######## inst_fetch_flat ########
inst_fetch_flat/detail.png
Bar = 5 um. Region (46, 84) to (66, 104) um. Cells in grey, sequential cells in the stronger grey; small squares are vias.
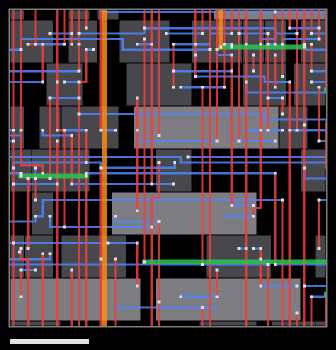
inst_fetch_flat/logic_types.png
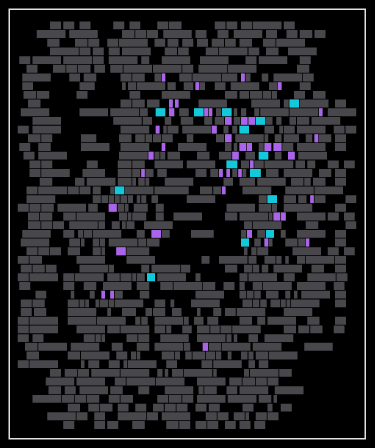
## src/rtl/inst_fetch_if.sv

```systemverilog
// inst_fetch_if: instruction-cache, redirect and decode handshake signals of the fetch stage.
// master is the fetch unit; slave is the environment around it.
interface inst_fetch_if;
   logic        inst_rreq;
   logic [31:0] inst_addr;
   logic        inst_valid;
   logic [31:0] inst_out;
   logic        redirect_valid;
   logic [31:0] redirect_pc;
   logic        if_valid;
   logic [31:0] if_inst;
   logic [31:0] if_pc;
   logic        id_ready;
   modport master (
      output inst_rreq, inst_addr, if_valid, if_inst, if_pc,
      input  inst_valid, inst_out, redirect_valid, redirect_pc, id_ready
   );
   modport slave (
      input  inst_rreq, inst_addr, if_valid, if_inst, if_pc,
      output inst_valid, inst_out, redirect_valid, redirect_pc, id_ready
   );
endinterface

```

## src/rtl/inst_fetch.sv

```systemverilog
// inst_fetch: single-outstanding instruction fetch FSM with a one-entry decode buffer
// and branch redirect handling (in-flight responses are discarded, latest target wins).
module inst_fetch #(
   parameter logic [31:0] RESET_PC = 32'h0000_0000
) (
   input logic          cpu_clk,
   input logic          cpu_rstn,
   inst_fetch_if.master bus
);
   localparam logic [1:0] BOOT = 2'd0;
   localparam logic [1:0] REQ  = 2'd1;
   localparam logic [1:0] WAIT = 2'd2;
   localparam logic [1:0] HOLD = 2'd3;

   logic [1:0]  state;
   logic [31:0] req_pc;
   logic [31:0] tgt;
   logic        discard;
   logic [31:0] if_inst;
   logic [31:0] if_pc;
   logic [31:0] rpc;

   assign rpc           = {bus.redirect_pc[31:2], 2'b00};
   assign bus.inst_rreq = (state == REQ);
   assign bus.inst_addr = req_pc;
   assign bus.if_valid  = (state == HOLD);
   assign bus.if_inst   = if_inst;
   assign bus.if_pc     = if_pc;

   always_ff @(posedge cpu_clk or negedge cpu_rstn) begin
      if (!cpu_rstn) begin
         state   <= BOOT;
         req_pc  <= RESET_PC;
         tgt     <= RESET_PC;
         discard <= 1'b0;
         if_inst <= 32'h0;
         if_pc   <= 32'h0;
      end else begin
         case (state)
            BOOT: begin
               state <= REQ;
               if (bus.redirect_valid) req_pc <= rpc;
            end
            REQ: begin
               state <= WAIT;
               if (bus.redirect_valid) begin
                  discard <= 1'b1;
                  tgt     <= rpc;
               end
            end
            WAIT: begin
               if (bus.inst_valid) begin
                  // a redirect arriving with the response also kills it
                  if (discard || bus.redirect_valid) begin
                     state   <= REQ;
                     discard <= 1'b0;
                     req_pc  <= bus.redirect_valid ? rpc : tgt;
                  end else begin
                     state   <= HOLD;
                     if_inst <= bus.inst_out;
                     if_pc   <= req_pc;
                  end
               end else if (bus.redirect_valid) begin
                  discard <= 1'b1;
                  tgt     <= rpc;
               end
            end
            HOLD: begin
               if (bus.redirect_valid) begin
                  state  <= REQ;
                  req_pc <= rpc;
               end else if (bus.id_ready) begin
                  state  <= REQ;
                  req_pc <= if_pc + 32'd4;
               end
            end
            default: state <= BOOT;
         endcase
      end
   end
endmodule

```

## src/flat_wrapper.sv

```systemverilog
// flat-port wrapper written by rule: the top's interface ports become plain ports
module inst_fetch_flat 
#(
   parameter logic [31:0] RESET_PC = 32'h0000_0000
)
  (cpu_clk, cpu_rstn, bus_inst_rreq, bus_inst_addr, bus_if_valid, bus_if_inst, bus_if_pc, bus_inst_valid, bus_inst_out, bus_redirect_valid, bus_redirect_pc, bus_id_ready);
  inst_fetch_if bus_i ();
  input logic cpu_clk;
  input logic cpu_rstn;
  output wire logic [$bits(bus_i.inst_rreq)-1:0] bus_inst_rreq;
  output wire logic [$bits(bus_i.inst_addr)-1:0] bus_inst_addr;
  output wire logic [$bits(bus_i.if_valid)-1:0] bus_if_valid;
  output wire logic [$bits(bus_i.if_inst)-1:0] bus_if_inst;
  output wire logic [$bits(bus_i.if_pc)-1:0] bus_if_pc;
  input wire logic [$bits(bus_i.inst_valid)-1:0] bus_inst_valid;
  input wire logic [$bits(bus_i.inst_out)-1:0] bus_inst_out;
  input wire logic [$bits(bus_i.redirect_valid)-1:0] bus_redirect_valid;
  input wire logic [$bits(bus_i.redirect_pc)-1:0] bus_redirect_pc;
  input wire logic [$bits(bus_i.id_ready)-1:0] bus_id_ready;
  assign bus_inst_rreq = bus_i.inst_rreq;
  assign bus_inst_addr = bus_i.inst_addr;
  assign bus_if_valid = bus_i.if_valid;
  assign bus_if_inst = bus_i.if_inst;
  assign bus_if_pc = bus_i.if_pc;
  assign bus_i.inst_valid = bus_inst_valid;
  assign bus_i.inst_out = bus_inst_out;
  assign bus_i.redirect_valid = bus_redirect_valid;
  assign bus_i.redirect_pc = bus_redirect_pc;
  assign bus_i.id_ready = bus_id_ready;
  inst_fetch #(.RESET_PC(RESET_PC)) u_core (.cpu_clk(cpu_clk), .cpu_rstn(cpu_rstn), .bus(bus_i));
endmodule
```

## config.mk

```make
export PLATFORM = sky130hd
export DESIGN_NAME = inst_fetch_flat
export DESIGN_NICKNAME = d
export VERILOG_FILES = /design/src/rtl/inst_fetch_if.sv /design/src/rtl/inst_fetch.sv /design/src/flat_wrapper.sv
export SDC_FILE = /design/constraint.sdc
export NUM_CORES = 1
export LEC_CHECK = 0
export CAP_MARGIN = 20
export CORE_AREA = 2 2 109 132
export CTS_CLUSTER_DIAMETER = 100
export DETAILED_ROUTE_END_ITERATION = 12
export DIE_AREA = 0 0 111 134
export MAX_ROUTING_LAYER = met4
export PLACE_DENSITY_LB_ADDON = 0.3
export SETUP_SLACK_MARGIN = 0.2
export SLEW_MARGIN = 10
export SYNTH_ARGS = -nofsm -noshare
export SYNTH_HDL_FRONTEND = slang
export SYNTH_SLANG_ARGS = --single-unit
```

## constraint.sdc

```tcl
create_clock -name cpu_clk -period 2.8 [get_ports cpu_clk]
set_input_delay 0.56 -clock cpu_clk [delete_from_list [all_inputs] [get_ports cpu_clk]]
set_output_delay 0.56 -clock cpu_clk [all_outputs]
set_load 0.05 [all_outputs]
```

==> metrics.csv <==
stage,metric,value,unit
logic_synthesis,top_cell_area_share,54.6,%
clocking,root_buffer,clkbuf_16,
global_route,grt_use_total,22.5,%
sta,drv_slew,0,
floorplan,fp-utilization,44.2,%
placement,place_area,7910,sq um
critical_path,end_kind,output pin,
status,status,"complete, no violations",
global_route,grt.overflow.total,0,
sta,fmax,415,MHz
power,top_power_group,combinational cells,
critical_path,crit_family,buffers and inverters,
logic_synthesis,synthXorXnorAreaFrac,2.33,%
sta,setup_violations,0,
routing,antenna_left,0,
critical_path,slowest_delay,0.88,ns
global_route,grt_max_degree,59,
clocking,tritoncts_num_sinks,131,
layout,finish.instance_area,8460,sq um
floorplan,core_region_area,13600,sq um
global_route,use_met3,4.47,%
hold_path,hold_class,in -> async,
flow_run,warnings,32,
clocking,tritoncts,done,
Notes on inst_fetch_flat/detail.png above:
colour	layer
red	metal 2
green	metal 3
blue	metal 1
orange	metal 4
most frequent	nor2_1 (4), dfrtp_1 (4), mux2_2 (3)
cells with their middle in the window	28
sequential cells in the window	4
netlist names of flops here include	u_core.tgt (3), u_core.bus.inst_addr (1)

Notes on inst_fetch_flat/logic_types.png above:
colour	family	cells
cyan	AND-OR and OR-AND gates	14
purple	NOR gates	43
dominant logic cell type in the layout: clkdlybuf4s50_1
Comb area share: 30.3%

## path summary, 6_finish.rpt
path	end	start	depth (start not counted)
max in group asynchronous	u_core.bus.inst_addr[31]	cpu_rstn	2
worst min-delay path	u_core.bus.if_inst[22]	cpu_rstn	1
worst min register to register	u_core.tgt[0]	u_core.tgt[0]	1
worst max-delay path	bus_if_pc[5]	u_core.bus.if_pc[5]	1
worst max register to register	u_core.bus.inst_addr[18]	u_core.state[0]	7
min in group cpu_clk	u_core.tgt[0]	u_core.tgt[0]	1
## state kept, by name (all words and copies together) (netlist names)
| signal | flops |
|---|---|
| u_core.state | 2 |
| u_core.bus.if_inst | 32 |
| u_core.bus.if_pc | 32 |
| u_core.bus.inst_addr | 32 |
| u_core.discard | 1 |
| u_core.tgt | 32 |
## layout make-up
| cell class | instances | area [sq um] |
|---|---|---|
| Fill cell | 1116 | 5120 |
| Inverter | 6 | 22.5 |
| Tap cell | 171 | 214 |
| Timing Repair Buffer | 184 | 1830 |
| Multi-Input combinational cell | 329 | 2560 |
| Sequential cell | 131 | 3280 |
| Clock inverter | 4 | 47.5 |
| Clock buffer | 26 | 509 |

######## mem_ctrl ########
mem_ctrl/clocks.png
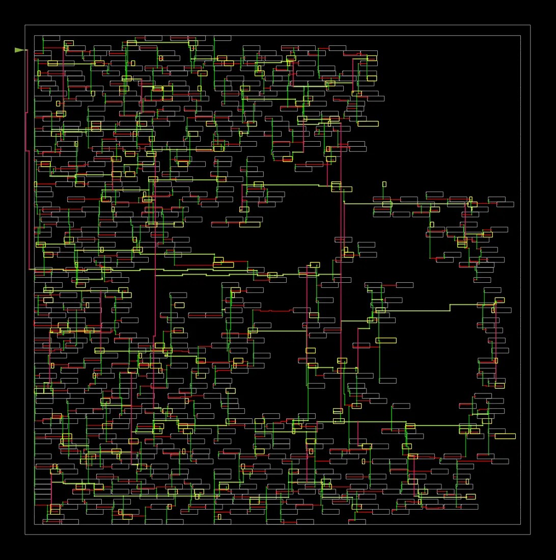
mem_ctrl/detail.png
Bar = 5 um. Region (126, 182) to (146, 202) um. Cells in grey, sequential cells in the stronger grey; small squares are vias.
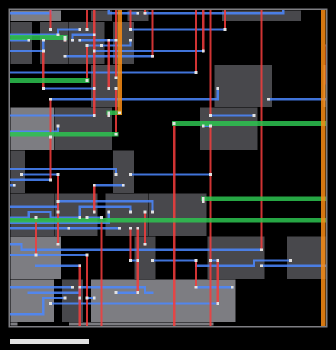
--- config.mk ---
export PLATFORM = sky130hd
export DESIGN_NAME = mem_ctrl
export DESIGN_NICKNAME = d
export VERILOG_FILES = /design/src/rtl/mem_ctrl.sv
export SDC_FILE = /design/constraint.sdc
export NUM_CORES = 1
export LEC_CHECK = 0
export CORE_AREA = 5 5 268 270
export CTS_BUF_LIST = sky130_fd_sc_hd__clkbuf_8
export CTS_CLUSTER_SIZE = 14
export DETAILED_ROUTE_END_ITERATION = 12
export DIE_AREA = 0 0 273 275
export PLACE_DENSITY = 0.79
export SYNTH_ARGS = -nofsm -noshare
export SYNTH_HDL_FRONTEND = slang
export SYNTH_SLANG_ARGS = --single-unit
--- constraint.sdc ---
create_clock -name clk -period 6.6 [get_ports clk]
set_clock_uncertainty 0.05 [all_clocks]
set_input_delay 1.32 -clock clk [delete_from_list [all_inputs] [get_ports clk]]
set_output_delay 1.32 -clock clk [all_outputs]
set_load 0.1 [all_outputs]
--- src/rtl/mem_ctrl.sv ---
// Byte-serial RAM controller shared by icache line refills and load/store traffic.
// Round-robin arbitration, IO write back-pressure, flush abort of in-flight reads.
module mem_ctrl #(
    parameter int unsigned LINE_BYTES = 64,
    parameter logic [1:0]  IO_ADDR_HI = 2'b11
) (
    input  logic                    clk,
    input  logic                    rst,
    input  logic                    rdy,
    input  logic                    rob_clear,
    input  logic                    if_en,
    input  logic [31:0]             if_pc,
    output logic                    if_done,
    output logic [8*LINE_BYTES-1:0] if_data,
    input  logic                    lsb_en,
    input  logic                    lsb_wr,
    input  logic [1:0]              lsb_size,
    input  logic [31:0]             lsb_addr,
    input  logic [31:0]             lsb_wdata,
    output logic [31:0]             lsb_rdata,
    output logic                    lsb_done,
    input  logic [7:0]              mem_din,
    output logic [7:0]              mem_dout,
    output logic [31:0]             mem_a,
    output logic                    mem_wr,
    input  logic                    io_buffer_full
);
    localparam int unsigned IW = $clog2(LINE_BYTES);
    localparam int unsigned CW = IW + 1;

    typedef enum logic [2:0] {IDLE, IF_RD, LS_RD, LS_WR, DONE} state_t;

    state_t        state, state_next;
    logic [31:0]   base;
    logic [31:0]   wdata;
    logic [CW-1:0] n_bytes;
    logic [CW-1:0] issue_cnt;
    logic [CW-1:0] capture_cnt;
    logic          rr_if_next;
    logic          resume;

    logic          if_ok, ls_ok;
    logic          grant_if, grant_ls;
    logic [CW-1:0] size_bytes;
    logic [31:0]   wr_addr;
    logic          wr_hold;
    logic          last_capture;
    logic [IW-1:0] cap_idx;

    assign if_ok        = if_en && !rob_clear;
    assign ls_ok        = lsb_en && (lsb_wr || !rob_clear);
    assign wr_addr      = base + 32'(issue_cnt);
    assign wr_hold      = (wr_addr[17:16] == IO_ADDR_HI) && io_buffer_full;
    assign last_capture = (capture_cnt == n_bytes - CW'(1));
    assign cap_idx      = capture_cnt[IW-1:0];

    always_comb begin
        case (lsb_size)
            2'd0:    size_bytes = CW'(1);
            2'd1:    size_bytes = CW'(2);
            default: size_bytes = CW'(4);
        endcase
    end

    always_comb begin
        state_next = state;
        grant_if   = 1'b0;
        grant_ls   = 1'b0;
        if (rdy) begin
            case (state)
                IDLE: begin
                    if (if_ok && ls_ok) begin
                        grant_if = rr_if_next;
                        grant_ls = !rr_if_next;
                    end else begin
                        grant_if = if_ok;
                        grant_ls = ls_ok;
                    end
                    if (grant_if)
                        state_next = IF_RD;
                    else if (grant_ls)
                        state_next = lsb_wr ? LS_WR : LS_RD;
                end
                IF_RD, LS_RD: begin
                    if (rob_clear)
                        state_next = IDLE;
                    else if (!resume && last_capture)
                        state_next = DONE;
                end
                LS_WR:   if (issue_cnt == n_bytes) state_next = DONE;
                DONE:    state_next = IDLE;
                default: state_next = IDLE;
            endcase
        end
    end

    always_ff @(posedge clk or negedge rst) begin
        if (!rst) begin
            state       <= IDLE;
            if_done     <= 1'b0;
            lsb_done    <= 1'b0;
            mem_wr      <= 1'b0;
            mem_a       <= '0;
            mem_dout    <= '0;
            if_data     <= '0;
            lsb_rdata   <= '0;
            rr_if_next  <= 1'b0;
            base        <= '0;
            wdata       <= '0;
            n_bytes     <= '0;
            issue_cnt   <= '0;
            capture_cnt <= '0;
            resume      <= 1'b0;
        end else if (!rdy) begin
            // The byte on mem_din during a stall is not trusted; re-issue on resume.
            mem_wr <= 1'b0;
            if (state == IF_RD || state == LS_RD)
                resume <= 1'b1;
        end else begin
            state <= state_next;
            case (state)
                IDLE: begin
                    if (grant_if) begin
                        base        <= if_pc;
                        n_bytes     <= CW'(LINE_BYTES);
                        mem_a       <= if_pc;
                        issue_cnt   <= CW'(1);
                        capture_cnt <= '0;
                        resume      <= 1'b0;
                        rr_if_next  <= 1'b0;
                    end else if (grant_ls) begin
                        base        <= lsb_addr;
                        n_bytes     <= size_bytes;
                        wdata       <= lsb_wdata;
                        mem_a       <= lsb_addr;
                        // Stores count bytes written, so they start from zero.
                        issue_cnt   <= lsb_wr ? '0 : CW'(1);
                        capture_cnt <= '0;
                        resume      <= 1'b0;
                        rr_if_next  <= 1'b1;
                        if (!lsb_wr)
                            lsb_rdata <= '0;
                    end
                end
                IF_RD, LS_RD: begin
                    if (!rob_clear) begin
                        if (resume) begin
                            resume    <= 1'b0;
                            mem_a     <= base + 32'(capture_cnt);
                            issue_cnt <= capture_cnt + CW'(1);
                        end else begin
                            if (state == IF_RD)
                                if_data[{cap_idx, 3'b000} +: 8] <= mem_din;
                            else
                                lsb_rdata[{capture_cnt[1:0], 3'b000} +: 8] <= mem_din;
                            if (last_capture) begin
                                if (state == IF_RD)
                                    if_done <= 1'b1;
                                else
                                    lsb_done <= 1'b1;
                            end else begin
                                capture_cnt <= capture_cnt + CW'(1);
                                if (issue_cnt < n_bytes) begin
                                    mem_a     <= base + 32'(issue_cnt);
                                    issue_cnt <= issue_cnt + CW'(1);
                                end
                            end
                        end
                    end
                end
                LS_WR: begin
                    if (issue_cnt == n_bytes) begin
                        lsb_done <= 1'b1;
                        mem_wr   <= 1'b0;
                    end else if (wr_hold) begin
                        mem_wr <= 1'b0;
                    end else begin
                        mem_a     <= wr_addr;
                        mem_dout  <= wdata[{issue_cnt[1:0], 3'b000} +: 8];
                        mem_wr    <= 1'b1;
                        issue_cnt <= issue_cnt + CW'(1);
                    end
                end
                DONE: begin
                    if_done  <= 1'b0;
                    lsb_done <= 1'b0;
                    mem_wr   <= 1'b0;
                end
                default: ;
            endcase
        end
    end
endmodule

==> metrics.csv <==
stage,metric,value,unit
status,status,"complete, no violations",
logic_synthesis,synthCells,2613,
sta,slew_headroom,15.0,%
sta,min_period,4.79,ns
power,p_int,8.40,mW
global_route,grt.overflow.total,0,
routing,routed.top_layer,met5,
power,ir_drop,0.000324,V
logic_synthesis,ys_cells,2613,
floorplan,io_pins,701,
sta,hold_viol,0,
clocking,tritoncts,done,
global_route,use_met3,11.6,%
logic_synthesis,mux_share,18.5,%
critical_path,worstPathArrival,5.38,ns
floorplan,rows,97,
routing,via_per_inst,5.70,
global_route,use_met1,36.2,%
logic_synthesis,ys_top_cells_by_area,"dfrtp_1 (55%), mux2_2 (17%), nand2_1 (3.7%), o31ai_1 (2.1%), nor2_1 (2.1%)",
routing,antenna_left,0,
logic_synthesis,avgSynthCellArea,11.6,sq um
global_route,grt_max_degree,168,
placement,dp_slack,1.73,ns
logic_synthesis,synthTopCellsByCount,"dfrtp_1 (674), mux2_2 (450), nand2_1 (298)",
power,leakage,18.2,nW
routing,drc,0,
layout,layout-drive-gt1-share,22.3,%
global_route,grt_use_total,30.4,%
critical_path,setup.worst_path.class,reg -> reg,
sta,drv_slew,0,
routing,vias,24700,
floorplan,fp-utilization,43.9,%
logic_synthesis,logic_family,multiplexers,
critical_path,slowest_delay,0.72,ns
sta,setup_violations,0,
global_route,met2_usage,49.8,%
floorplan,dieArea,75100,sq um
clocking,htree_levels,3,
global_route,grt_pass1_wl,173,mm
layout,final_util,58.9,%
clocking,worstSkewPairLatency,0.75,ns
Notes on mem_ctrl/clocks.png above:
Num CTS Buffers: 112
CTS sink count: 674

Notes on mem_ctrl/detail.png above:
colour	layer
blue	metal 1
orange	metal 4
green	metal 3
red	metal 2
sequential cells in the window	1
cells with their middle in the window	18
netlist names of flops here include	if_data (1)
most frequent	clkdlybuf4s50_1 (6), nand2_1 (5)

power groups by stage:
stage,Combinational [mW],Sequential [mW],Clock (mW)
floorplan,2.83,6.49,0
global placement,6.04,5.17,0
detailed placement,6.10,5.19,0
CTS,6.12,5.12,4.08
global route,6.48,5.19,4.29
finish,6.14,5.14,4.02
sequential cells by signal (all words and copies together) (netlist names), 7 cells and up:
register     cells
wdata           32
issue_cnt        7
mem_dout         8
lsb_rdata       32
base            32
if_data        512
mem_a           32
capture_cnt      7
layout make-up:
| class | instances | area share, % |
|---|---|---|
| tap | 940 | 2.88 |
| sequential | 674 | 41.3 |
| clock inverter | 63 | 1.25 |
| clock buffer | 142 | 4.79 |
| antenna | 3 | 0.0184 |
| timing repair buffer | 737 | 17.9 |
| inverter | 40 | 0.368 |
| multi-input combinational | 1739 | 31.5 |
final timing paths:
path                                 from           end  slack, ns  depth (start not counted)
setup / recovery           capture_cnt[1]  if_data[480]       1.81                          8
hold / removal               if_data[135]  if_data[135]       0.42                          2
setup reg to reg           capture_cnt[1]  if_data[480]       1.81                          8
hold reg to reg              if_data[135]  if_data[135]       0.42                          2
max in group asynchronous             rst  if_data[506]       4.53                          2
min in group asynchronous             rst      base[11]       0.53                          1

######## fault_campaign_ctrl ########
fault_campaign_ctrl/detail.png
Bar = 5 um. Region (20, 32) to (40, 52) um. Cells in grey, sequential cells in the stronger grey; small squares are vias.
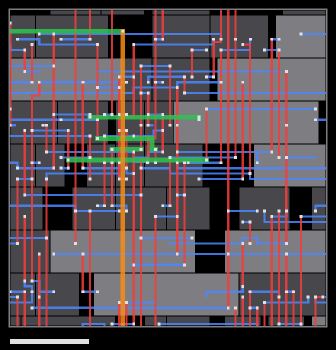
`config.mk`:
```
export PLATFORM = sky130hd
export DESIGN_NAME = fault_campaign_ctrl
export DESIGN_NICKNAME = d
export VERILOG_FILES = /design/src/rtl/fault_campaign_ctrl.sv
export SDC_FILE = /design/constraint.sdc
export NUM_CORES = 1
export LEC_CHECK = 0
export CAP_MARGIN = 30
export CORE_MARGIN = 5
export CORE_UTILIZATION = 49
export CTS_CLUSTER_DIAMETER = 50
export CTS_CLUSTER_SIZE = 16
export DETAILED_ROUTE_END_ITERATION = 10
export GPL_ROUTABILITY_DRIVEN = 0
export GPL_TIMING_DRIVEN = 0
export PLACE_DENSITY = 0.75
export SYNTH_ARGS = -nofsm -noshare
export SYNTH_HDL_FRONTEND = slang
export SYNTH_SLANG_ARGS = --single-unit
```
`constraint.sdc`:
```
create_clock -name clk -period 1.76 [get_ports clk]
set_clock_uncertainty 0.2 [all_clocks]
set_input_delay 0.176 -clock clk [delete_from_list [all_inputs] [get_ports clk]]
set_output_delay 0.176 -clock clk [all_outputs]
set_load 0.02 [all_outputs]
```
`src/rtl/fault_campaign_ctrl.sv`:
```
// fault_campaign_ctrl
// Runs a complete stuck-at fault campaign against a good/faulty full-adder
// pair. For every fault (site, stuck value) it walks the input vectors in
// ascending order, samples the comparator flags after a settle time, and
// reports a per-fault result along with a running detected count.
//
// Optional build macro: FAULT_DROP_EN. When defined, a fault stops at its
// first detecting vector and goes straight to its report. When undefined,
// every fault is run over all vectors.
//
// state  | meaning
// -------+----------------------------------------------------------
// IDLE   | waiting for start, fault injection off
// APPLY  | current vector/site/stuck driven, fault injection on
// WAIT   | settle time before the flags are sampled
// SAMPLE | flags sampled, first detection captured, vector advanced
// REPORT | per-fault result presented, move on to the next fault
// DONE   | one-cycle end-of-campaign pulse
module fault_campaign_ctrl #(
    parameter int NUM_SITES  = 4,
    parameter int VEC_W      = 3,
    parameter int SETTLE_CYC = 1,
    parameter int SITE_W     = (NUM_SITES > 1) ? $clog2(NUM_SITES) : 1,
    parameter int CNT_W      = $clog2(2 * NUM_SITES + 1)
) (
    input  logic              clk,
    input  logic              rst,
    input  logic              start,
    input  logic              abort,
    output logic [VEC_W-1:0]  vec,
    output logic              fault_enable,
    output logic              stuck_val,
    output logic [SITE_W-1:0] fault_site,
    input  logic              fault_sum,
    input  logic              fault_cout,
    output logic              busy,
    output logic              det_valid,
    output logic [SITE_W-1:0] det_site,
    output logic              det_stuck,
    output logic              det_hit,
    output logic [VEC_W-1:0]  det_first_vec,
    output logic [CNT_W-1:0]  detected_count,
    output logic              done
);

`ifdef FAULT_DROP_EN
    localparam bit DROP_EN = 1'b1;
`else
    localparam bit DROP_EN = 1'b0;
`endif

    localparam int SET_W = (SETTLE_CYC > 1) ? $clog2(SETTLE_CYC) : 1;
    localparam logic [SET_W-1:0]  SET_LOAD  = (SETTLE_CYC > 0) ? SET_W'(SETTLE_CYC - 1) : '0;
    localparam logic [VEC_W-1:0]  VEC_LAST  = '1;
    localparam logic [SITE_W-1:0] SITE_LAST = SITE_W'(NUM_SITES - 1);

    typedef enum logic [2:0] {
        S_IDLE,
        S_APPLY,
        S_WAIT,
        S_SAMPLE,
        S_REPORT,
        S_DONE
    } state_t;

    state_t state, state_nxt;

    logic [VEC_W-1:0]  vec_q;
    logic [SITE_W-1:0] site_q;
    logic              stuck_q;
    logic              hit_q;
    logic [VEC_W-1:0]  first_q;
    logic [SET_W-1:0]  settle_q;
    logic [CNT_W-1:0]  count_q;
    logic [SITE_W-1:0] det_site_q;
    logic              det_stuck_q;
    logic              det_hit_q;
    logic [VEC_W-1:0]  det_fv_q;

    logic first_det;
    logic last_fault;
    logic last_vec;
    logic settle_end;

    assign first_det  = (fault_sum | fault_cout) & ~hit_q;
    assign last_fault = (site_q == SITE_LAST) && stuck_q;
    assign last_vec   = (vec_q == VEC_LAST);
    assign settle_end = (settle_q == '0);

    // State register
    always_ff @(posedge clk or posedge rst) begin
        if (rst) begin
            state <= S_IDLE;
        end else begin
            state <= state_nxt;
        end
    end

    // Next-state and per-state strobes; abort overrides every transition
    always_comb begin
        state_nxt    = state;
        busy         = 1'b0;
        fault_enable = 1'b0;
        det_valid    = 1'b0;
        done         = 1'b0;
        case (state)
            S_IDLE: begin
                if (start) state_nxt = S_APPLY;
            end
            S_APPLY: begin
                busy         = 1'b1;
                fault_enable = 1'b1;
                state_nxt    = (SETTLE_CYC > 0) ? S_WAIT : S_SAMPLE;
            end
            S_WAIT: begin
                busy         = 1'b1;
                fault_enable = 1'b1;
                if (settle_end) state_nxt = S_SAMPLE;
            end
            S_SAMPLE: begin
                busy         = 1'b1;
                fault_enable = 1'b1;
                if (last_vec || (DROP_EN && first_det)) state_nxt = S_REPORT;
                else                                    state_nxt = S_APPLY;
            end
            S_REPORT: begin
                busy         = 1'b1;
                fault_enable = 1'b1;
                det_valid    = 1'b1;
                state_nxt    = last_fault ? S_DONE : S_APPLY;
            end
            S_DONE: begin
                done      = 1'b1;
                state_nxt = S_IDLE;
            end
            default: state_nxt = S_IDLE;
        endcase
        if (abort) state_nxt = S_IDLE;
    end

    // Vector/fault walk, detection capture, result registers and count
    always_ff @(posedge clk or posedge rst) begin
        if (rst) begin
            vec_q       <= '0;
            site_q      <= '0;
            stuck_q     <= 1'b0;
            hit_q       <= 1'b0;
            first_q     <= '0;
            settle_q    <= '0;
            count_q     <= '0;
            det_site_q  <= '0;
            det_stuck_q <= 1'b0;
            det_hit_q   <= 1'b0;
            det_fv_q    <= '0;
        end else begin
            case (state)
                S_IDLE: begin
                    if (start && !abort) begin
                        vec_q   <= '0;
                        site_q  <= '0;
                        stuck_q <= 1'b0;
                        hit_q   <= 1'b0;
                        first_q <= '0;
                        count_q <= '0;
                    end
                end
                S_APPLY: begin
                    settle_q <= SET_LOAD;
                end
                S_WAIT: begin
                    if (!settle_end) settle_q <= settle_q - SET_W'(1);
                end
                S_SAMPLE: begin
                    if (first_det) begin
                        hit_q   <= 1'b1;
                        first_q <= vec_q;
                    end
                    // vec is left on the last applied vector when leaving for REPORT
                    if (!last_vec && !(DROP_EN && first_det)) vec_q <= vec_q + VEC_W'(1);
                end
                S_REPORT: begin
                    det_site_q  <= site_q;
                    det_stuck_q <= stuck_q;
                    det_hit_q   <= hit_q;
                    det_fv_q    <= first_q;
                    if (hit_q) count_q <= count_q + CNT_W'(1);
                    hit_q   <= 1'b0;
                    first_q <= '0;
                    vec_q   <= '0;
                    if (!last_fault) begin
                        if (stuck_q) begin
                            stuck_q <= 1'b0;
                            site_q  <= site_q + SITE_W'(1);
                        end else begin
                            stuck_q <= 1'b1;
                        end
                    end
                end
                default: ;
            endcase
        end
    end

    assign vec            = vec_q;
    assign fault_site     = site_q;
    assign stuck_val      = stuck_q;
    assign detected_count = count_q;

    // Result fields show the finishing fault during REPORT, then hold
    assign det_site      = (state == S_REPORT) ? site_q  : det_site_q;
    assign det_stuck     = (state == S_REPORT) ? stuck_q : det_stuck_q;
    assign det_hit       = (state == S_REPORT) ? hit_q   : det_hit_q;
    assign det_first_vec = (state == S_REPORT) ? first_q : det_fv_q;

endmodule

```
==> metrics.csv <==
stage,metric,value,unit
global_route,grt_max_degree,25,
logic_synthesis,synth.most_common_cell,dfrtp_1,
layout,fill_cells,189,
clocking,ctsHoldBuffers,0,
routing,drc,0,
layout,comb_area,634,sq um
power,ir_drop,0.000567,V
logic_synthesis,ys_warn_count,0,
critical_path,critPathBufInv,3,
global_route,grt_pass1_vias,1152,
logic_synthesis,ff_type,dfrtp_1,
power,power.total,1.30,mW
sta,hold_viol,0,
floorplan,rows,18,
sta,whs,0.156,ns
routing,detail_route.first_pass.iterations,4,
layout,num-nets-final,181,
power,comb_power_share,22.3,%
critical_path,worst-path-stages,5,
logic_synthesis,synth_simple_gate_area_share,21.0,%
status,status,finished with violations,
logic_synthesis,synthAoiAreaFrac,17.7,%
sta,grt_setup_unrepaired,yes,
critical_path,setup.worst_path.end,det_hit,
logic_synthesis,mux_share,1.59,%
logic_synthesis,ys_area,1260,sq um
floorplan,dieArea,3680,sq um
layout,layout-drive-gt1-share,37.1,%
clocking,tritoncts_num_sinks,24,
logic_synthesis,synthAdderAreaFrac,3.98,%
clocking,tritoncts,done,
clocking,worstSkewPairLatency,0.32,ns
sta,fmax,477,MHz
critical_path,startpoint_type,flip-flop,
power,pwr-share-seq,47.1,%
sta,setup_violations,15,
layout,diodes,0,
logic_synthesis,ys_async_sr_fraction,100,%
clocking,clk_path_buf_depth,2,
sta,period_used_share,119,%
routing,vias,1090,
sta,finalWorstSetupSlack,-0.337,ns
placement,place_inst,179,
critical_path,setup.worst_path.class,reg -> out,
status,violations,negative setup slack,
About fault_campaign_ctrl/detail.png:
colour	layer
red	metal 2
blue	metal 1
green	metal 3
orange	metal 4
cells with their middle in the window	29
sequential cells in the window	6
most frequent	dfrtp_1 (6)
netlist names of flops here include	first_q (2)

[sequential cells by signal, indices dropped and copies added, names as in the netlist]
name            flops
detected_count      4
det_fv_q            3
first_q             3
state               3
vec                 3
det_site_q          2
fault_site          2
det_hit_q           1
det_stuck_q         1
hit_q               1
stuck_val           1
[power by group through the flow]
stage / sequential, mW / clock, mW / combinational [mW]
detailed placement: 0.621 / 0 / 0.241
finish: 0.610 / 0.397 / 0.289
global route: 0.614 / 0.425 / 0.314
global placement: 0.618 / 0 / 0.237
CTS: 0.609 / 0.403 / 0.276
floorplan: 0.625 / 0 / 0.142
[layout make-up]
class	instances	share of cell area [%]
plain buffers	7	3.09
clock buffers	3	1.24
clock inverters	1	1.65
inverters	7	1.72
multi-input cells	85	34.9
flip-flops and latches	24	33.0
well taps	30	2.06
repair buffers	43	22.4
[per-layer routing]
layer  GRT usage [%]  part of all wire (%)  vias to the layer above
li1                -                     -                      532
met1            24.3                    44                      524
met2            30.1                    50                       30
met3            3.40                   5.1                        4
met4            7.43                  0.95                        0
met5               0                     0                        -
[timing repair]
action                                  in CTS  in global routing
pin swaps                                    9                  5
resized                                     91                 12
gates cloned                                 1                  0
buffers inserted                            15                  5
endpoints found under the setup margin      18                 20

######## tt_um_carlosgs99_seq_mult ########
tt_um_carlosgs99_seq_mult/logic_types.png
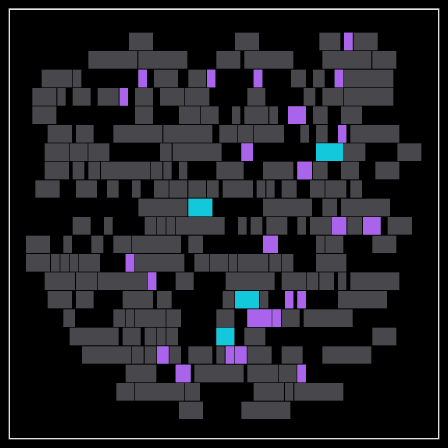
tt_um_carlosgs99_seq_mult/clocks.png
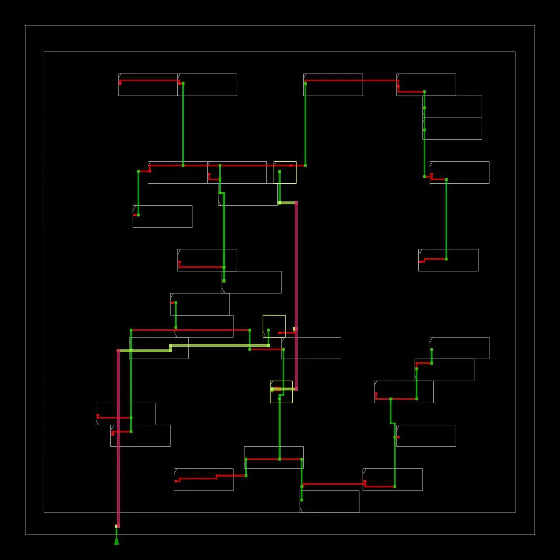
===== config.mk =====
export PLATFORM = sky130hd
export DESIGN_NAME = tt_um_carlosgs99_seq_mult
export DESIGN_NICKNAME = d
export VERILOG_FILES = /design/src/rtl/mult_pkg.sv /design/src/rtl/cond_negate.sv /design/src/rtl/tt_um_carlosgs99_seq_mult.sv
export SDC_FILE = /design/constraint.sdc
export NUM_CORES = 1
export LEC_CHECK = 0
export CORE_MARGIN = 2
export CORE_UTILIZATION = 45
export DETAILED_ROUTE_END_ITERATION = 10
export GPL_ROUTABILITY_DRIVEN = 0
export PLACE_DENSITY = 0.68
export SYNTH_ARGS = -nofsm -noshare
export SYNTH_HDL_FRONTEND = slang
export SYNTH_SLANG_ARGS = --single-unit

===== constraint.sdc =====
create_clock -name io_clk -period 2.7 [get_ports io_clk]
set_input_delay 0.54 -clock io_clk [delete_from_list [all_inputs] [get_ports io_clk]]
set_output_delay 0.54 -clock io_clk [all_outputs]
set_load 0.05 [all_outputs]

===== src/rtl/mult_pkg.sv =====
// Shared definitions for the sequential shift/add multiplier.
//   state_t       : FSM encoding (2'd3 is unused and treated as IDLE)
//   cnt_width()   : bit count of the RUN-cycle counter for a given operand width
package mult_pkg;

    typedef enum logic [1:0] {
        ST_IDLE   = 2'd0,
        ST_RUN    = 2'd1,
        ST_FINISH = 2'd2
    } state_t;

    localparam int DEF_WIDTH = 4;

    // Counter must reach WIDTH, so it needs $clog2(WIDTH+1) bits.
    function automatic int cnt_width(input int width);
        return $clog2(width + 1);
    endfunction

endpackage


===== src/rtl/cond_negate.sv =====
// Conditional two's-complement negation.
//   neg : 1 = output -in (mod 2^N), 0 = pass through
//   in  : N-bit operand
//   out : N-bit result
// Used for operand magnitudes (N=WIDTH) and for the final sign fix
// (N=2*WIDTH). The magnitude of the most negative value wraps to itself,
// which read as unsigned is exactly the right magnitude.
module cond_negate #(
    parameter int N = 4
) (
    input  logic         neg,
    input  logic [N-1:0] in,
    output logic [N-1:0] out
);

    assign out = neg ? (~in + N'(1)) : in;

endmodule


===== src/rtl/tt_um_carlosgs99_seq_mult.sv =====
// Sequential shift/add multiplier with start/busy/done handshake.
//   io_clk     : clock, rising edge
//   io_rst     : synchronous active-high reset
//   io_start   : request, sampled only in IDLE
//   io_signed  : 1 = two's-complement operands, sampled with the operands
//   io_A/io_B  : multiplicand / multiplier (WIDTH bits)
//   io_busy    : high from the accept edge until the result edge
//   io_done    : one-cycle pulse when io_Product updates
//   io_Product : registered 2*WIDTH-bit result, holds until next completion
// Latency is WIDTH+1 cycles: WIDTH RUN cycles (one multiplier bit each,
// LSB first) plus one FINISH cycle that applies the sign correction.
module tt_um_carlosgs99_seq_mult #(
    parameter int WIDTH = 4
) (
    input  logic               io_clk,
    input  logic               io_rst,
    input  logic               io_start,
    input  logic               io_signed,
    input  logic [WIDTH-1:0]   io_A,
    input  logic [WIDTH-1:0]   io_B,
    output logic               io_busy,
    output logic               io_done,
    output logic [2*WIDTH-1:0] io_Product
);

    import mult_pkg::*;

    localparam int CW = cnt_width(WIDTH);

    state_t            state, state_nxt;
    logic              accept, in_run, in_finish;

    // Datapath {acc, mq}: acc collects partial sums, mq holds the
    // not-yet-consumed multiplier bits and fills with product LSBs.
    logic [WIDTH:0]    acc;
    logic [WIDTH-1:0]  mq;
    logic [WIDTH-1:0]  mcand;
    logic              neg;
    logic [CW-1:0]     cnt;

    logic [WIDTH-1:0]  a_mag, b_mag;
    logic [WIDTH:0]    addend, sum;
    logic [2*WIDTH-1:0] raw, prod_fix;

    // Operand magnitudes, only meaningful on the accept edge.
    cond_negate #(.N(WIDTH)) u_neg_a (
        .neg (io_signed & io_A[WIDTH-1]),
        .in  (io_A),
        .out (a_mag)
    );

    cond_negate #(.N(WIDTH)) u_neg_b (
        .neg (io_signed & io_B[WIDTH-1]),
        .in  (io_B),
        .out (b_mag)
    );

    // Magnitude product is < 2^(2*WIDTH), so acc's top bit is clear
    // after the final shift and raw needs only the low bits.
    assign raw = {acc[WIDTH-1:0], mq};

    cond_negate #(.N(2*WIDTH)) u_neg_p (
        .neg (neg),
        .in  (raw),
        .out (prod_fix)
    );

    // acc stays below 2^WIDTH before each add, so the WIDTH+1-bit sum
    // never overflows.
    assign addend = mq[0] ? {1'b0, mcand} : '0;
    assign sum    = acc + addend;

    // State register
    always_ff @(posedge io_clk) begin
        if (io_rst) state <= ST_IDLE;
        else        state <= state_nxt;
    end

    // Next state and phase decode
    always_comb begin
        state_nxt = state;
        accept    = 1'b0;
        in_run    = 1'b0;
        in_finish = 1'b0;
        case (state)
            ST_RUN: begin
                in_run = 1'b1;
                if (cnt == CW'(WIDTH - 1)) state_nxt = ST_FINISH;
            end
            ST_FINISH: begin
                in_finish = 1'b1;
                state_nxt = ST_IDLE;
            end
            default: begin  // ST_IDLE and the unused code
                if (io_start) begin
                    accept    = 1'b1;
                    state_nxt = ST_RUN;
                end
            end
        endcase
    end

    // Datapath, counter and registered outputs
    always_ff @(posedge io_clk) begin
        if (io_rst) begin
            acc        <= '0;
            mq         <= '0;
            mcand      <= '0;
            neg        <= 1'b0;
            cnt        <= '0;
            io_busy    <= 1'b0;
            io_done    <= 1'b0;
            io_Product <= '0;
        end else begin
            io_done <= 1'b0;
            if (accept) begin
                mcand   <= a_mag;
                mq      <= b_mag;
                acc     <= '0;
                neg     <= io_signed & (io_A[WIDTH-1] ^ io_B[WIDTH-1]);
                cnt     <= '0;
                io_busy <= 1'b1;
            end else if (in_run) begin
                // add-then-shift of the whole {acc, mq} register
                acc <= {1'b0, sum[WIDTH:1]};
                mq  <= {sum[0], mq[WIDTH-1:1]};
                cnt <= cnt + CW'(1);
            end else if (in_finish) begin
                io_Product <= prod_fix;
                io_done    <= 1'b1;
                io_busy    <= 1'b0;
            end
        end
    end

endmodule


==> metrics.csv <==
stage,metric,value,unit
status,status,"complete, no violations",
clocking,tritoncts_num_sinks,28,
layout,final_cell_mix,"dfxtp_1 (28), clkdlybuf4s50_1 (21), inv_1 (16), nor2_1 (14), ha_1 (12)",
critical_path,worstPathArrival,1.52,ns
logic_synthesis,synth-edff-count,0,
sta,period_used_share,76.1,%
floorplan,dieArea,3980,sq um
global_route,use_met3,1.61,%
logic_synthesis,ys_warn_count,0,
logic_synthesis,avgSynthCellArea,8.59,sq um
critical_path,ff2ff_path_depth,7,
sta,drv_slew,0,
logic_synthesis,synth_simple_gate_area_share,20.4,%
critical_path,slowest_delay,0.81,ns
routing,vias,1375,
power,powerComb,0.690,mW
global_route,antenna_found_initial,0,
layout,seqCellArea,561,sq um
sta,min_period,2.06,ns
## Picture notes: tt_um_carlosgs99_seq_mult/logic_types.png
colour	family	cells
purple	NOR gates	24
cyan	AND-OR and OR-AND gates	4
Non-Filler Instances: 247
Comb area share: 49.8%
dominant logic cell type in the layout: dfxtp_1

## Picture notes: tt_um_carlosgs99_seq_mult/clocks.png
clk_skew: 0.00351 ns
Num CTS Buffers: 3
clk latency late pin: 0.33 ns
clock buffers: 3

[sequential cells by signal (all words and copies together) (netlist names)]
name / count
io_Product: 8
acc: 4
mcand: 4
mq: 4
cnt: 3
state: 2
io_busy: 1
io_done: 1
neg: 1
[how the worst max path moves through the flow]
stage	slack [ns]	depth (start not counted)	to	startpoint
2_1_floorplan	1.04	8	acc[1]	mq[0]
4_1_cts	0.64	1	io_Product[3]	io_Product[3]
3_5_place_dp	0.56	4	acc[2]	io_rst
3_3_place_gp	0.60	4	acc[2]	io_rst
5_1_grt	0.60	1	io_Product[1]	io_Product[1]
6_report	0.64	1	io_Product[3]	io_Product[3]
[through the flow]
stage	power (mW)	cells	hold slack [ns]	setup slack (ns)
floorplan	1.10	183	0.432	1.04
detailed placement	1.29	244	0.444	0.562
global placement	1.26	244	0.443	0.603
CTS	1.45	247	0.463	0.639
global route	1.56	247	0.482	0.600
finish	1.45	247	0.460	0.645
[per-layer routing]
| layer | share of wire, % | vias to the layer above | wire, um |
|---|---|---|---|
| met3 | 2.6 | 8 | 85 |
| li1 | - | 698 | - |
| met5 | 0 | - | 0 |
| met1 | 49 | 645 | 1610 |
| met2 | 47 | 24 | 1540 |
| met4 | 2.3 | 0 | 77 |

######## fetch_stage ########
fetch_stage/logic_types.png
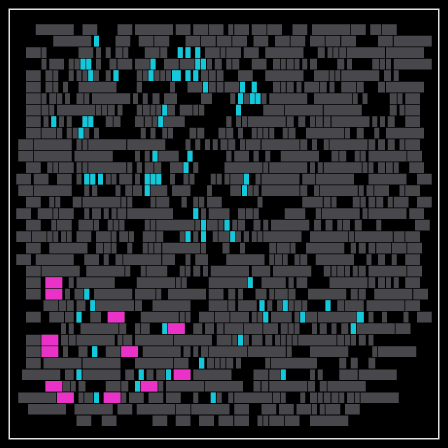
File: config.mk
export PLATFORM = sky130hd
export DESIGN_NAME = fetch_stage
export DESIGN_NICKNAME = d
export VERILOG_FILES = /design/src/rtl/fetch_stage.sv
export SDC_FILE = /design/constraint.sdc
export NUM_CORES = 1
export LEC_CHECK = 0
export ABC_AREA = 1
export CORE_MARGIN = 1
export CORE_UTILIZATION = 53
export DETAILED_ROUTE_END_ITERATION = 10
export HOLD_SLACK_MARGIN = 0.15
export PLACE_DENSITY = 0.86
export SYNTH_ARGS = -nofsm -noshare
export SYNTH_HDL_FRONTEND = slang
export SYNTH_SLANG_ARGS = --single-unit
File: constraint.sdc
create_clock -name clk -period 3.6 [get_ports clk]
set_input_delay 0.72 -clock clk [delete_from_list [all_inputs] [get_ports clk]]
set_output_delay 0.72 -clock clk [all_outputs]
set_load 0.01 [all_outputs]
File: src/rtl/fetch_stage.sv
// fetch_stage: instruction-fetch stage; drives a level-held imem request/ack handshake and fills the IF/ID register.
// Latency: IF/ID loads on the edge that sees imem_ack (zero-wait memory gives one instruction per cycle).
// Backpressure: stall holds PC and IF/ID; an ack under stall parks in a one-entry skid (HOLD) with imem_req low.
// Ports: clk/rst_n; PcSrc, kill, stall, jmp_target, br_target, ret_addr (redirect control from decode);
//        imem_req/imem_addr out, imem_ack/imem_rdata in; if_instr/if_pc/if_pc_plus1/if_valid (IF/ID);
//        fetch_err (sticky timeout flag). Optional FETCH_PERF_CNT_EN adds perf_fetched/perf_killed.
module fetch_stage #(
  parameter logic [15:0] RESET_PC     = 16'h0000,
  parameter int          IMEM_TIMEOUT = 8
) (
  input  logic        clk,
  input  logic        rst_n,
  input  logic [1:0]  PcSrc,
  input  logic        kill,
  input  logic        stall,
  input  logic [15:0] jmp_target,
  input  logic [15:0] br_target,
  input  logic [15:0] ret_addr,
  output logic        imem_req,
  output logic [15:0] imem_addr,
  input  logic        imem_ack,
  input  logic [15:0] imem_rdata,
  output logic [15:0] if_instr,
  output logic [15:0] if_pc,
  output logic [15:0] if_pc_plus1,
  output logic        if_valid,
  output logic        fetch_err
`ifdef FETCH_PERF_CNT_EN
  ,
  output logic [31:0] perf_fetched,
  output logic [31:0] perf_killed
`endif
);

  localparam int            CW  = $clog2(IMEM_TIMEOUT + 1);
  localparam logic [CW-1:0] TMO = CW'(IMEM_TIMEOUT);

  typedef enum logic [1:0] {IDLE = 2'd0, REQ = 2'd1, HOLD = 2'd2} state_t;

  typedef struct packed {
    logic [15:0] instr;
    logic [15:0] pc;
    logic [15:0] pc_plus1;
  } ifid_t;

  state_t        state, state_nxt;
  logic [15:0]   pc, pc_nxt, pc_inc, redirect_pc;
  logic [15:0]   dis_addr, skid_instr;
  logic          discard, discard_nxt;
  logic          dis_ld, skid_ld, load_ifid, load_from_skid, clr_valid;
  ifid_t         ifid;
  logic          ifid_vld;
  logic [CW-1:0] tmo_cnt;
  logic          err;

  assign pc_inc = pc + 16'd1;

  always_comb begin
    redirect_pc = pc_inc;
    case (PcSrc)
      2'd0:    redirect_pc = pc_inc;
      2'd1:    redirect_pc = jmp_target;
      2'd2:    redirect_pc = br_target;
      default: redirect_pc = ret_addr;
    endcase
  end

  assign imem_req = (state == REQ);
  // After a kill the old request is still on the bus until its ack returns;
  // keep presenting its address so the handshake stays stable.
  assign imem_addr = discard ? dis_addr : pc;

  always_comb begin
    state_nxt      = state;
    pc_nxt         = pc;
    discard_nxt    = discard;
    dis_ld         = 1'b0;
    skid_ld        = 1'b0;
    load_ifid      = 1'b0;
    load_from_skid = 1'b0;
    clr_valid      = 1'b0;
    case (state)
      IDLE: begin
        state_nxt = REQ;
        if (kill) begin
          pc_nxt    = redirect_pc;
          clr_valid = 1'b1;
        end
      end
      REQ: begin
        if (kill) begin
          pc_nxt    = redirect_pc;
          clr_valid = 1'b1;
          if (imem_ack) begin
            discard_nxt = 1'b0;
          end else if (!discard) begin
            discard_nxt = 1'b1;
            dis_ld      = 1'b1;
          end
        end else if (imem_ack) begin
          if (discard) begin
            discard_nxt = 1'b0;
          end else if (stall) begin
            // PC stays put; the skid entry belongs to the current PC.
            skid_ld   = 1'b1;
            state_nxt = HOLD;
          end else begin
            load_ifid = 1'b1;
            pc_nxt    = redirect_pc;
          end
        end
      end
      HOLD: begin
        if (kill) begin
          pc_nxt    = redirect_pc;
          clr_valid = 1'b1;
          state_nxt = REQ;
        end else if (!stall) begin
          load_ifid      = 1'b1;
          load_from_skid = 1'b1;
          pc_nxt         = redirect_pc;
          state_nxt      = REQ;
        end
      end
      default: state_nxt = IDLE;
    endcase
  end

  always_ff @(posedge clk or negedge rst_n) begin
    if (!rst_n) begin
      state      <= IDLE;
      pc         <= RESET_PC;
      discard    <= 1'b0;
      dis_addr   <= 16'h0000;
      skid_instr <= 16'h0000;
    end else begin
      state   <= state_nxt;
      pc      <= pc_nxt;
      discard <= discard_nxt;
      if (dis_ld)  dis_addr   <= pc;
      if (skid_ld) skid_instr <= imem_rdata;
    end
  end

  always_ff @(posedge clk or negedge rst_n) begin
    if (!rst_n) begin
      ifid     <= '0;
      ifid_vld <= 1'b0;
    end else if (clr_valid) begin
      ifid_vld <= 1'b0;
    end else if (load_ifid) begin
      ifid.instr    <= load_from_skid ? skid_instr : imem_rdata;
      ifid.pc       <= pc;
      ifid.pc_plus1 <= pc_inc;
      ifid_vld      <= 1'b1;
    end else if (!stall) begin
      ifid_vld <= 1'b0;
    end
  end

  // Counts consecutive unanswered request cycles; the error is sticky but
  // the request simply keeps waiting.
  always_ff @(posedge clk or negedge rst_n) begin
    if (!rst_n) begin
      tmo_cnt <= '0;
      err     <= 1'b0;
    end else if (imem_req && !imem_ack) begin
      if (tmo_cnt != TMO)         tmo_cnt <= tmo_cnt + 1'b1;
      if (tmo_cnt >= TMO - 1'b1)  err     <= 1'b1;
    end else if (imem_req) begin
      tmo_cnt <= '0;
    end
  end

  assign if_instr    = ifid.instr;
  assign if_pc       = ifid.pc;
  assign if_pc_plus1 = ifid.pc_plus1;
  assign if_valid    = ifid_vld;
  assign fetch_err   = err;

`ifdef FETCH_PERF_CNT_EN
  always_ff @(posedge clk or negedge rst_n) begin
    if (!rst_n) begin
      perf_fetched <= 32'd0;
      perf_killed  <= 32'd0;
    end else begin
      if (load_ifid && !clr_valid && (perf_fetched != 32'hFFFF_FFFF))
        perf_fetched <= perf_fetched + 32'd1;
      if (kill && (perf_killed != 32'hFFFF_FFFF))
        perf_killed <= perf_killed + 32'd1;
    end
  end
`endif

endmodule
==> metrics.csv <==
stage,metric,value,unit
global_route,grt_pass1_wl,22.5,mm
layout,final_util,73.5,%
sta,finalSetupTns,0,ns
clocking,root_buffer,clkbuf_8,
clocking,cts_resized,0,
global_route,grt_pass1_vias,4626,
floorplan,die_w,101,um
placement,place_area,6660,sq um
clocking,clk_path_buf_depth,2,
logic_synthesis,synthAoiAreaFrac,12.0,%
logic_synthesis,yosys.area.top_type,dfrtp_1,
sta,setup_violations,0,
sta,skew,0.0156,ns
sta,finalWorstSetupSlack,0.722,ns
logic_synthesis,synthXorXnorAreaFrac,1.18,%
global_route,busiest_layer,met2,
floorplan,dieArea,10200,sq um
global_route,use_met1,41.7,%
routing,routed.top_layer,met4,
logic_synthesis,synthTopCellsByCount,"nand2_1 (226), dfrtp_1 (105), o21ai_0 (79)",
floorplan,rows,35,
global_route,use_met3,4.07,%
critical_path,end_kind,output pin,
global_route,grt_use_total,28.4,%
hold_path,hold_class,in -> async,
placement,globalplace.congestion,0.906,
critical_path,cp.required,2.88,ns
logic_synthesis,syn_area,5220,sq um
power,p_int,3.31,mW
critical_path,crit_fanout,34,
status,status,"complete, no violations",
power,p_sw_share,39.2,%
critical_path,setup.worst_path.class,reg -> out,
flow_run,warnings,32,
logic_synthesis,synth-edff-count,0,
critical_path,crit_start,discard,
critical_path,startpoint_type,flip-flop,
global_route,grt.overflow.total,0,
sta,period_used_share,79.9,%
clocking,path_clk_slew,0.11,ns
Notes on fetch_stage/logic_types.png above:
colour	family	cells
magenta	multiplexers	12
cyan	NOR gates	68
Comb area share: 33.0%
dominant logic cell type in the layout: nand2_1
Non-Filler Instances: 923

sequential cells by signal, summed over array words and instances, names as in the netlist:
| name | count |
|---|---|
| fetch_err | 1 |
| if_pc_plus1 | 16 |
| dis_addr | 16 |
| if_pc | 16 |
| state | 2 |
| pc | 16 |
| if_instr | 16 |
| tmo_cnt | 4 |
| skid_instr | 16 |
| if_valid | 1 |
| discard | 1 |
power groups by stage:
stage	Sequential [mW]	Clock, mW	Combinational, mW
3_5_place_dp	2.17	0	2.44
2_1_floorplan	2.16	0	1.20
3_3_place_gp	2.15	0	2.35
5_1_grt	2.24	0.889	2.70
6_report	2.17	0.827	2.45
4_1_cts	2.16	0.836	2.45
layout make-up:
cell class	instances	area, sq um	share of cell area, %
Inverter	48	180	2.62
Clock inverter	6	97.6	1.42
Timing Repair Buffer	144	1420	20.6
Sequential cell	105	2630	38.2
Multi-Input combinational cell	481	2270	33.0
Tap cell	129	161	2.34
Clock buffer	10	128	1.85
critical path, cell delays in order, from the launching register on:
cell and delay (ns):
dfrtp_1 0.94, nand2_1 0.12, o21ai_0 0.15, clkdlybuf4s50_1 0.58

######## sys_bridge_n ########
sys_bridge_n/logic_types.png
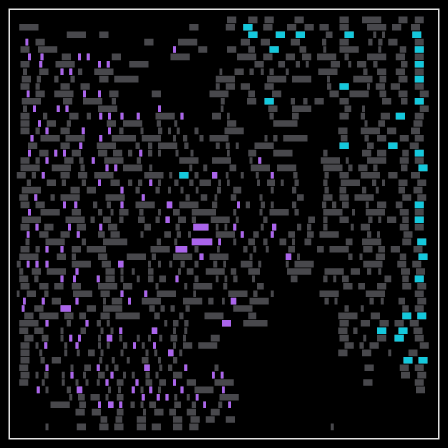
sys_bridge_n/io_placement.png
Bar = 50 um. Pins as bars across the die edge, other pins in grey.
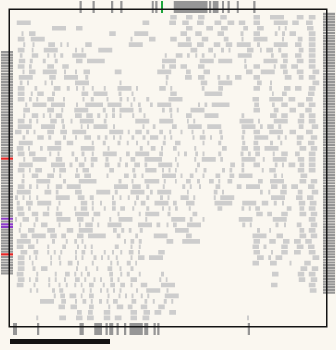
--- src/rtl/sys_bridge_n.sv ---
`default_nettype none
// ============================================================================
//  Module      : sys_bridge_n
//  Description : CPU-to-device bridge. Decodes a CPU access into one of NDEV
//                device slots or a control slot (MASK / PEND / ERRCNT), runs a
//                fixed-latency handshake and aggregates device interrupts.
//  Revision    : 1.0 - initial release
// ============================================================================
module sys_bridge_n #(
    parameter int          NDEV = 3,
    parameter int          WAIT = 1,
    parameter logic [31:0] BASE = 32'h0000_7F00
) (
    input  logic                clk,
    input  logic                rst,
    input  logic                pr_req,
    input  logic                pr_we,
    input  logic [31:0]         pr_addr,
    input  logic [31:0]         pr_wd,
    output logic [31:0]         pr_rd,
    output logic                pr_ready,
    output logic                pr_err,
    output logic [1:0]          dev_addr,
    output logic [31:0]         dev_wd,
    output logic [NDEV-1:0]     dev_we,
    input  logic [32*NDEV-1:0]  dev_rd,
    input  logic [NDEV-1:0]     dev_irq,
    output logic [5:0]          hw_int
);

    // Window spans NDEV device slots plus the trailing control slot.
    localparam logic [31:0] C_WIN_BYTES = 32'(16 * (NDEV + 1));
    localparam logic [2:0]  C_CTRL_SLOT = 3'(NDEV);
    localparam logic [2:0]  C_WAIT_LAST = 3'(WAIT);

    typedef enum logic [1:0] {
        S_IDLE   = 2'd0,
        S_ACCESS = 2'd1,
        S_DONE   = 2'd2
    } state_t;

    state_t             state_q, state_d;
    logic               we_q, we_d;
    logic               miss_q, miss_d;
    logic               ctrl_q, ctrl_d;
    logic [2:0]         idx_q, idx_d;
    logic [2:0]         wcnt_q, wcnt_d;
    logic [1:0]         dev_addr_q, dev_addr_d;
    logic [31:0]        dev_wd_q, dev_wd_d;
    logic [NDEV-1:0]    dev_we_q, dev_we_d;
    logic [31:0]        pr_rd_q, pr_rd_d;
    logic               pr_ready_q, pr_ready_d;
    logic               pr_err_q, pr_err_d;
    logic [NDEV-1:0]    mask_q, mask_d;
    logic [NDEV-1:0]    pend_q, pend_d;
    logic [NDEV-1:0]    pend_clr;
    logic [7:0]         errcnt_q, errcnt_d;
    logic [5:0]         hw_int_q, hw_int_d;

    logic [31:0]        addr_off;
    logic               addr_hit;
    logic [2:0]         addr_slot;
    logic               dev_read;
    logic [31:0]        dev_rd_sel;
    logic [31:0]        ctrl_rd;

    // Address decode of the live request (only used while IDLE).
    assign addr_off  = pr_addr - BASE;
    assign addr_hit  = (pr_addr >= BASE) && (addr_off < C_WIN_BYTES);
    assign addr_slot = addr_off[6:4];
    assign dev_read  = !miss_q && !ctrl_q && !we_q;

    // Read-data muxes: selected device slice and zero-extended control word.
    always_comb begin
        dev_rd_sel = '0;
        for (int i = 0; i < NDEV; i++) begin
            if (idx_q == 3'(i)) begin
                dev_rd_sel = dev_rd[32*i +: 32];
            end
        end
        ctrl_rd = '0;
        case (dev_addr_q)
            2'd0:    ctrl_rd[NDEV-1:0] = mask_q;
            2'd1:    ctrl_rd[NDEV-1:0] = pend_q;
            2'd2:    ctrl_rd[7:0]      = errcnt_q;
            default: ctrl_rd           = '0;
        endcase
    end

    // Next-state and datapath: IDLE latches/decodes, ACCESS performs, DONE handshakes.
    always_comb begin
        state_d    = state_q;
        we_d       = we_q;
        miss_d     = miss_q;
        ctrl_d     = ctrl_q;
        idx_d      = idx_q;
        wcnt_d     = wcnt_q;
        dev_addr_d = dev_addr_q;
        dev_wd_d   = dev_wd_q;
        dev_we_d   = '0;
        pr_rd_d    = pr_rd_q;
        pr_ready_d = 1'b0;
        pr_err_d   = 1'b0;
        mask_d     = mask_q;
        errcnt_d   = errcnt_q;
        pend_clr   = '0;

        case (state_q)
            S_IDLE: begin
                if (pr_req) begin
                    state_d    = S_ACCESS;
                    we_d       = pr_we;
                    miss_d     = !addr_hit;
                    ctrl_d     = addr_hit && (addr_slot == C_CTRL_SLOT);
                    idx_d      = addr_slot;
                    wcnt_d     = '0;
                    dev_addr_d = pr_addr[3:2];
                    dev_wd_d   = pr_wd;
                    // Strobe is registered so it lands on the first ACCESS cycle.
                    for (int i = 0; i < NDEV; i++) begin
                        if (addr_slot == 3'(i)) begin
                            dev_we_d[i] = addr_hit && pr_we;
                        end
                    end
                end
            end
            S_ACCESS: begin
                if (dev_read) begin
                    if (wcnt_q == C_WAIT_LAST) begin
                        pr_rd_d    = dev_rd_sel;
                        pr_ready_d = 1'b1;
                        state_d    = S_DONE;
                    end else begin
                        wcnt_d = wcnt_q + 3'd1;
                    end
                end else begin
                    pr_ready_d = 1'b1;
                    pr_err_d   = miss_q;
                    state_d    = S_DONE;
                    pr_rd_d    = '0;
                    if (miss_q) begin
                        if (errcnt_q != 8'hFF) begin
                            errcnt_d = errcnt_q + 8'd1;
                        end
                    end else if (ctrl_q && we_q) begin
                        case (dev_addr_q)
                            2'd0:    mask_d   = dev_wd_q[NDEV-1:0];
                            2'd1:    pend_clr = dev_wd_q[NDEV-1:0];
                            2'd2:    errcnt_d = '0;
                            default: pend_clr = '0;
                        endcase
                    end else if (ctrl_q) begin
                        pr_rd_d = ctrl_rd;
                    end
                end
            end
            S_DONE: begin
                state_d = S_IDLE;
            end
            default: begin
                state_d = S_IDLE;
            end
        endcase

        // A set from a live interrupt beats a same-cycle W1C clear.
        pend_d   = (pend_q & ~pend_clr) | dev_irq;
        hw_int_d = '0;
        hw_int_d[NDEV-1:0] = pend_q & mask_q;
    end

    // State and output registers with synchronous active-low reset.
    always_ff @(posedge clk) begin
        if (!rst) begin
            state_q    <= S_IDLE;
            we_q       <= 1'b0;
            miss_q     <= 1'b0;
            ctrl_q     <= 1'b0;
            idx_q      <= '0;
            wcnt_q     <= '0;
            dev_addr_q <= '0;
            dev_wd_q   <= '0;
            dev_we_q   <= '0;
            pr_rd_q    <= '0;
            pr_ready_q <= 1'b0;
            pr_err_q   <= 1'b0;
            mask_q     <= '0;
            pend_q     <= '0;
            errcnt_q   <= '0;
            hw_int_q   <= '0;
        end else begin
            state_q    <= state_d;
            we_q       <= we_d;
            miss_q     <= miss_d;
            ctrl_q     <= ctrl_d;
            idx_q      <= idx_d;
            wcnt_q     <= wcnt_d;
            dev_addr_q <= dev_addr_d;
            dev_wd_q   <= dev_wd_d;
            dev_we_q   <= dev_we_d;
            pr_rd_q    <= pr_rd_d;
            pr_ready_q <= pr_ready_d;
            pr_err_q   <= pr_err_d;
            mask_q     <= mask_d;
            pend_q     <= pend_d;
            errcnt_q   <= errcnt_d;
            hw_int_q   <= hw_int_d;
        end
    end

    assign pr_rd    = pr_rd_q;
    assign pr_ready = pr_ready_q;
    assign pr_err   = pr_err_q;
    assign dev_addr = dev_addr_q;
    assign dev_wd   = dev_wd_q;
    assign dev_we   = dev_we_q;
    assign hw_int   = hw_int_q;

endmodule
`default_nettype wire

--- config.mk ---
export PLATFORM = sky130hd
export DESIGN_NAME = sys_bridge_n
export DESIGN_NICKNAME = d
export VERILOG_FILES = /design/src/rtl/sys_bridge_n.sv
export SDC_FILE = /design/constraint.sdc
export NUM_CORES = 1
export LEC_CHECK = 0
export ABC_AREA = 1
export CELL_PAD_IN_SITES_DETAIL_PLACEMENT = 2
export CELL_PAD_IN_SITES_GLOBAL_PLACEMENT = 2
export CORE_MARGIN = 2
export CORE_UTILIZATION = 20
export CTS_CLUSTER_SIZE = 24
export DETAILED_ROUTE_END_ITERATION = 16
export PLACE_DENSITY = 0.76
export SLEW_MARGIN = 10
export SYNTH_ARGS = -nofsm -noshare
export SYNTH_HDL_FRONTEND = slang
export SYNTH_SLANG_ARGS = --single-unit
--- constraint.sdc ---
create_clock -name clk -period 2.1 [get_ports clk]
set_input_delay 0.42 -clock clk [delete_from_list [all_inputs] [get_ports clk]]
set_output_delay 0.42 -clock clk [all_outputs]
set_load 0.02 [all_outputs]
==> metrics.csv <==
stage,metric,value,unit
clocking,path_clk_slew,0.08,ns
sta,grt_setup_unrepaired,no,
power,ir_drop,0.000385,V
floorplan,fp-utilization,20.2,%
logic_synthesis,logic_family,AND-OR/OR-AND gates,
power,pwr-share-seq,40.9,%
sta,finalWorstSetupSlack,0.159,ns
sta,fmax,515,MHz
power,leakage,3.01,nW
logic_synthesis,avgSynthCellArea,7.25,sq um
placement,place_inst,1204,
layout,num-clock-buffers,9,
logic_synthesis,synth-edff-count,0,
sta,min_period,1.94,ns
status,status,"complete, no violations",
logic_synthesis,ys_area,4700,sq um
logic_synthesis,synth.most_common_cell,nor2_1,
Notes on sys_bridge_n/logic_types.png above:
colour	family	cells
purple	NOR gates	128
cyan	AND-OR and OR-AND gates	31
dominant logic cell type in the layout: clkdlybuf4s50_1
Non-Filler Instances: 1221
Comb area share: 30.4%

Notes on sys_bridge_n/io_placement.png above:
colour	port	pins	direction	edge
purple	dev_we	3	output	west
red	dev_addr	2	output	west
green	pr_req	1	input	north
Die Ht: 157 um
die x size: 157 um

==> power by group through the flow <==
stage	clock [mW]	combinational, mW	sequential [mW]
floorplan	0	0.495	2.23
finish	1.61	1.39	2.08
global route	1.76	1.52	2.09
global placement	0	1.38	2.12
detailed placement	0	1.40	2.12
CTS	1.69	1.41	2.08
==> state kept, by name, summed over array words and instances, names as in the netlist, 2 cells and up <==
register,cells
dev_wd,32
pr_rd,32
errcnt_q,8
dev_we,3
hw_int,3
idx_q,3
mask_q,3
pend_q,3
wcnt_q,3
dev_addr,2
state_q,2
==> what timing repair did <==
action / 4_1_cts / 5_1_grt
setup buffers: 0 / 1
endpoints found under the setup margin: 0 / 6
resized: 0 / 7
==> worst paths after layout <==
path	endpoint	depth (start not counted)	slack, ns	startpoint
worst max-delay path	dev_addr[0]	1	0.16	dev_addr[0]
worst min-delay path	dev_wd[23]	3	0.45	rst
worst max register to register	errcnt_q[7]	10	0.34	dev_addr[1]
worst min register to register	hw_int[1]	2	0.47	pend_q[1]
==> per-layer routing <==
metal  global-route usage, %  share of wire (%)
met5                       0                  0
met4                    3.90               0.80
met3                    7.02                 11
met2                    28.5                 46
met1                    19.7                 42

######## rvm_ifetch ########
rvm_ifetch/logic_types.png
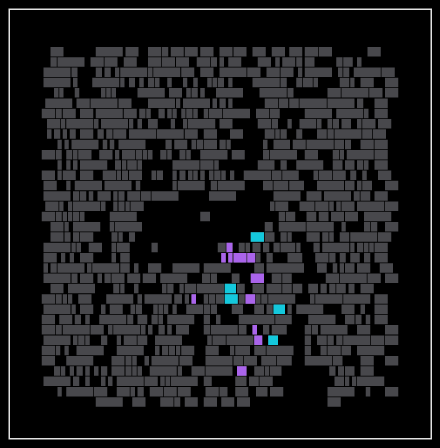
[src/rtl/rvm_ifetch.sv]
// rtl/rvm_ifetch.sv - instruction fetch unit with req/gnt/rvalid memory port
module rvm_ifetch #(
    parameter int unsigned TIMEOUT     = 16,
    parameter logic [31:0] RESET_INSTR = 32'h00000013
) (
    input  logic        clk,
    input  logic        resetn,
    input  logic        fetch_en,
    input  logic [31:0] pc,
    input  logic        flush,
    input  logic        instr_ack,
    output logic        instr_valid,
    output logic [31:0] instr,
    output logic [31:0] instr_pc,
    output logic [1:0]  fault,
    output logic        busy,
    output logic        mem_req,
    output logic [31:0] mem_addr,
    input  logic        mem_gnt,
    input  logic        mem_rvalid,
    input  logic [31:0] mem_rdata,
    input  logic        mem_err
);

    typedef enum logic [2:0] {
        S_IDLE  = 3'd0,
        S_REQ   = 3'd1,
        S_WAIT  = 3'd2,
        S_DONE  = 3'd3,
        S_DRAIN = 3'd4
    } state_t;

    localparam logic [1:0] F_NONE  = 2'b00;
    localparam logic [1:0] F_ALIGN = 2'b01;
    localparam logic [1:0] F_BUS   = 2'b10;
    localparam logic [1:0] F_TMO   = 2'b11;

    // Counter only needs to reach TIMEOUT-1; a zero TIMEOUT never compares.
    localparam int unsigned   CW       = (TIMEOUT > 2) ? $clog2(TIMEOUT) : 1;
    localparam logic [CW-1:0] CNT_LAST = (TIMEOUT == 0) ? '0 : CW'(TIMEOUT - 1);

    state_t        state_q, state_d;
    logic [31:0]   instr_q, instr_d;
    logic [31:0]   instr_pc_q, instr_pc_d;
    logic [1:0]    fault_q, fault_d;
    logic [31:0]   mem_addr_q, mem_addr_d;
    logic [CW-1:0] cnt_q, cnt_d;

    // State and datapath registers with synchronous active-low reset
    always_ff @(posedge clk) begin
        if (!resetn) begin
            state_q    <= S_IDLE;
            instr_q    <= RESET_INSTR;
            instr_pc_q <= '0;
            fault_q    <= F_NONE;
            mem_addr_q <= '0;
            cnt_q      <= '0;
        end else begin
            state_q    <= state_d;
            instr_q    <= instr_d;
            instr_pc_q <= instr_pc_d;
            fault_q    <= fault_d;
            mem_addr_q <= mem_addr_d;
            cnt_q      <= cnt_d;
        end
    end

    // Next-state and captured-data logic; flush outranks every other input
    always_comb begin
        state_d    = state_q;
        instr_d    = instr_q;
        instr_pc_d = instr_pc_q;
        fault_d    = fault_q;
        mem_addr_d = mem_addr_q;
        cnt_d      = cnt_q;
        unique case (state_q)
            S_IDLE: begin
                if (!flush && fetch_en) begin
                    instr_pc_d = pc;
                    if (pc[1:0] != 2'b00) begin
                        fault_d = F_ALIGN;
                        state_d = S_DONE;
                    end else begin
                        mem_addr_d = pc;
                        state_d    = S_REQ;
                    end
                end
            end
            S_REQ: begin
                if (flush) begin
                    state_d = S_IDLE;
                end else if (mem_gnt) begin
                    state_d = S_WAIT;
                    cnt_d   = '0;
                end
            end
            S_WAIT: begin
                if (flush) begin
                    // A response arriving with the flush retires the fetch at once.
                    state_d = mem_rvalid ? S_IDLE : S_DRAIN;
                end else if (mem_rvalid) begin
                    instr_d = mem_rdata;
                    fault_d = mem_err ? F_BUS : F_NONE;
                    state_d = S_DONE;
                end else if ((TIMEOUT != 0) && (cnt_q == CNT_LAST)) begin
                    instr_d = RESET_INSTR;
                    fault_d = F_TMO;
                    state_d = S_DONE;
                end else begin
                    cnt_d = cnt_q + CW'(1);
                end
            end
            S_DONE: begin
                if (flush || instr_ack) begin
                    state_d = S_IDLE;
                end
            end
            S_DRAIN: begin
                if (mem_rvalid) begin
                    state_d = S_IDLE;
                end
            end
            default: state_d = S_IDLE;
        endcase
        // Nothing is held outside DONE, so present the NOP and a clean fault code.
        if (state_d == S_IDLE) begin
            instr_d = RESET_INSTR;
            fault_d = F_NONE;
        end
    end

    // Outputs decoded from the current state and held registers
    always_comb begin
        instr_valid = (state_q == S_DONE);
        busy        = (state_q != S_IDLE);
        mem_req     = (state_q == S_REQ);
        mem_addr    = mem_addr_q;
        instr       = instr_q;
        instr_pc    = instr_pc_q;
        fault       = fault_q;
    end

endmodule

[config.mk]
export PLATFORM = sky130hd
export DESIGN_NAME = rvm_ifetch
export DESIGN_NICKNAME = d
export VERILOG_FILES = /design/src/rtl/rvm_ifetch.sv
export SDC_FILE = /design/constraint.sdc
export NUM_CORES = 1
export LEC_CHECK = 0
export CAP_MARGIN = 20
export CORE_AREA = 8 8 103 105
export CTS_BUF_LIST = sky130_fd_sc_hd__clkbuf_4
export DETAILED_ROUTE_END_ITERATION = 10
export DIE_AREA = 0 0 111 113
export GPL_TIMING_DRIVEN = 0
export HOLD_SLACK_MARGIN = 0.06
export PLACE_DENSITY = 0.82
export SLEW_MARGIN = 20
export SYNTH_ARGS = -nofsm -noshare
export SYNTH_HDL_FRONTEND = slang
export SYNTH_SLANG_ARGS = --single-unit
[constraint.sdc]
create_clock -name clk -period 3.2 [get_ports clk]
set_clock_uncertainty 0.15 [all_clocks]
set_input_delay 0.96 -clock clk [delete_from_list [all_inputs] [get_ports clk]]
set_output_delay 0.96 -clock clk [all_outputs]
set_load 0.03 [all_outputs]
==> metrics.csv <==
stage,metric,value,unit
critical_path,crit_family,buffers and inverters,
critical_path,slowest_delay,0.66,ns
global_route,grt.overflow.total,0,
critical_path,reg2reg_from,state_q[1],
logic_synthesis,ys.flops,105,
routing,met3_length,1.35,mm
layout,final_util,68.4,%
layout,fill_cells,757,
logic_synthesis,ys_top_cells_by_area,"dfxtp_1 (50%), nand2_1 (14%), a21oi_1 (8.3%), a22oi_1 (4.7%), nand3_1 (4.0%)",
clocking,ctsHoldBuffers,0,
logic_synthesis,ys_warn_count,0,
layout,clock_area_share,2.02,%
sta,period_used_share,97.2,%
clocking,tritoncts,done,
clocking,worstSkewPairLatency,0.45,ns
logic_synthesis,ys_cells,500,
placement,io_buffers,170,
sta,drv_slew,0,
power,leakage,2.12,nW
routing,wl_met1,5.38,mm
critical_path,end_kind,output pin,
global_route,grt_max_degree,20,
logic_synthesis,top_cell_area_share,50.3,%
floorplan,nWellTaps,111,
logic_synthesis,ff_type,dfxtp_1,
layout,area_share_nonclk_buffers,31.4,%
global_route,grt_pass1_wl,22.0,mm
critical_path,r2r_end,instr[14],
sta,slew_headroom,61.4,%
layout,layout-drive-gt1-share,8.47,%
sta,finalSetupTns,0,ns
routing,via_per_inst,5.41,
logic_synthesis,synthAdderAreaFrac,0.299,%
routing,antenna_left,0,
logic_synthesis,synth_simple_gate_area_share,24.9,%
status,status,"complete, no violations",
routing,routed.top_layer,met4,
clocking,post-cts-setup-buffers,0,
Notes on rvm_ifetch/logic_types.png above:
colour	family	cells
purple	NOR gates	11
cyan	AND-OR and OR-AND gates	5
Non-Filler Instances: 796
dominant logic cell type in the layout: clkdlybuf4s50_1
Comb area share: 29.8%

cell usage in the layout, fill, tap and decap left out, drive strengths merged, types with 3 or more instances in the layout:
cell type,instances
nand2,158
nand3,33
o21ai,10
or3,4
clkinvlp,4
and3,3
nand3b,5
clkbuf,30
buf,21
or3b,4
nor2,5
nor3,3
dfxtp,105
or4,3
inv,5
or2,3
clkdlybuf4s50,168
a21oi,69
a22oi,30
cells by family (layout without fill, tap and decap cells):
kind of cell / Yosys count / count (layout)
adders and majority gates: 1 / 1
and+or+nand+nor: 229 / 229
xor gates and xnor gates: 1 / 1
AOI/OAI and AO/OA: 119 / 119
DFF: 105 / 105
buffers and inverters: 45 / 230
power by group through the flow:
stage	clock network [mW]	logic, mW	registers, mW
floorplan	0	0.150	1.44
global placement	0	0.406	1.39
detailed placement	0	0.411	1.39
CTS	0.643	0.412	1.36
global route	0.692	0.440	1.36
finish	0.637	0.410	1.36
routing by layer:
metal  up-vias  GRT usage, %
li1       2067             -
met1      2035          23.5
met2       188          35.4
met4         0          6.85
met5         -             0
met3        17          8.52
tightest hold or removal path: stages, from the launching register on:
cell and delay (ns):
dfxtp_1 0.34, nand2_1 0.05, a21oi_1 0.05

######## level_sequencer ########
[src/rtl/level_sequencer.sv]
// level_sequencer: top-level game controller for the symmetric-counter game.
// Each level runs LOAD -> PLAY (per-level countdown) -> JUDGE -> WAIT, and then
// advances to the next level, ends the game (OVER) or wins it (WON).
//
// Ports
//   Clk100M        in   system clock, rising edge
//   Reset          in   asynchronous active-high reset, returns to IDLE
//   start          in   pulse: start / restart the game
//   playerDone     in   pulse: player declares the level finished (PLAY only)
//   incLevel       in   judge result pulse: pass (WAIT only)
//   lose           in   judge result pulse: fail (WAIT only, wins over incLevel)
//   levelComplete  out  one-cycle strobe to the judge
//   loadLevel      out  one-cycle strobe to reload the level pattern
//   level          out  current level 1..MAX_LEVEL, 0 in IDLE
//   secondsLeft    out  countdown value
//   playing        out  high in PLAY
//   gameOver       out  high in OVER
//   win            out  high in WON
module level_sequencer #(
  parameter int MAX_LEVEL     = 15,
  parameter int TICKS_PER_SEC = 100000000,
  parameter int BASE_TIME     = 20,
  parameter int JUDGE_TIMEOUT = 8
) (
  input  logic       Clk100M,
  input  logic       Reset,
  input  logic       start,
  input  logic       playerDone,
  input  logic       incLevel,
  input  logic       lose,
  output logic       levelComplete,
  output logic       loadLevel,
  output logic [3:0] level,
  output logic [4:0] secondsLeft,
  output logic       playing,
  output logic       gameOver,
  output logic       win
);

  localparam int PW = (TICKS_PER_SEC > 1) ? $clog2(TICKS_PER_SEC) : 1;
  localparam int TW = $clog2(JUDGE_TIMEOUT + 1);
  localparam logic [PW-1:0] PRESC_LAST = PW'(TICKS_PER_SEC - 1);
  localparam logic [TW-1:0] TMO_LAST   = TW'(JUDGE_TIMEOUT - 1);
  localparam logic [4:0]    C_BASE     = 5'(BASE_TIME);
  localparam logic [3:0]    C_MAX      = 4'(MAX_LEVEL);

  typedef enum logic [2:0] {
    S_IDLE, S_LOAD, S_PLAY, S_JUDGE, S_WAIT, S_OVER, S_WON
  } state_t;

  state_t        r_state;
  logic [PW-1:0] r_presc;
  logic [TW-1:0] r_tmo;
  logic          r_levelComplete;
  logic          r_loadLevel;
  logic [3:0]    r_level;
  logic [4:0]    r_secondsLeft;
  logic          r_playing;
  logic          r_gameOver;
  logic          r_win;

  // Flags are set on the transition into their state so every output is a
  // plain register that matches the state it describes.
  always_ff @(posedge Clk100M or posedge Reset) begin
    if (Reset) begin
      r_state         <= S_IDLE;
      r_presc         <= '0;
      r_tmo           <= '0;
      r_levelComplete <= 1'b0;
      r_loadLevel     <= 1'b0;
      r_level         <= '0;
      r_secondsLeft   <= '0;
      r_playing       <= 1'b0;
      r_gameOver      <= 1'b0;
      r_win           <= 1'b0;
    end else begin
      r_levelComplete <= 1'b0;
      r_loadLevel     <= 1'b0;
      case (r_state)
        S_IDLE, S_OVER, S_WON: begin
          if (start) begin
            r_state       <= S_LOAD;
            r_level       <= 4'd1;
            r_loadLevel   <= 1'b1;
            r_secondsLeft <= C_BASE;
            r_presc       <= '0;
            r_gameOver    <= 1'b0;
            r_win         <= 1'b0;
          end
        end
        S_LOAD: begin
          r_state   <= S_PLAY;
          r_playing <= 1'b1;
        end
        S_PLAY: begin
          // playerDone beats a coinciding final tick: the time is frozen.
          if (playerDone) begin
            r_state         <= S_JUDGE;
            r_playing       <= 1'b0;
            r_levelComplete <= 1'b1;
          end else if (r_presc == PRESC_LAST) begin
            r_presc <= '0;
            if (r_secondsLeft != 5'd0)
              r_secondsLeft <= r_secondsLeft - 5'd1;
            if (r_secondsLeft <= 5'd1) begin
              r_state    <= S_OVER;
              r_playing  <= 1'b0;
              r_gameOver <= 1'b1;
            end
          end else begin
            r_presc <= r_presc + PW'(1);
          end
        end
        S_JUDGE: begin
          r_state <= S_WAIT;
          r_tmo   <= '0;
        end
        S_WAIT: begin
          r_tmo <= r_tmo + TW'(1);
          // A result on the last allowed cycle is still honoured because
          // results are tested before the timeout.
          if (lose) begin
            r_state    <= S_OVER;
            r_gameOver <= 1'b1;
          end else if (incLevel) begin
            if (r_level >= C_MAX) begin
              r_state <= S_WON;
              r_win   <= 1'b1;
            end else begin
              r_state       <= S_LOAD;
              r_level       <= r_level + 4'd1;
              r_loadLevel   <= 1'b1;
              r_secondsLeft <= C_BASE;
              r_presc       <= '0;
            end
          end else if (r_tmo == TMO_LAST) begin
            r_state    <= S_OVER;
            r_gameOver <= 1'b1;
          end
        end
        default: r_state <= S_IDLE;
      endcase
    end
  end

  assign levelComplete = r_levelComplete;
  assign loadLevel     = r_loadLevel;
  assign level         = r_level;
  assign secondsLeft   = r_secondsLeft;
  assign playing       = r_playing;
  assign gameOver      = r_gameOver;
  assign win           = r_win;

endmodule

[config.mk]
export PLATFORM = sky130hd
export DESIGN_NAME = level_sequencer
export DESIGN_NICKNAME = d
export VERILOG_FILES = /design/src/rtl/level_sequencer.sv
export SDC_FILE = /design/constraint.sdc
export NUM_CORES = 1
export LEC_CHECK = 0
export CELL_PAD_IN_SITES_DETAIL_PLACEMENT = 1
export CELL_PAD_IN_SITES_GLOBAL_PLACEMENT = 2
export CORE_MARGIN = 1.5
export CORE_UTILIZATION = 41
export CTS_BUF_LIST = sky130_fd_sc_hd__clkbuf_2 sky130_fd_sc_hd__clkbuf_4 sky130_fd_sc_hd__clkbuf_8
export DETAILED_ROUTE_END_ITERATION = 10
export PLACE_DENSITY_LB_ADDON = 0.25
export SETUP_SLACK_MARGIN = 0.4
export SYNTH_ARGS = -nofsm -noshare
export SYNTH_HDL_FRONTEND = slang
export SYNTH_SLANG_ARGS = --single-unit
export TNS_END_PERCENT = 5
[constraint.sdc]
create_clock -name Clk100M -period 3.3 [get_ports Clk100M]
set_input_delay 0.33 -clock Clk100M [delete_from_list [all_inputs] [get_ports Clk100M]]
set_output_delay 0.33 -clock Clk100M [all_outputs]
set_load 0.02 [all_outputs]
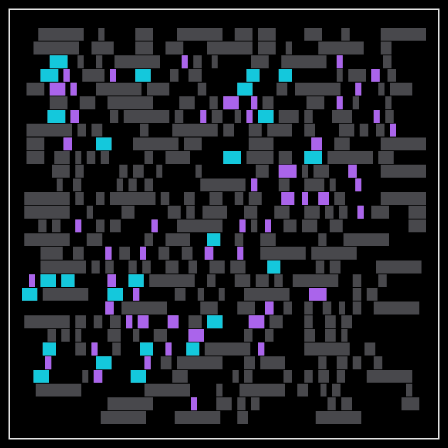
level_sequencer/logic_types.png
colour	family	cells
cyan	AND-OR and OR-AND gates	25
purple	NOR gates	52
dominant logic cell type in the layout: dfrtp_1
Non-Filler Instances: 406
Comb area share: 46.4%

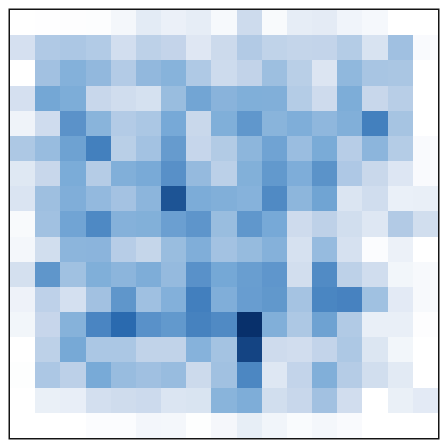
level_sequencer/metal_density.png
17 x 17 tiles, from white (low) to dark blue (high), scaled to the fullest tile. Values are wire area over tile area, all layers added.
emptiest ninth of the die	south-east
densest ninth of the die	centre
nearly empty tiles	9.7%
Routed wire per std cell: 17.7 um
GRT Overall Usage: 21.3%

==> metrics.csv <==
stage,metric,value,unit
logic_synthesis,syn_area,2760,sq um
placement,dp_slack,0.553,ns
logic_synthesis,synthAoiAreaFrac,22.7,%
critical_path,cp_slowest_cell,nor4_1,
sta,setup_violations,0,
sta,finalWorstSetupSlack,0.669,ns
logic_synthesis,avgSynthCellArea,8.94,sq um
critical_path,ff2ff_setup_slack,0.67,ns
global_route,grt.overflow.total,0,
routing,antenna_left,0,
routing,vias,2483,
status,violations,design-rule violations,
routing,via_per_inst,6.12,
critical_path,r2r_end,r_presc[22],
critical_path,end_kind,flip-flop,
layout,num-nets-final,339,
logic_synthesis,ff_type,dfrtp_1,
clocking,clk_path_buf_depth,2,
critical_path,slowest_delay,0.56,ns
logic_synthesis,ys_async_sr_fraction,100,%
status,status,finished with violations,
logic_synthesis,ys.flops,48,
placement,hpwl,5.20,mm
layout,diodes,0,
layout,area_delta_synth_final,13.2,%
routing,detail_route.first_pass.iterations,7,
routing,drc,1,
logic_synthesis,top_cell_area_share,43.5,%
layout,final_cell_mix,"dfrtp_1 (48), nor2_1 (32), o21ai_0 (27), a21oi_1 (22), clkdlybuf4s50_1 (19)",
logic_synthesis,synth_simple_gate_area_share,25.3,%
global_route,antenna_found_initial,0,
hold_path,hold_class,reg -> reg,
floorplan,die_w,85.1,um
logic_synthesis,synthTopCellsByCount,"dfrtp_1 (48), nor2_1 (32), o21ai_0 (27)",
logic_synthesis,mux_share,1.59,%
sta,drv_slew,0,
logic_synthesis,synthXorXnorAreaFrac,0.634,%
## layer usage
layer,vias up,wire (um),track usage [%]
li1,1198,-,-
met1,1248,3550,29.5
met2,28,3400,34.4
met3,9,147,3.40
met4,0,98,6.41
met5,-,0,0
## layout make-up
class | count | area [sq um]
repair buffers | 25 | 235
multi-input cells | 236 | 1450
inverters | 12 | 45.0
fillers | 754 | 3300
flip-flops and latches | 48 | 1200
well taps | 77 | 96.3
clock buffers | 8 | 97.6
## worst max-delay path by stage
stage	startpoint	to	slack, ns	cells past startpoint
floorplan	r_presc[10]	secondsLeft[4]	1.08	6
global placement	playerDone	r_presc[21]	0.62	6
detailed placement	playerDone	r_presc[19]	0.55	6
CTS	r_presc[0]	r_presc[22]	0.68	6
global route	r_presc[0]	r_presc[22]	0.44	6
finish	r_presc[0]	r_presc[22]	0.67	6
## flip-flops by register name, summed over array words and instances, names as in the netlist
signal	flops
r_presc	27
secondsLeft	5
level	4
r_tmo	4
r_state	3
gameOver	1
levelComplete	1
loadLevel	1
playing	1
win	1
## report_power, final
part           switching, mW  internal [mW]
sequential             0.140          0.671
combinational          0.578          0.414
clock                  0.199          0.188

######## rf_wb_ctrl_flat ########
rf_wb_ctrl_flat/metal_density.png
21 x 31 tiles, from white (low) to dark blue (high), scaled to the fullest tile. Values are wire area over tile area, all layers added.
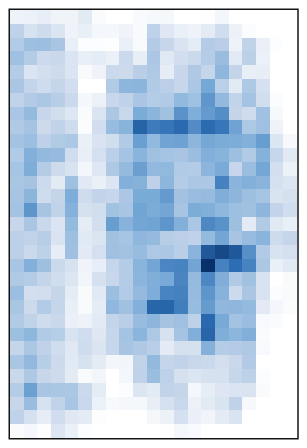
rf_wb_ctrl_flat/detail.png
Bar = 5 um. Region (43, 100) to (63, 120) um. Cells in grey, sequential cells in the stronger grey; small squares are vias.
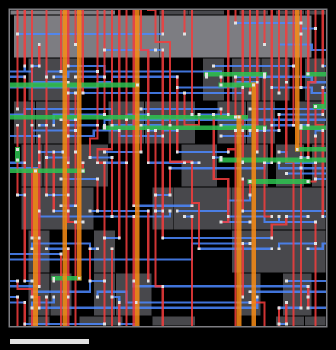
### src/rtl/rf_ctrl_pkg.sv
// Shared widths, the write-back request record and the round-robin pick rule
// for the register-file write-back controller.
package rf_ctrl_pkg;
  localparam int RF_ADDR_W = 5;
  localparam int RF_DATA_W = 32;
  localparam int RF_PEND_W = 2;

  typedef struct packed {
    logic [RF_ADDR_W-1:0] wa;
    logic [RF_DATA_W-1:0] wd;
  } wb_req_t;

  // One-hot grant; prio1 set means requester 1 wins a tie.
  function automatic logic [1:0] rr_pick(input logic [1:0] req, input logic prio1);
    logic [1:0] gnt;
    gnt[0] = req[0] & (~req[1] | ~prio1);
    gnt[1] = req[1] & (~req[0] | prio1);
    return gnt;
  endfunction
endpackage

### src/rtl/rf_wb_ctrl_if.sv
// Decode issue, hazard query, two write-back requesters and the reg_file write port.
interface rf_wb_ctrl_if
  import rf_ctrl_pkg::*;
#(
  parameter int ADDR_WIDTH = RF_ADDR_W,
  parameter int DATA_WIDTH = RF_DATA_W
);
  logic                  issue_valid;
  logic [ADDR_WIDTH-1:0] issue_wa;
  logic                  issue_ready;
  logic [ADDR_WIDTH-1:0] ra0;
  logic [ADDR_WIDTH-1:0] ra1;
  logic                  hazard0;
  logic                  hazard1;
  logic                  req0_valid;
  logic [ADDR_WIDTH-1:0] req0_wa;
  logic [DATA_WIDTH-1:0] req0_wd;
  logic                  req0_ready;
  logic                  req1_valid;
  logic [ADDR_WIDTH-1:0] req1_wa;
  logic [DATA_WIDTH-1:0] req1_wd;
  logic                  req1_ready;
  logic                  rf_we;
  logic [ADDR_WIDTH-1:0] rf_wa;
  logic [DATA_WIDTH-1:0] rf_wd;

  modport master (
    output issue_valid, issue_wa, ra0, ra1,
    output req0_valid, req0_wa, req0_wd, req1_valid, req1_wa, req1_wd,
    input  issue_ready, hazard0, hazard1, req0_ready, req1_ready,
    input  rf_we, rf_wa, rf_wd
  );

  modport slave (
    input  issue_valid, issue_wa, ra0, ra1,
    input  req0_valid, req0_wa, req0_wd, req1_valid, req1_wa, req1_wd,
    output issue_ready, hazard0, hazard1, req0_ready, req1_ready,
    output rf_we, rf_wa, rf_wd
  );
endinterface

### src/rtl/rr_arb2.sv
// Two-way round-robin arbiter: the side not granted last wins a tie.
module rr_arb2
  import rf_ctrl_pkg::*;
(
  input  logic       clk,
  input  logic       rstn,
  input  logic [1:0] req,
  input  logic       accept,
  output logic [1:0] gnt
);
  logic prio1_q, prio1_d;

  assign gnt = rr_pick(req, prio1_q);

  // After serving requester 0 the next tie goes to requester 1, and vice versa.
  always_comb begin
    prio1_d = prio1_q;
    if (accept) prio1_d = gnt[0];
  end

  always_ff @(posedge clk or negedge rstn) begin
    if (!rstn) prio1_q <= 1'b0;
    else       prio1_q <= prio1_d;
  end
endmodule

### src/rtl/rf_wb_ctrl.sv
// Write-back controller: arbitrates MEM/ALU write-backs onto the single reg_file
// write port and keeps a per-register pending-write scoreboard for RAW detection.
module rf_wb_ctrl
  import rf_ctrl_pkg::*;
#(
  parameter int ADDR_WIDTH = RF_ADDR_W,
  parameter int DATA_WIDTH = RF_DATA_W,
  parameter int PEND_W     = RF_PEND_W
)(
  input logic          clk,
  input logic          rstn,
  rf_wb_ctrl_if.slave  bus
);
  localparam int NREG = 1 << ADDR_WIDTH;
  localparam logic [PEND_W-1:0] CNT_MAX = '1;

  logic [1:0] gnt;
  logic       accept;
  wb_req_t    sel;
  wb_req_t    wb_q, wb_d;
  logic       rf_we_q, rf_we_d;
  logic [PEND_W-1:0] cnt_q [NREG];
  logic [PEND_W-1:0] cnt_d [NREG];
  logic       issue_take;

  rr_arb2 u_arb (
    .clk    (clk),
    .rstn   (rstn),
    .req    ({bus.req1_valid, bus.req0_valid}),
    .accept (accept),
    .gnt    (gnt)
  );

  assign bus.req0_ready = gnt[0];
  assign bus.req1_ready = gnt[1];
  assign accept         = |gnt;

  always_comb begin
    sel.wa = bus.req0_wa;
    sel.wd = bus.req0_wd;
    if (gnt[1]) begin
      sel.wa = bus.req1_wa;
      sel.wd = bus.req1_wd;
    end
  end

  // Writes to x0 are accepted but never reach reg_file.
  always_comb begin
    rf_we_d = accept && (sel.wa != '0);
    wb_d    = accept ? sel : wb_q;
  end

  always_ff @(posedge clk or negedge rstn) begin
    if (!rstn) begin
      rf_we_q <= 1'b0;
      wb_q    <= '0;
    end else begin
      rf_we_q <= rf_we_d;
      wb_q    <= wb_d;
    end
  end

  assign bus.rf_we = rf_we_q;
  assign bus.rf_wa = wb_q.wa;
  assign bus.rf_wd = wb_q.wd;

  assign issue_take      = bus.issue_valid && bus.issue_ready && (bus.issue_wa != '0);
  assign bus.issue_ready = (bus.issue_wa == '0) || (cnt_q[bus.issue_wa] != CNT_MAX);
  assign bus.hazard0     = (bus.ra0 != '0) && (cnt_q[bus.ra0] != '0);
  assign bus.hazard1     = (bus.ra1 != '0) && (cnt_q[bus.ra1] != '0);

  // Entry 0 is skipped so x0 never looks pending.
  always_comb begin
    cnt_d = cnt_q;
    for (int r = 1; r < NREG; r++) begin
      logic inc, dec;
      inc = issue_take && (bus.issue_wa == ADDR_WIDTH'(r));
      dec = rf_we_q && (wb_q.wa == ADDR_WIDTH'(r));
      if (inc && !dec)
        cnt_d[r] = cnt_q[r] + 1'b1;
      else if (dec && !inc && (cnt_q[r] != '0))
        cnt_d[r] = cnt_q[r] - 1'b1;
    end
  end

  always_ff @(posedge clk or negedge rstn) begin
    if (!rstn) begin
      for (int r = 0; r < NREG; r++) cnt_q[r] <= '0;
    end else begin
      cnt_q <= cnt_d;
    end
  end

  a_no_underflow: assert property (@(posedge clk) disable iff (!rstn)
    rf_we_q |-> (cnt_q[wb_q.wa] != '0));
endmodule

### src/flat_wrapper.sv
// flat-port wrapper written by rule: the top's interface ports become plain ports
module rf_wb_ctrl_flat import rf_ctrl_pkg::*;
#(
  parameter int ADDR_WIDTH = RF_ADDR_W,
  parameter int DATA_WIDTH = RF_DATA_W,
  parameter int PEND_W     = RF_PEND_W
)
  (clk, rstn, bus_issue_valid, bus_issue_wa, bus_ra0, bus_ra1, bus_req0_valid, bus_req0_wa, bus_req0_wd, bus_req1_valid, bus_req1_wa, bus_req1_wd, bus_issue_ready, bus_hazard0, bus_hazard1, bus_req0_ready, bus_req1_ready, bus_rf_we, bus_rf_wa, bus_rf_wd);
  rf_wb_ctrl_if #(.ADDR_WIDTH(ADDR_WIDTH), .DATA_WIDTH(DATA_WIDTH)) bus_i ();
  input logic clk;
  input logic rstn;
  input wire logic [$bits(bus_i.issue_valid)-1:0] bus_issue_valid;
  input wire logic [$bits(bus_i.issue_wa)-1:0] bus_issue_wa;
  input wire logic [$bits(bus_i.ra0)-1:0] bus_ra0;
  input wire logic [$bits(bus_i.ra1)-1:0] bus_ra1;
  input wire logic [$bits(bus_i.req0_valid)-1:0] bus_req0_valid;
  input wire logic [$bits(bus_i.req0_wa)-1:0] bus_req0_wa;
  input wire logic [$bits(bus_i.req0_wd)-1:0] bus_req0_wd;
  input wire logic [$bits(bus_i.req1_valid)-1:0] bus_req1_valid;
  input wire logic [$bits(bus_i.req1_wa)-1:0] bus_req1_wa;
  input wire logic [$bits(bus_i.req1_wd)-1:0] bus_req1_wd;
  output wire logic [$bits(bus_i.issue_ready)-1:0] bus_issue_ready;
  output wire logic [$bits(bus_i.hazard0)-1:0] bus_hazard0;
  output wire logic [$bits(bus_i.hazard1)-1:0] bus_hazard1;
  output wire logic [$bits(bus_i.req0_ready)-1:0] bus_req0_ready;
  output wire logic [$bits(bus_i.req1_ready)-1:0] bus_req1_ready;
  output wire logic [$bits(bus_i.rf_we)-1:0] bus_rf_we;
  output wire logic [$bits(bus_i.rf_wa)-1:0] bus_rf_wa;
  output wire logic [$bits(bus_i.rf_wd)-1:0] bus_rf_wd;
  assign bus_i.issue_valid = bus_issue_valid;
  assign bus_i.issue_wa = bus_issue_wa;
  assign bus_i.ra0 = bus_ra0;
  assign bus_i.ra1 = bus_ra1;
  assign bus_i.req0_valid = bus_req0_valid;
  assign bus_i.req0_wa = bus_req0_wa;
  assign bus_i.req0_wd = bus_req0_wd;
  assign bus_i.req1_valid = bus_req1_valid;
  assign bus_i.req1_wa = bus_req1_wa;
  assign bus_i.req1_wd = bus_req1_wd;
  assign bus_issue_ready = bus_i.issue_ready;
  assign bus_hazard0 = bus_i.hazard0;
  assign bus_hazard1 = bus_i.hazard1;
  assign bus_req0_ready = bus_i.req0_ready;
  assign bus_req1_ready = bus_i.req1_ready;
  assign bus_rf_we = bus_i.rf_we;
  assign bus_rf_wa = bus_i.rf_wa;
  assign bus_rf_wd = bus_i.rf_wd;
  rf_wb_ctrl #(.ADDR_WIDTH(ADDR_WIDTH), .DATA_WIDTH(DATA_WIDTH), .PEND_W(PEND_W)) u_core (.clk(clk), .rstn(rstn), .bus(bus_i));
endmodule
### config.mk
export PLATFORM = sky130hd
export DESIGN_NAME = rf_wb_ctrl_flat
export DESIGN_NICKNAME = d
export VERILOG_FILES = /design/src/rtl/rf_ctrl_pkg.sv /design/src/rtl/rf_wb_ctrl_if.sv /design/src/rtl/rr_arb2.sv /design/src/rtl/rf_wb_ctrl.sv /design/src/flat_wrapper.sv
export SDC_FILE = /design/constraint.sdc
export NUM_CORES = 1
export LEC_CHECK = 0
export CORE_ASPECT_RATIO = 1.5
export CORE_UTILIZATION = 40
export CTS_BUF_LIST = sky130_fd_sc_hd__clkbuf_2
export DETAILED_ROUTE_END_ITERATION = 10
export PLACE_DENSITY = 0.63
export SLEW_MARGIN = 10
export SYNTH_ARGS = -nofsm -noshare
export SYNTH_HDL_FRONTEND = slang
export SYNTH_SLANG_ARGS = --single-unit
### constraint.sdc
create_clock -name clk -period 2.55 [get_ports clk]
set_input_delay 0.3825 -clock clk [delete_from_list [all_inputs] [get_ports clk]]
set_output_delay 0.3825 -clock clk [all_outputs]
set_load 0.05 [all_outputs]
==> metrics.csv <==
stage,metric,value,unit
critical_path,slowest_delay,0.50,ns
power,sequentialPower,2.36,mW
sta,finalWorstSetupSlack,-0.202,ns
logic_synthesis,floorplan.nets,839,
clocking,post-cts-setup-buffers,32,
logic_synthesis,ys_area,6410,sq um
hold_path,hold_class,in -> async,
routing,via_per_inst,5.82,
logic_synthesis,syn_area,6410,sq um
critical_path,worstPathArrival,2.37,ns
sta,skew,0.0409,ns
global_route,grt.overflow.total,0,
layout,area_delta_synth_final,40.2,%
sta,setup_violations,3,
clocking,tritoncts_num_sinks,101,
sta,hold_viol,0,
logic_synthesis,synth-edff-count,0,
status,violations,negative setup slack,
critical_path,crit_chain,nor3_2 > a21oi_1 > mux4_2 > a21oi_2 > nand2_1 > o21a_1 > buf_12,
clocking,tritoncts,done,
status,status,finished with violations,
routing,wl_met2,11.5,mm
routing,antenna_left,0,
critical_path,startpoint_type,flip-flop,
critical_path,reg2reg_from,u_core.cnt_q[9],
power,comb_power_share,41.1,%
logic_synthesis,ys_types,51,
power,power_density,614,nW/um^2
logic_synthesis,ys_cells,745,
placement,place_area,8390,sq um
global_route,antenna_found_initial,1,
## Picture notes: rf_wb_ctrl_flat/metal_density.png
tiles over half the peak	8.8%
emptiest ninth of the die	south-east
mean over tiles	0.23
fullest tile	0.86
nearly empty tiles	11%
GRT Overall Usage: 28.1%
total number of vias: 6733
final wirelength: 22.3 mm

## Picture notes: rf_wb_ctrl_flat/detail.png
colour	layer
blue	metal 1
green	metal 3
orange	metal 4
red	metal 2
netlist names of flops here include	u_core.cnt_q (2)
cells with their middle in the window	33
most frequent	nor2_1 (8), a21oi_1 (4), nor3_1 (4)
sequential cells in the window	2

==> cells by family after synthesis <==
group | Yosys count | synth area share [%]
compound gates | 235 | 25.1
buf+inv | 48 | 3.46
flops | 101 | 39.5
mux | 27 | 7.60
simple gates | 334 | 24.4
==> layout make-up <==
type                    instances  area share (%)
multi-input cells             596            42.1
diodes                          1          0.0279
inverters                      12           0.501
repair buffers                229            24.6
clock buffers                   9           0.501
clock inverters                 6           0.975
well taps                     203            2.83
flip-flops and latches        101            28.5
==> registers in the layout (all words and copies together) (netlist names) <==
| register | count |
|---|---|
| u_core.cnt_q | 62 |
| u_core.bus.rf_wa | 5 |
| u_core.u_arb.prio1_q | 1 |
| u_core.bus.rf_we | 1 |
| u_core.bus.rf_wd | 32 |
==> stage by stage <==
stage / hold slack (ns) / setup TNS (ns) / total power, mW / utilization (%)
2_1_floorplan: 0.0869 / 0 / 3.46 / -
3_3_place_gp: 0.422 / -19.52 / 4.27 / 53.7
3_5_place_dp: 0.433 / -22.57 / 4.34 / 53.7
4_1_cts: 0.259 / -0.622 / 5.49 / 57.0
5_1_grt: 0.277 / -0.859 / 5.80 / 57.5
6_report: 0.261 / -0.544 / 5.51 / 57.5

######## registers_dump_flat ########
registers_dump_flat/logic_types.png
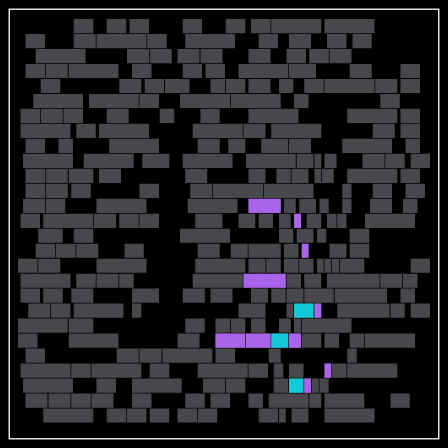
[src/rtl/registers_dump_if.sv]
// rtl/registers_dump_if.sv - bank read port and dump stream handshake bundle
interface registers_dump_if #(
  parameter int ADDR_W = 6,
  parameter int DATA_W = 32
);
  logic [ADDR_W-1:0] read_register;
  logic [DATA_W-1:0] read_data;
  logic [DATA_W-1:0] dump_data;
  logic [ADDR_W-1:0] dump_addr;
  logic              dump_valid;
  logic              dump_ready;

  modport master (
    output read_register,
    input  read_data,
    output dump_data,
    output dump_addr,
    output dump_valid,
    input  dump_ready
  );

  modport slave (
    input  read_register,
    output read_data,
    input  dump_data,
    input  dump_addr,
    input  dump_valid,
    output dump_ready
  );
endinterface

[src/rtl/registers_dump.sv]
// rtl/registers_dump.sv - walks a register range and streams each value out
module registers_dump #(
  parameter int ADDR_W = 6,
  parameter int DATA_W = 32
) (
  input  logic              clock,
  input  logic              reset_n,
  input  logic              start,
  input  logic              abort,
  input  logic [ADDR_W-1:0] first_reg,
  input  logic [ADDR_W-1:0] last_reg,
  output logic              busy,
  output logic              done,
  registers_dump_if.master  bus
);

  typedef enum logic [1:0] {
    IDLE = 2'd0,
    READ = 2'd1,
    SEND = 2'd2,
    DONE = 2'd3
  } state_t;

  state_t            state;
  state_t            state_next;
  logic [ADDR_W-1:0] cur;
  logic [ADDR_W-1:0] last;
  logic              xfer;

  assign xfer = bus.dump_valid && bus.dump_ready;

  // State register
  always_ff @(posedge clock or negedge reset_n) begin
    if (!reset_n) begin
      state <= IDLE;
    end else begin
      state <= state_next;
    end
  end

  // Next-state selection; abort overrides every other transition
  always_comb begin
    state_next = state;
    busy       = (state != IDLE);
    done       = (state == DONE);
    case (state)
      IDLE: if (start) state_next = READ;
      READ: state_next = SEND;
      SEND: begin
        if (xfer) begin
          state_next = (cur == last) ? DONE : READ;
        end
      end
      DONE: state_next = IDLE;
      default: state_next = IDLE;
    endcase
    if (abort) begin
      state_next = IDLE;
    end
  end

  // Address walk and output word capture; read address wraps naturally at 2^ADDR_W
  always_ff @(posedge clock or negedge reset_n) begin
    if (!reset_n) begin
      cur               <= '0;
      last              <= '0;
      bus.read_register <= '0;
      bus.dump_data     <= '0;
      bus.dump_addr     <= '0;
      bus.dump_valid    <= 1'b0;
    end else if (abort) begin
      bus.dump_valid <= 1'b0;
    end else begin
      case (state)
        IDLE: begin
          if (start) begin
            cur               <= first_reg;
            last              <= last_reg;
            bus.read_register <= first_reg;
          end
        end
        READ: begin
          bus.dump_data  <= bus.read_data;
          bus.dump_addr  <= cur;
          bus.dump_valid <= 1'b1;
        end
        SEND: begin
          if (xfer) begin
            bus.dump_valid <= 1'b0;
            if (cur != last) begin
              cur               <= cur + ADDR_W'(1);
              bus.read_register <= cur + ADDR_W'(1);
            end
          end
        end
        default: begin
        end
      endcase
    end
  end

endmodule
[src/flat_wrapper.sv]
// flat-port wrapper written by rule: the top's interface ports become plain ports
module registers_dump_flat 
#(
  parameter int ADDR_W = 6,
  parameter int DATA_W = 32
)
  (clock, reset_n, start, abort, first_reg, last_reg, busy, done, bus_read_register, bus_read_data, bus_dump_data, bus_dump_addr, bus_dump_valid, bus_dump_ready);
  registers_dump_if #(.ADDR_W(ADDR_W), .DATA_W(DATA_W)) bus_i ();
  input  logic clock;
  input  logic reset_n;
  input  logic start;
  input  logic abort;
  input  logic [ADDR_W-1:0] first_reg;
  input  logic [ADDR_W-1:0] last_reg;
  output logic busy;
  output logic done;
  output wire logic [$bits(bus_i.read_register)-1:0] bus_read_register;
  input wire logic [$bits(bus_i.read_data)-1:0] bus_read_data;
  output wire logic [$bits(bus_i.dump_data)-1:0] bus_dump_data;
  output wire logic [$bits(bus_i.dump_addr)-1:0] bus_dump_addr;
  output wire logic [$bits(bus_i.dump_valid)-1:0] bus_dump_valid;
  input wire logic [$bits(bus_i.dump_ready)-1:0] bus_dump_ready;
  assign bus_read_register = bus_i.read_register;
  assign bus_i.read_data = bus_read_data;
  assign bus_dump_data = bus_i.dump_data;
  assign bus_dump_addr = bus_i.dump_addr;
  assign bus_dump_valid = bus_i.dump_valid;
  assign bus_i.dump_ready = bus_dump_ready;
  registers_dump #(.ADDR_W(ADDR_W), .DATA_W(DATA_W)) u_core (.clock(clock), .reset_n(reset_n), .start(start), .abort(abort), .first_reg(first_reg), .last_reg(last_reg), .busy(busy), .done(done), .bus(bus_i));
endmodule
[config.mk]
export PLATFORM = sky130hd
export DESIGN_NAME = registers_dump_flat
export DESIGN_NICKNAME = d
export VERILOG_FILES = /design/src/rtl/registers_dump_if.sv /design/src/rtl/registers_dump.sv /design/src/flat_wrapper.sv
export SDC_FILE = /design/constraint.sdc
export NUM_CORES = 1
export LEC_CHECK = 0
export CAP_MARGIN = 20
export CORE_UTILIZATION = 40
export DETAILED_ROUTE_END_ITERATION = 10
export PLACE_DENSITY = 0.76
export SYNTH_ARGS = -nofsm -noshare
export SYNTH_HDL_FRONTEND = slang
export SYNTH_SLANG_ARGS = --single-unit
export TNS_END_PERCENT = 20
[constraint.sdc]
create_clock -name clock -period 1.8 [get_ports clock]
set_input_delay 0.27 -clock clock [delete_from_list [all_inputs] [get_ports clock]]
set_output_delay 0.27 -clock clock [all_outputs]
set_load 0.05 [all_outputs]
==> metrics.csv <==
stage,metric,value,unit
routing,antenna_left,0,
sta,finalSetupTns,0,ns
routing,via_per_inst,4.84,
logic_synthesis,ys_seq_share,57.8,%
critical_path,r2r_end,u_core.bus.read_register[1],
power,p_sw_share,43.9,%
floorplan,core_region_area,5510,sq um
sta,period_used_share,97.2,%
sta,fmax,571,MHz
sta,grt_setup_unrepaired,no,
critical_path,crit_fanout,2,
logic_synthesis,ys_top_cells_by_area,"dfrtp_1 (58%), mux2_2 (22%), xor2_1 (1.9%), a2bb2oi_1 (1.5%), buf_2 (1.3%)",
global_route,antenna_found_initial,0,
power,powerComb,2.59,mW
critical_path,worstPathArrival,1.48,ns
global_route,grt_max_degree,24,
logic_synthesis,ys_area,2290,sq um
logic_synthesis,synthTopCellsByCount,"dfrtp_1 (53), mux2_2 (44), buf_2 (6), nand2_1 (6)",
critical_path,crit_chain,clkdlybuf4s50_1,
global_route,grt_pass1_wl,8.07,mm
power,power_density,1440,nW/um^2
status,status,"complete, no violations",
flow_run,warnings,26,
floorplan,dieArea,6040,sq um
clocking,clk_path_buf_depth,2,
sta,finalWorstSetupSlack,0.0501,ns
logic_synthesis,yosys.area.top_type,dfrtp_1,
routing,finalWirelength,4.92,mm
power,powerClk,0.703,mW
critical_path,crit_start,u_core.bus.dump_data[1],
placement,io_buffers,95,
logic_synthesis,ys_async_sr_fraction,100,%
logic_synthesis,synth.most_common_cell,dfrtp_1,
placement,dp_slack,-0.0346,ns
critical_path,cp_slowest_cell,clkdlybuf4s50_1,
logic_synthesis,floorplan.nets,213,
placement,globalplace.congestion,0.782,
routing,vias,1675,
sta,setup_violations,0,
layout,finish.instance_area,3510,sq um
floorplan,fp-utilization,41.6,%
placement,place_area,3400,sq um
About registers_dump_flat/logic_types.png:
colour	family	cells
cyan	AND-OR and OR-AND gates	3
purple	NOR gates	10
Comb area share: 26.1%
Non-Filler Instances: 346
dominant logic cell type in the layout: clkdlybuf4s50_1

logic make-up after synthesis:
kind of cell | synth area share (%)
buffers and inverters | 2.45
multiplexers | 22.7
flip-flops | 57.8
adder cells (fa/ha/maj) | 0.545
XOR/XNOR | 2.62
AND-OR/OR-AND | 6.98
AND/OR/NAND/NOR | 6.87
layout make-up:
cell class	instances	area [sq um]
fillers	429	1990
flip-flops and latches	53	1330
repair buffers	111	1070
multi-input cells	99	916
well taps	72	90.1
clock buffers	6	82.6
clock inverters	2	13.8
inverters	3	11.3
worst max-delay path by stage:
| stage | endpoint | depth (start not counted) | slack, ns |
|---|---|---|---|
| after detailed placement | u_core.bus.dump_data[8] | 4 | -0.03 |
| after floorplan | u_core.bus.read_register[1] | 4 | 0.02 |
| after CTS | bus_dump_data[11] | 1 | 0.02 |
| after global routing | bus_dump_data[12] | 1 | 0.002 |
| after global placement | u_core.bus.dump_data[2] | 4 | -0.02 |
| final | bus_dump_data[1] | 1 | 0.05 |
per-layer routing:
metal	vias up	global-route usage, %	wire length [um]
li1	803	-	-
met1	810	21.6	2120
met2	60	28.0	2370
met3	2	6.59	401
met4	0	4.53	23
met5	-	0	0

######## pixel_hit_buffer ########
<file path="src/rtl/etroc2_pixel_pkg.sv">
// Shared field widths and hit-entry packing for the ETROC2 pixel storage stage.
// Entries are packed {hit, err, TOA, TOT, Cal} with hit as the MSB.
package etroc2_pixel_pkg;

  localparam int TOA_W   = 10;
  localparam int TOT_W   = 9;
  localparam int CAL_W   = 10;
  localparam int ERR_W   = 3;
  localparam int ENTRY_W = 1 + ERR_W + TOA_W + TOT_W + CAL_W;
  localparam int DATA_W  = ENTRY_W - 1;

  typedef struct packed {
    logic             hit;
    logic [ERR_W-1:0] err;
    logic [TOA_W-1:0] toa;
    logic [TOT_W-1:0] tot;
    logic [CAL_W-1:0] cal;
  } hit_entry_t;

  // Non-hit entries carry all-zero payload so stale codes never leak downstream.
  function automatic hit_entry_t pack_entry(
    input logic             hit,
    input logic [ERR_W-1:0] err,
    input logic [TOA_W-1:0] toa,
    input logic [TOT_W-1:0] tot,
    input logic [CAL_W-1:0] cal
  );
    hit_entry_t e;
    if (hit) begin
      e.hit = 1'b1;
      e.err = err;
      e.toa = toa;
      e.tot = tot;
      e.cal = cal;
    end else begin
      e = {ENTRY_W{1'b0}};
    end
    return e;
  endfunction

endpackage

</file>
<file path="src/rtl/pixel_hit_buffer_hit_fifo.sv">
// Parameterised synchronous FIFO with synchronous active-low reset.
// A push into a full FIFO is accepted only when a pop happens in the same cycle.
module hit_fifo #(
  parameter int WIDTH = 40,
  parameter int DEPTH = 4,
  parameter int AW    = $clog2(DEPTH)
) (
  input  logic             clk,
  input  logic             reset,
  input  logic             push,
  input  logic             pop,
  input  logic [WIDTH-1:0] wr_data,
  output logic [WIDTH-1:0] rd_data,
  output logic             full,
  output logic             empty
);

  logic [AW:0]      wr_ptr_r;
  logic [AW:0]      rd_ptr_r;
  logic [WIDTH-1:0] mem_r [DEPTH];
  logic             push_en_s;
  logic             pop_en_s;

  // Extra pointer bit distinguishes full from empty when the indices match.
  always_comb begin
    empty     = (wr_ptr_r == rd_ptr_r);
    full      = (wr_ptr_r[AW] != rd_ptr_r[AW]) && (wr_ptr_r[AW-1:0] == rd_ptr_r[AW-1:0]);
    pop_en_s  = pop & ~empty;
    push_en_s = push & (~full | pop_en_s);
    rd_data   = mem_r[rd_ptr_r[AW-1:0]];
  end

  // Pointer update
  always_ff @(posedge clk) begin
    if (!reset) begin
      wr_ptr_r <= {(AW+1){1'b0}};
      rd_ptr_r <= {(AW+1){1'b0}};
    end else begin
      if (push_en_s) wr_ptr_r <= wr_ptr_r + (AW+1)'(1);
      if (pop_en_s)  rd_ptr_r <= rd_ptr_r + (AW+1)'(1);
    end
  end

  // Storage array; contents need no reset because empty gates every read
  always_ff @(posedge clk) begin
    if (push_en_s) mem_r[wr_ptr_r[AW-1:0]] <= wr_data;
  end

endmodule

</file>
<file path="src/rtl/pixel_hit_buffer.sv">
// Per-pixel circular hit buffer written every BX, read back on L1A at the
// programmed latency; triggered hits are queued with their L1 ID for readout.
module pixel_hit_buffer
  import etroc2_pixel_pkg::*;
#(
  parameter int CB_DEPTH   = 16,
  parameter int FIFO_DEPTH = 4,
  parameter int L1ID_W     = 8,
  parameter int CB_AW      = $clog2(CB_DEPTH)
) (
  input  logic              clk,
  input  logic              reset,
  input  logic [TOA_W-1:0]  TOA_code,
  input  logic [TOT_W-1:0]  TOT_code,
  input  logic [CAL_W-1:0]  Cal_code,
  input  logic              hitFlag,
  input  logic [ERR_W-1:0]  errFlags,
  input  logic              disPixel,
  input  logic              L1A,
  input  logic [CB_AW-1:0]  latency,
  output logic              hitValid,
  input  logic              hitReady,
  output logic [TOA_W-1:0]  hitTOA,
  output logic [TOT_W-1:0]  hitTOT,
  output logic [CAL_W-1:0]  hitCal,
  output logic [ERR_W-1:0]  hitErr,
  output logic [L1ID_W-1:0] hitL1Id,
  output logic [L1ID_W-1:0] l1Id,
  output logic              overflow,
  output logic [7:0]        dropCount
);

  localparam int FIFO_W = DATA_W + L1ID_W;

  hit_entry_t        cb_mem_r [CB_DEPTH];
  logic [CB_AW-1:0]  wr_ptr_r;
  logic [CB_AW-1:0]  lat_eff_s;
  logic [CB_AW-1:0]  rd_addr_s;
  hit_entry_t        wr_entry_s;
  hit_entry_t        rd_entry_s;
  logic [L1ID_W-1:0] l1_id_r;
  logic              overflow_r;
  logic [7:0]        drop_count_r;
  logic              push_s;
  logic              pop_s;
  logic              drop_s;
  logic              fifo_full_s;
  logic              fifo_empty_s;
  logic [FIFO_W-1:0] fifo_wr_data_s;
  logic [FIFO_W-1:0] fifo_rd_data_s;

  // Write-entry formation, latency-addressed read and FIFO handshake terms
  always_comb begin
    wr_entry_s = pack_entry(hitFlag & ~disPixel, errFlags, TOA_code, TOT_code, Cal_code);
    if (latency == {CB_AW{1'b0}}) begin
      lat_eff_s = CB_AW'(1);
    end else begin
      lat_eff_s = latency;
    end
    rd_addr_s      = wr_ptr_r - lat_eff_s;
    rd_entry_s     = cb_mem_r[rd_addr_s];
    push_s         = reset & L1A & rd_entry_s.hit;
    pop_s          = reset & ~fifo_empty_s & hitReady;
    drop_s         = push_s & fifo_full_s & ~pop_s;
    fifo_wr_data_s = {rd_entry_s.err, rd_entry_s.toa, rd_entry_s.tot, rd_entry_s.cal, l1_id_r};
  end

  // Circular buffer write; reset only needs to invalidate the hit bits
  always_ff @(posedge clk) begin
    if (!reset) begin
      wr_ptr_r <= {CB_AW{1'b0}};
      for (int i = 0; i < CB_DEPTH; i++) begin
        cb_mem_r[i].hit <= 1'b0;
      end
    end else begin
      cb_mem_r[wr_ptr_r] <= wr_entry_s;
      wr_ptr_r           <= wr_ptr_r + CB_AW'(1);
    end
  end

  // Trigger counter and sticky drop bookkeeping
  always_ff @(posedge clk) begin
    if (!reset) begin
      l1_id_r      <= {L1ID_W{1'b0}};
      overflow_r   <= 1'b0;
      drop_count_r <= 8'd0;
    end else begin
      if (L1A) l1_id_r <= l1_id_r + L1ID_W'(1);
      if (drop_s) begin
        overflow_r <= 1'b1;
        if (drop_count_r != 8'd255) drop_count_r <= drop_count_r + 8'd1;
      end
    end
  end

  hit_fifo #(
    .WIDTH (FIFO_W),
    .DEPTH (FIFO_DEPTH)
  ) u_hit_fifo (
    .clk     (clk),
    .reset   (reset),
    .push    (push_s),
    .pop     (pop_s),
    .wr_data (fifo_wr_data_s),
    .rd_data (fifo_rd_data_s),
    .full    (fifo_full_s),
    .empty   (fifo_empty_s)
  );

  // Head fields are forced to zero whenever nothing is queued
  always_comb begin
    hitValid = ~fifo_empty_s;
    if (hitValid) begin
      {hitErr, hitTOA, hitTOT, hitCal, hitL1Id} = fifo_rd_data_s;
    end else begin
      hitErr  = {ERR_W{1'b0}};
      hitTOA  = {TOA_W{1'b0}};
      hitTOT  = {TOT_W{1'b0}};
      hitCal  = {CAL_W{1'b0}};
      hitL1Id = {L1ID_W{1'b0}};
    end
  end

  assign l1Id      = l1_id_r;
  assign overflow  = overflow_r;
  assign dropCount = drop_count_r;

endmodule

</file>
<file path="config.mk">
export PLATFORM = sky130hd
export DESIGN_NAME = pixel_hit_buffer
export DESIGN_NICKNAME = d
export VERILOG_FILES = /design/src/rtl/etroc2_pixel_pkg.sv /design/src/rtl/pixel_hit_buffer_hit_fifo.sv /design/src/rtl/pixel_hit_buffer.sv
export SDC_FILE = /design/constraint.sdc
export NUM_CORES = 1
export LEC_CHECK = 0
export CAP_MARGIN = 20
export CORE_UTILIZATION = 50
export CTS_CLUSTER_DIAMETER = 200
export DETAILED_ROUTE_END_ITERATION = 6
export GPL_TIMING_DRIVEN = 0
export PLACE_DENSITY = 0.67
export SLEW_MARGIN = 20
export SYNTH_ARGS = -nofsm -noshare
export SYNTH_HDL_FRONTEND = slang
export SYNTH_SLANG_ARGS = --single-unit
</file>
<file path="constraint.sdc">
create_clock -name clk -period 5.12 [get_ports clk]
set_input_delay 0.512 -clock clk [delete_from_list [all_inputs] [get_ports clk]]
set_output_delay 0.512 -clock clk [all_outputs]
set_load 0.02 [all_outputs]
</file>
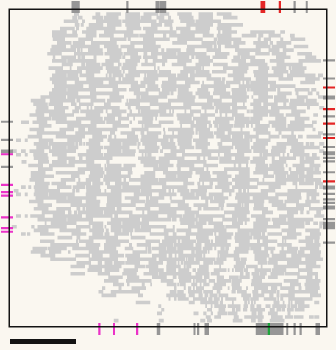
pixel_hit_buffer/io_placement.png
Bar = 50 um. Pins as bars across the die edge, other pins in grey.
colour	port	pins	direction	edge
green	overflow	1	output	south
magenta	Cal_code	10	input	7 west, 3 south
red	hitTOT	9	output	5 east, 4 north
Die Ht: 238 um
# port buffers: 98
die x size: 238 um

==> metrics.csv <==
stage,metric,value,unit
routing,detail_route.first_pass.iterations,5,
sta,period_used_share,88.0,%
critical_path,setup.worst_path.class,in -> reg,
placement,hpwl,38.4,mm
floorplan,io_pins,100,
logic_synthesis,synthTopCellsByCount,"edfxtp_1 (672), mux4_2 (172), and2_1 (115)",
logic_synthesis,synthXorXnorAreaFrac,0.533,%
sta,finalSetupTns,0,ns
global_route,grt_use_total,21.7,%
logic_synthesis,ys_types,44,
layout,signal_buffers,201,
logic_synthesis,syn_area,27900,sq um
clocking,tritoncts,done,
status,status,"complete, no violations",
layout,diodes,0,
layout,area_delta_synth_final,16.5,%
logic_synthesis,synthAoiAreaFrac,2.19,%
placement,globalplace.congestion,0.746,
layout,dominant_cells,registers,
sta,slew_headroom,34.1,%
clocking,clk_path_buf_depth,3,
flow_run,warnings,33,
layout,finish.instance_area,32500,sq um
sta,finalWorstSetupSlack,0.616,ns
logic_synthesis,ys_cells,1399,
critical_path,r2r_end,u_hit_fifo.mem_r[1][17],
routing,vias,13800,
layout,layout-drive-gt1-share,21.5,%
sta,hold_viol,0,
sta,min_period,4.50,ns
logic_synthesis,top_cell_area_share,72.3,%
routing,drtIter0Drc,1079,
global_route,grt_max_degree,42,
sta,fmax,222,MHz
[worst max-delay path by stage]
stage	end	slack, ns	depth (start not counted)	from
final	u_hit_fifo.mem_r[1][17]	0.62	12	latency[3]
after global routing	u_hit_fifo.mem_r[3][23]	0.37	12	latency[3]
after CTS	u_hit_fifo.mem_r[1][17]	0.67	12	latency[3]
after detailed placement	u_hit_fifo.mem_r[0][17]	-0.01	12	latency[3]
after global placement	cb_mem_r[1][32]	-2.32	5	reset
after floorplan	u_hit_fifo.mem_r[1][0]	1.13	11	latency[1]
[registers in the layout, summed over array words and instances, names as in the netlist, named ones only]
| signal | count |
|---|---|
| u_hit_fifo.mem_r | 160 |
| l1Id | 8 |
| dropCount | 8 |
| u_hit_fifo.wr_ptr_r | 3 |
| u_hit_fifo.rd_ptr_r | 3 |
| cb_mem_r | 528 |
| overflow | 1 |
| wr_ptr_r | 4 |
[report_power, final]
group	switching, mW	internal [mW]	leakage [nW]
clock	2.15	2.96	1.13
sequential	0.0251	6.58	6.60
combinational	0.993	0.643	2.83
[metal layers]
layer	track usage, %	vias up	routed length, um
met5	0	-	0
met4	6.04	0	1100
met3	3.39	83	3580
met2	36.5	430	29900
met1	29.7	7293	24700
li1	-	6026	-

######## alu_wb_stage ########
**config.mk**
```make
export PLATFORM = sky130hd
export DESIGN_NAME = alu_wb_stage
export DESIGN_NICKNAME = d
export VERILOG_FILES = /design/src/rtl/alu_wb_stage.sv
export SDC_FILE = /design/constraint.sdc
export NUM_CORES = 1
export LEC_CHECK = 0
export ABC_AREA = 1
export CAP_MARGIN = 20
export CORE_UTILIZATION = 46
export DETAILED_ROUTE_END_ITERATION = 8
export PLACE_DENSITY = 0.72
export SLEW_MARGIN = 10
export SYNTH_ARGS = -nofsm -noshare
export SYNTH_HDL_FRONTEND = slang
export SYNTH_SLANG_ARGS = --single-unit
```
**constraint.sdc**
```tcl
create_clock -name clk -period 1.43 [get_ports clk]
set_clock_uncertainty 0.15 [all_clocks]
set_input_delay 0.286 -clock clk [delete_from_list [all_inputs] [get_ports clk]]
set_output_delay 0.286 -clock clk [all_outputs]
set_load 0.005 [all_outputs]
```
**src/rtl/alu_wb_stage.sv**
```systemverilog
// ALU write-back stage: 2-entry result FIFO between ALU and register file,
// with the architectural V,N,Z,C flags register updated as entries retire.
module alu_wb_stage #(
    parameter int n  = 8,
    parameter int RW = 3
) (
    input  logic          clk,
    input  logic          nReset,
    input  logic          in_valid,
    output logic          in_ready,
    input  logic [n-1:0]  in_result,
    input  logic [3:0]    in_flags,
    input  logic [2:0]    in_func,
    input  logic [RW-1:0] in_rd,
    input  logic          flush,
    output logic          out_valid,
    input  logic          out_ready,
    output logic [n-1:0]  out_result,
    output logic [RW-1:0] out_rd,
    output logic [3:0]    flags_q
);

    // Shared ALU function codes
    localparam logic [2:0] RA   = 3'd0;
    localparam logic [2:0] RB   = 3'd1;
    localparam logic [2:0] RADD = 3'd2;
    localparam logic [2:0] RSUB = 3'd3;
    localparam logic [2:0] RAND = 3'd4;
    localparam logic [2:0] ROR  = 3'd5;
    localparam logic [2:0] RXOR = 3'd6;
    localparam logic [2:0] MUL  = 3'd7;

    typedef struct packed {
        logic [n-1:0]  result;
        logic [3:0]    flags;
        logic [2:0]    func;
        logic [RW-1:0] rd;
    } entry_t;

    entry_t [1:0] mem;
    logic         wptr, rptr;
    logic [1:0]   count;
    logic         push, pop;
    entry_t       head;
    logic [3:0]   flags_d;

    // Handshake flags depend on registered count only; no out_ready -> in_ready path.
    assign in_ready   = (count < 2'd2);
    assign out_valid  = (count != 2'd0);
    assign head       = mem[rptr];
    assign out_result = head.result;
    assign out_rd     = head.rd;

    assign push = in_valid && in_ready && !flush;
    assign pop  = out_valid && out_ready && !flush;

    always_comb begin
        flags_d = flags_q;
        if (pop) begin
            case (head.func)
                RADD, RSUB:             flags_d = head.flags;
                RAND, ROR, RXOR, MUL:   flags_d[2:1] = head.flags[2:1];
                RA, RB:                 flags_d = flags_q;
                default:                flags_d = flags_q;
            endcase
        end
    end

    always_ff @(posedge clk or negedge nReset) begin
        if (!nReset) begin
            mem     <= '0;
            wptr    <= 1'b0;
            rptr    <= 1'b0;
            count   <= 2'd0;
            flags_q <= 4'b0000;
        end else if (flush) begin
            wptr  <= 1'b0;
            rptr  <= 1'b0;
            count <= 2'd0;
        end else begin
            if (push) begin
                mem[wptr] <= '{result: in_result, flags: in_flags, func: in_func, rd: in_rd};
                wptr      <= ~wptr;
            end
            if (pop)
                rptr <= ~rptr;
            case ({push, pop})
                2'b10:   count <= count + 2'd1;
                2'b01:   count <= count - 2'd1;
                default: count <= count;
            endcase
            flags_q <= flags_d;
        end
    end

endmodule

```
==> metrics.csv <==
stage,metric,value,unit
status,status,finished with violations,
status,violations,negative setup slack,
logic_synthesis,synth-edff-count,0,
routing,wl_met1,2.51,mm
placement,dp_slack,-0.255,ns
hold_path,hold_class,in -> async,
global_route,antenna_found_initial,0,
routing,antenna_left,0,
logic_synthesis,ys_cells,246,
sta,setup_violations,54,
layout,num-nets-final,342,
power,power.total,4.40,mW
clocking,clk_path_buf_depth,2,
sta,finalWorstSetupSlack,-0.395,ns
critical_path,end_kind,output pin,
routing,via_per_inst,5.11,
critical_path,crit_start,rptr,
logic_synthesis,ys_async_sr_fraction,100,%
global_route,grt.overflow.total,0,
sta,finalSetupTns,-8.36,ns
logic_synthesis,ys_seq_share,49.4,%
placement,hpwl,2.75,mm
sta,whs,0.299,ns
clocking,cts_resized,89,
layout,fin_cells,371,
critical_path,crit_fanout,4,
logic_synthesis,ys_warn_count,0,
layout,finish.instance_area,3400,sq um
routing,drtIter0Drc,75,
power,top_power_group,registers,
placement,place_inst,334,
sta,drv_slew,0,
logic_synthesis,synth.most_common_cell,nand2_1,
power,leakage,1.71,nW
routing,routed.top_layer,met4,
flow_run,cap_violations,0,
clocking,worstSkewPairLatency,0.29,ns
logic_synthesis,ys.flops,42,
==> logic make-up (layout without fill, tap and decap cells) <==
family,Yosys count,after routing,synth area share [%]
compound gates,46,46,15.6
buf+inv,46,119,12.6
flops,42,42,49.4
simple gates,112,112,22.3
==> worst max-delay path, cell delays in order, from the launching register on <==
cell	delay [ns]
dfrtp_2	0.46
buf_12	0.15
buf_6	0.12
buf_6	0.12
nand2_2	0.05
nand2_1	0.07
buf_2	0.13
==> final cells by class <==
| cell class | instances | area (sq um) |
|---|---|---|
| timing repair buffer | 85 | 911 |
| sequential | 42 | 1050 |
| fill | 278 | 1010 |
| timing repair inverter | 1 | 7.51 |
| tap | 52 | 65.1 |
| clock buffer | 7 | 76.3 |
| inverter | 26 | 113 |
| multi-input combinational | 158 | 1180 |
==> worst paths after layout <==
| check | endpoint | slack, ns | cells past startpoint |
|---|---|---|---|
| min | mem[11] | 0.30 | 2 |
| max | out_result[2] | -0.40 | 6 |
| min reg2reg | flags_q[2] | 0.33 | 2 |
| min in group clk | flags_q[2] | 0.33 | 2 |
| max reg2reg | flags_q[2] | -0.19 | 9 |
| max in group asynchronous | mem[17] | 0.34 | 3 |
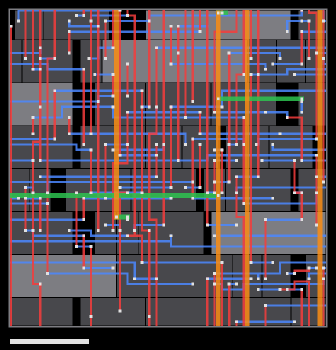
alu_wb_stage/detail.png
Bar = 5 um. Region (25, 39) to (45, 59) um. Cells in grey, sequential cells in the stronger grey; small squares are vias.
colour	layer
red	metal 2
blue	metal 1
orange	metal 4
green	metal 3
cells with their middle in the window	38
sequential cells in the window	4
most frequent	buf_6 (7), nand2_1 (6)
netlist names of flops here include	mem (4)

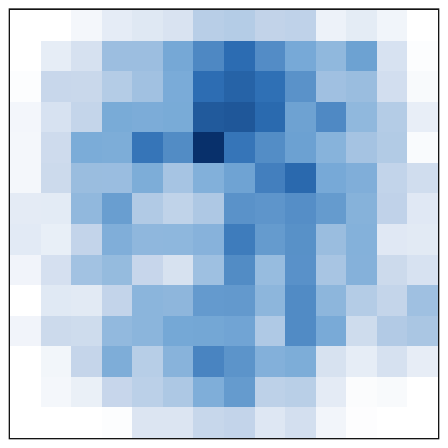
alu_wb_stage/metal_density.png
14 x 14 tiles, from white (low) to dark blue (high), scaled to the fullest tile. Values are wire area over tile area, all layers added.
emptiest ninth of the die	south-west
nearly empty tiles	9.2%
densest ninth of the die	north
tiles over half the peak	23%
mean over tiles	0.18
Routed wire per std cell: 15.8 um
final wirelength: 5.85 mm
total number of vias: 1897
GRT Overall Usage: 19.1%



## Gallery

Close-up of the layout.
panel A
Bar = 5 um. Region (29, 44) to (49, 64) um. Cells in grey, sequential cells in the stronger grey; small squares are vias.
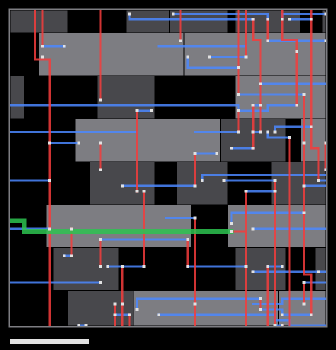
panel B
Bar = 5 um. Region (109, 157) to (129, 177) um. Cells in grey, sequential cells in the stronger grey; small squares are vias.
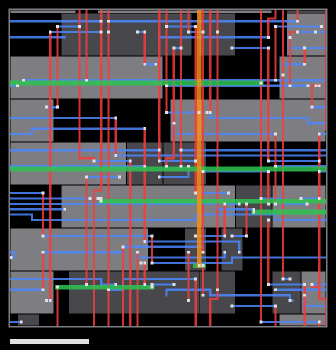
panel C
Bar = 5 um. Region (22, 34) to (42, 54) um. Cells in grey, sequential cells in the stronger grey; small squares are vias.
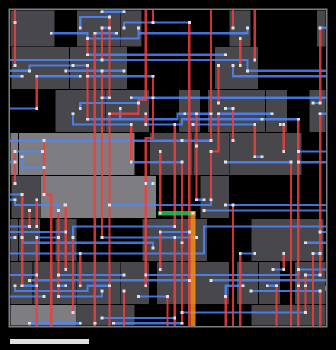
panel D
Bar = 5 um. Region (41, 61) to (61, 81) um. Cells in grey, sequential cells in the stronger grey; small squares are vias.
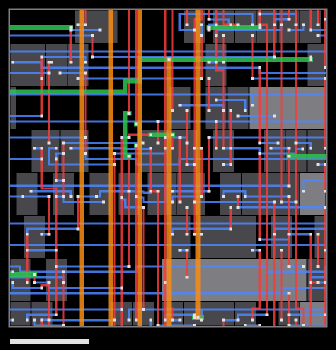
panel E
Bar = 5 um. Region (46, 69) to (66, 89) um. Cells in grey, sequential cells in the stronger grey; small squares are vias.
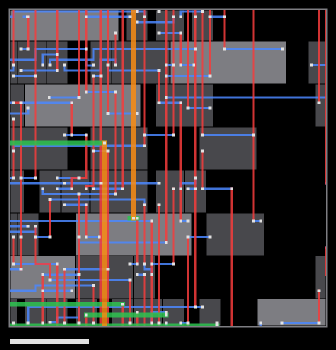
panel F
Bar = 5 um. Region (33, 50) to (53, 70) um. Cells in grey, sequential cells in the stronger grey; small squares are vias.
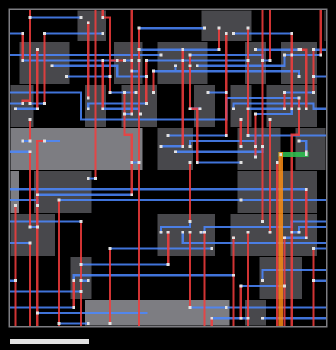
The one with the smallest die is panel C.
The one with the largest die is panel B.
- panel F = level_sequencer
- panel E = rvm_ifetch
- panel B = pixel_hit_buffer
- panel C = tt_um_carlosgs99_seq_mult
- panel D = fetch_stage
- panel A = registers_dump_flat


==> notes/layouts.md <==
Pictures saved along the way, in no particular order.

Gate families picked out.
(a)
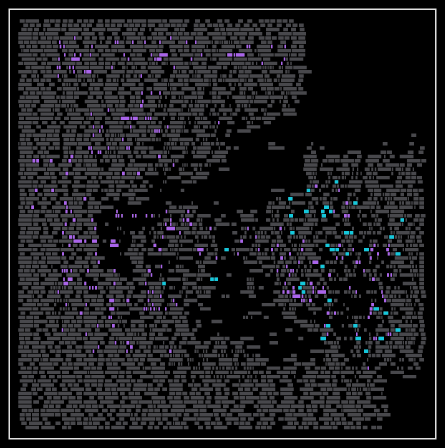
(b)
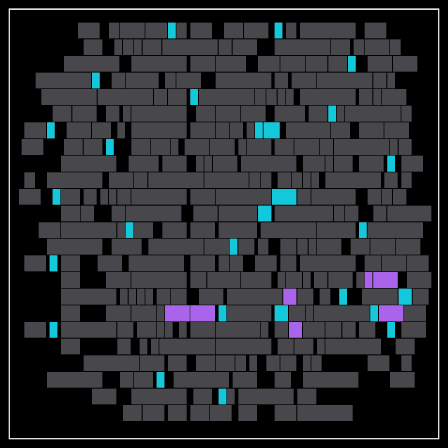
(c)
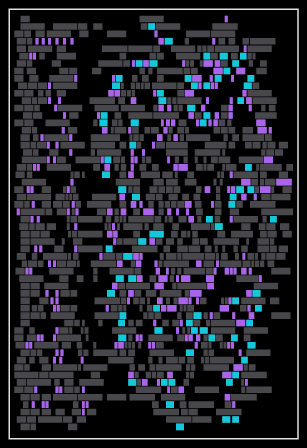
(d)
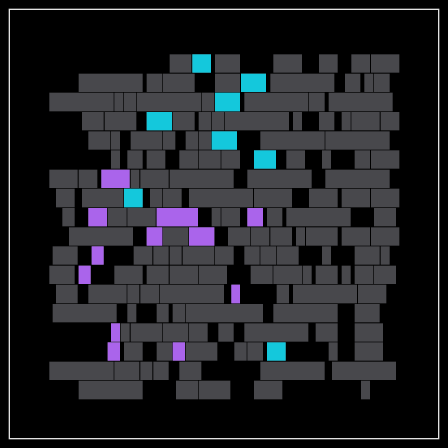
(e)
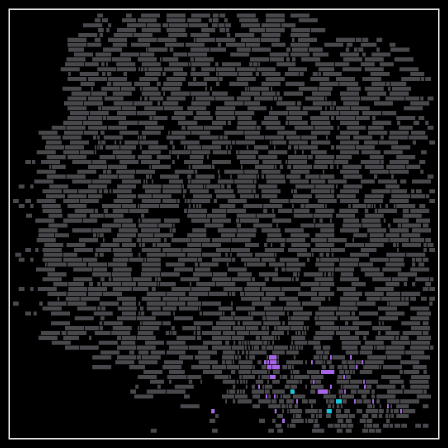
rf_wb_ctrl_flat -> (c)
fault_campaign_ctrl -> (d)
mem_ctrl -> (a)
pixel_hit_buffer -> (e)
alu_wb_stage -> (b)
- most cells: (a)

Power is estimated from default activity; no workload was simulated.
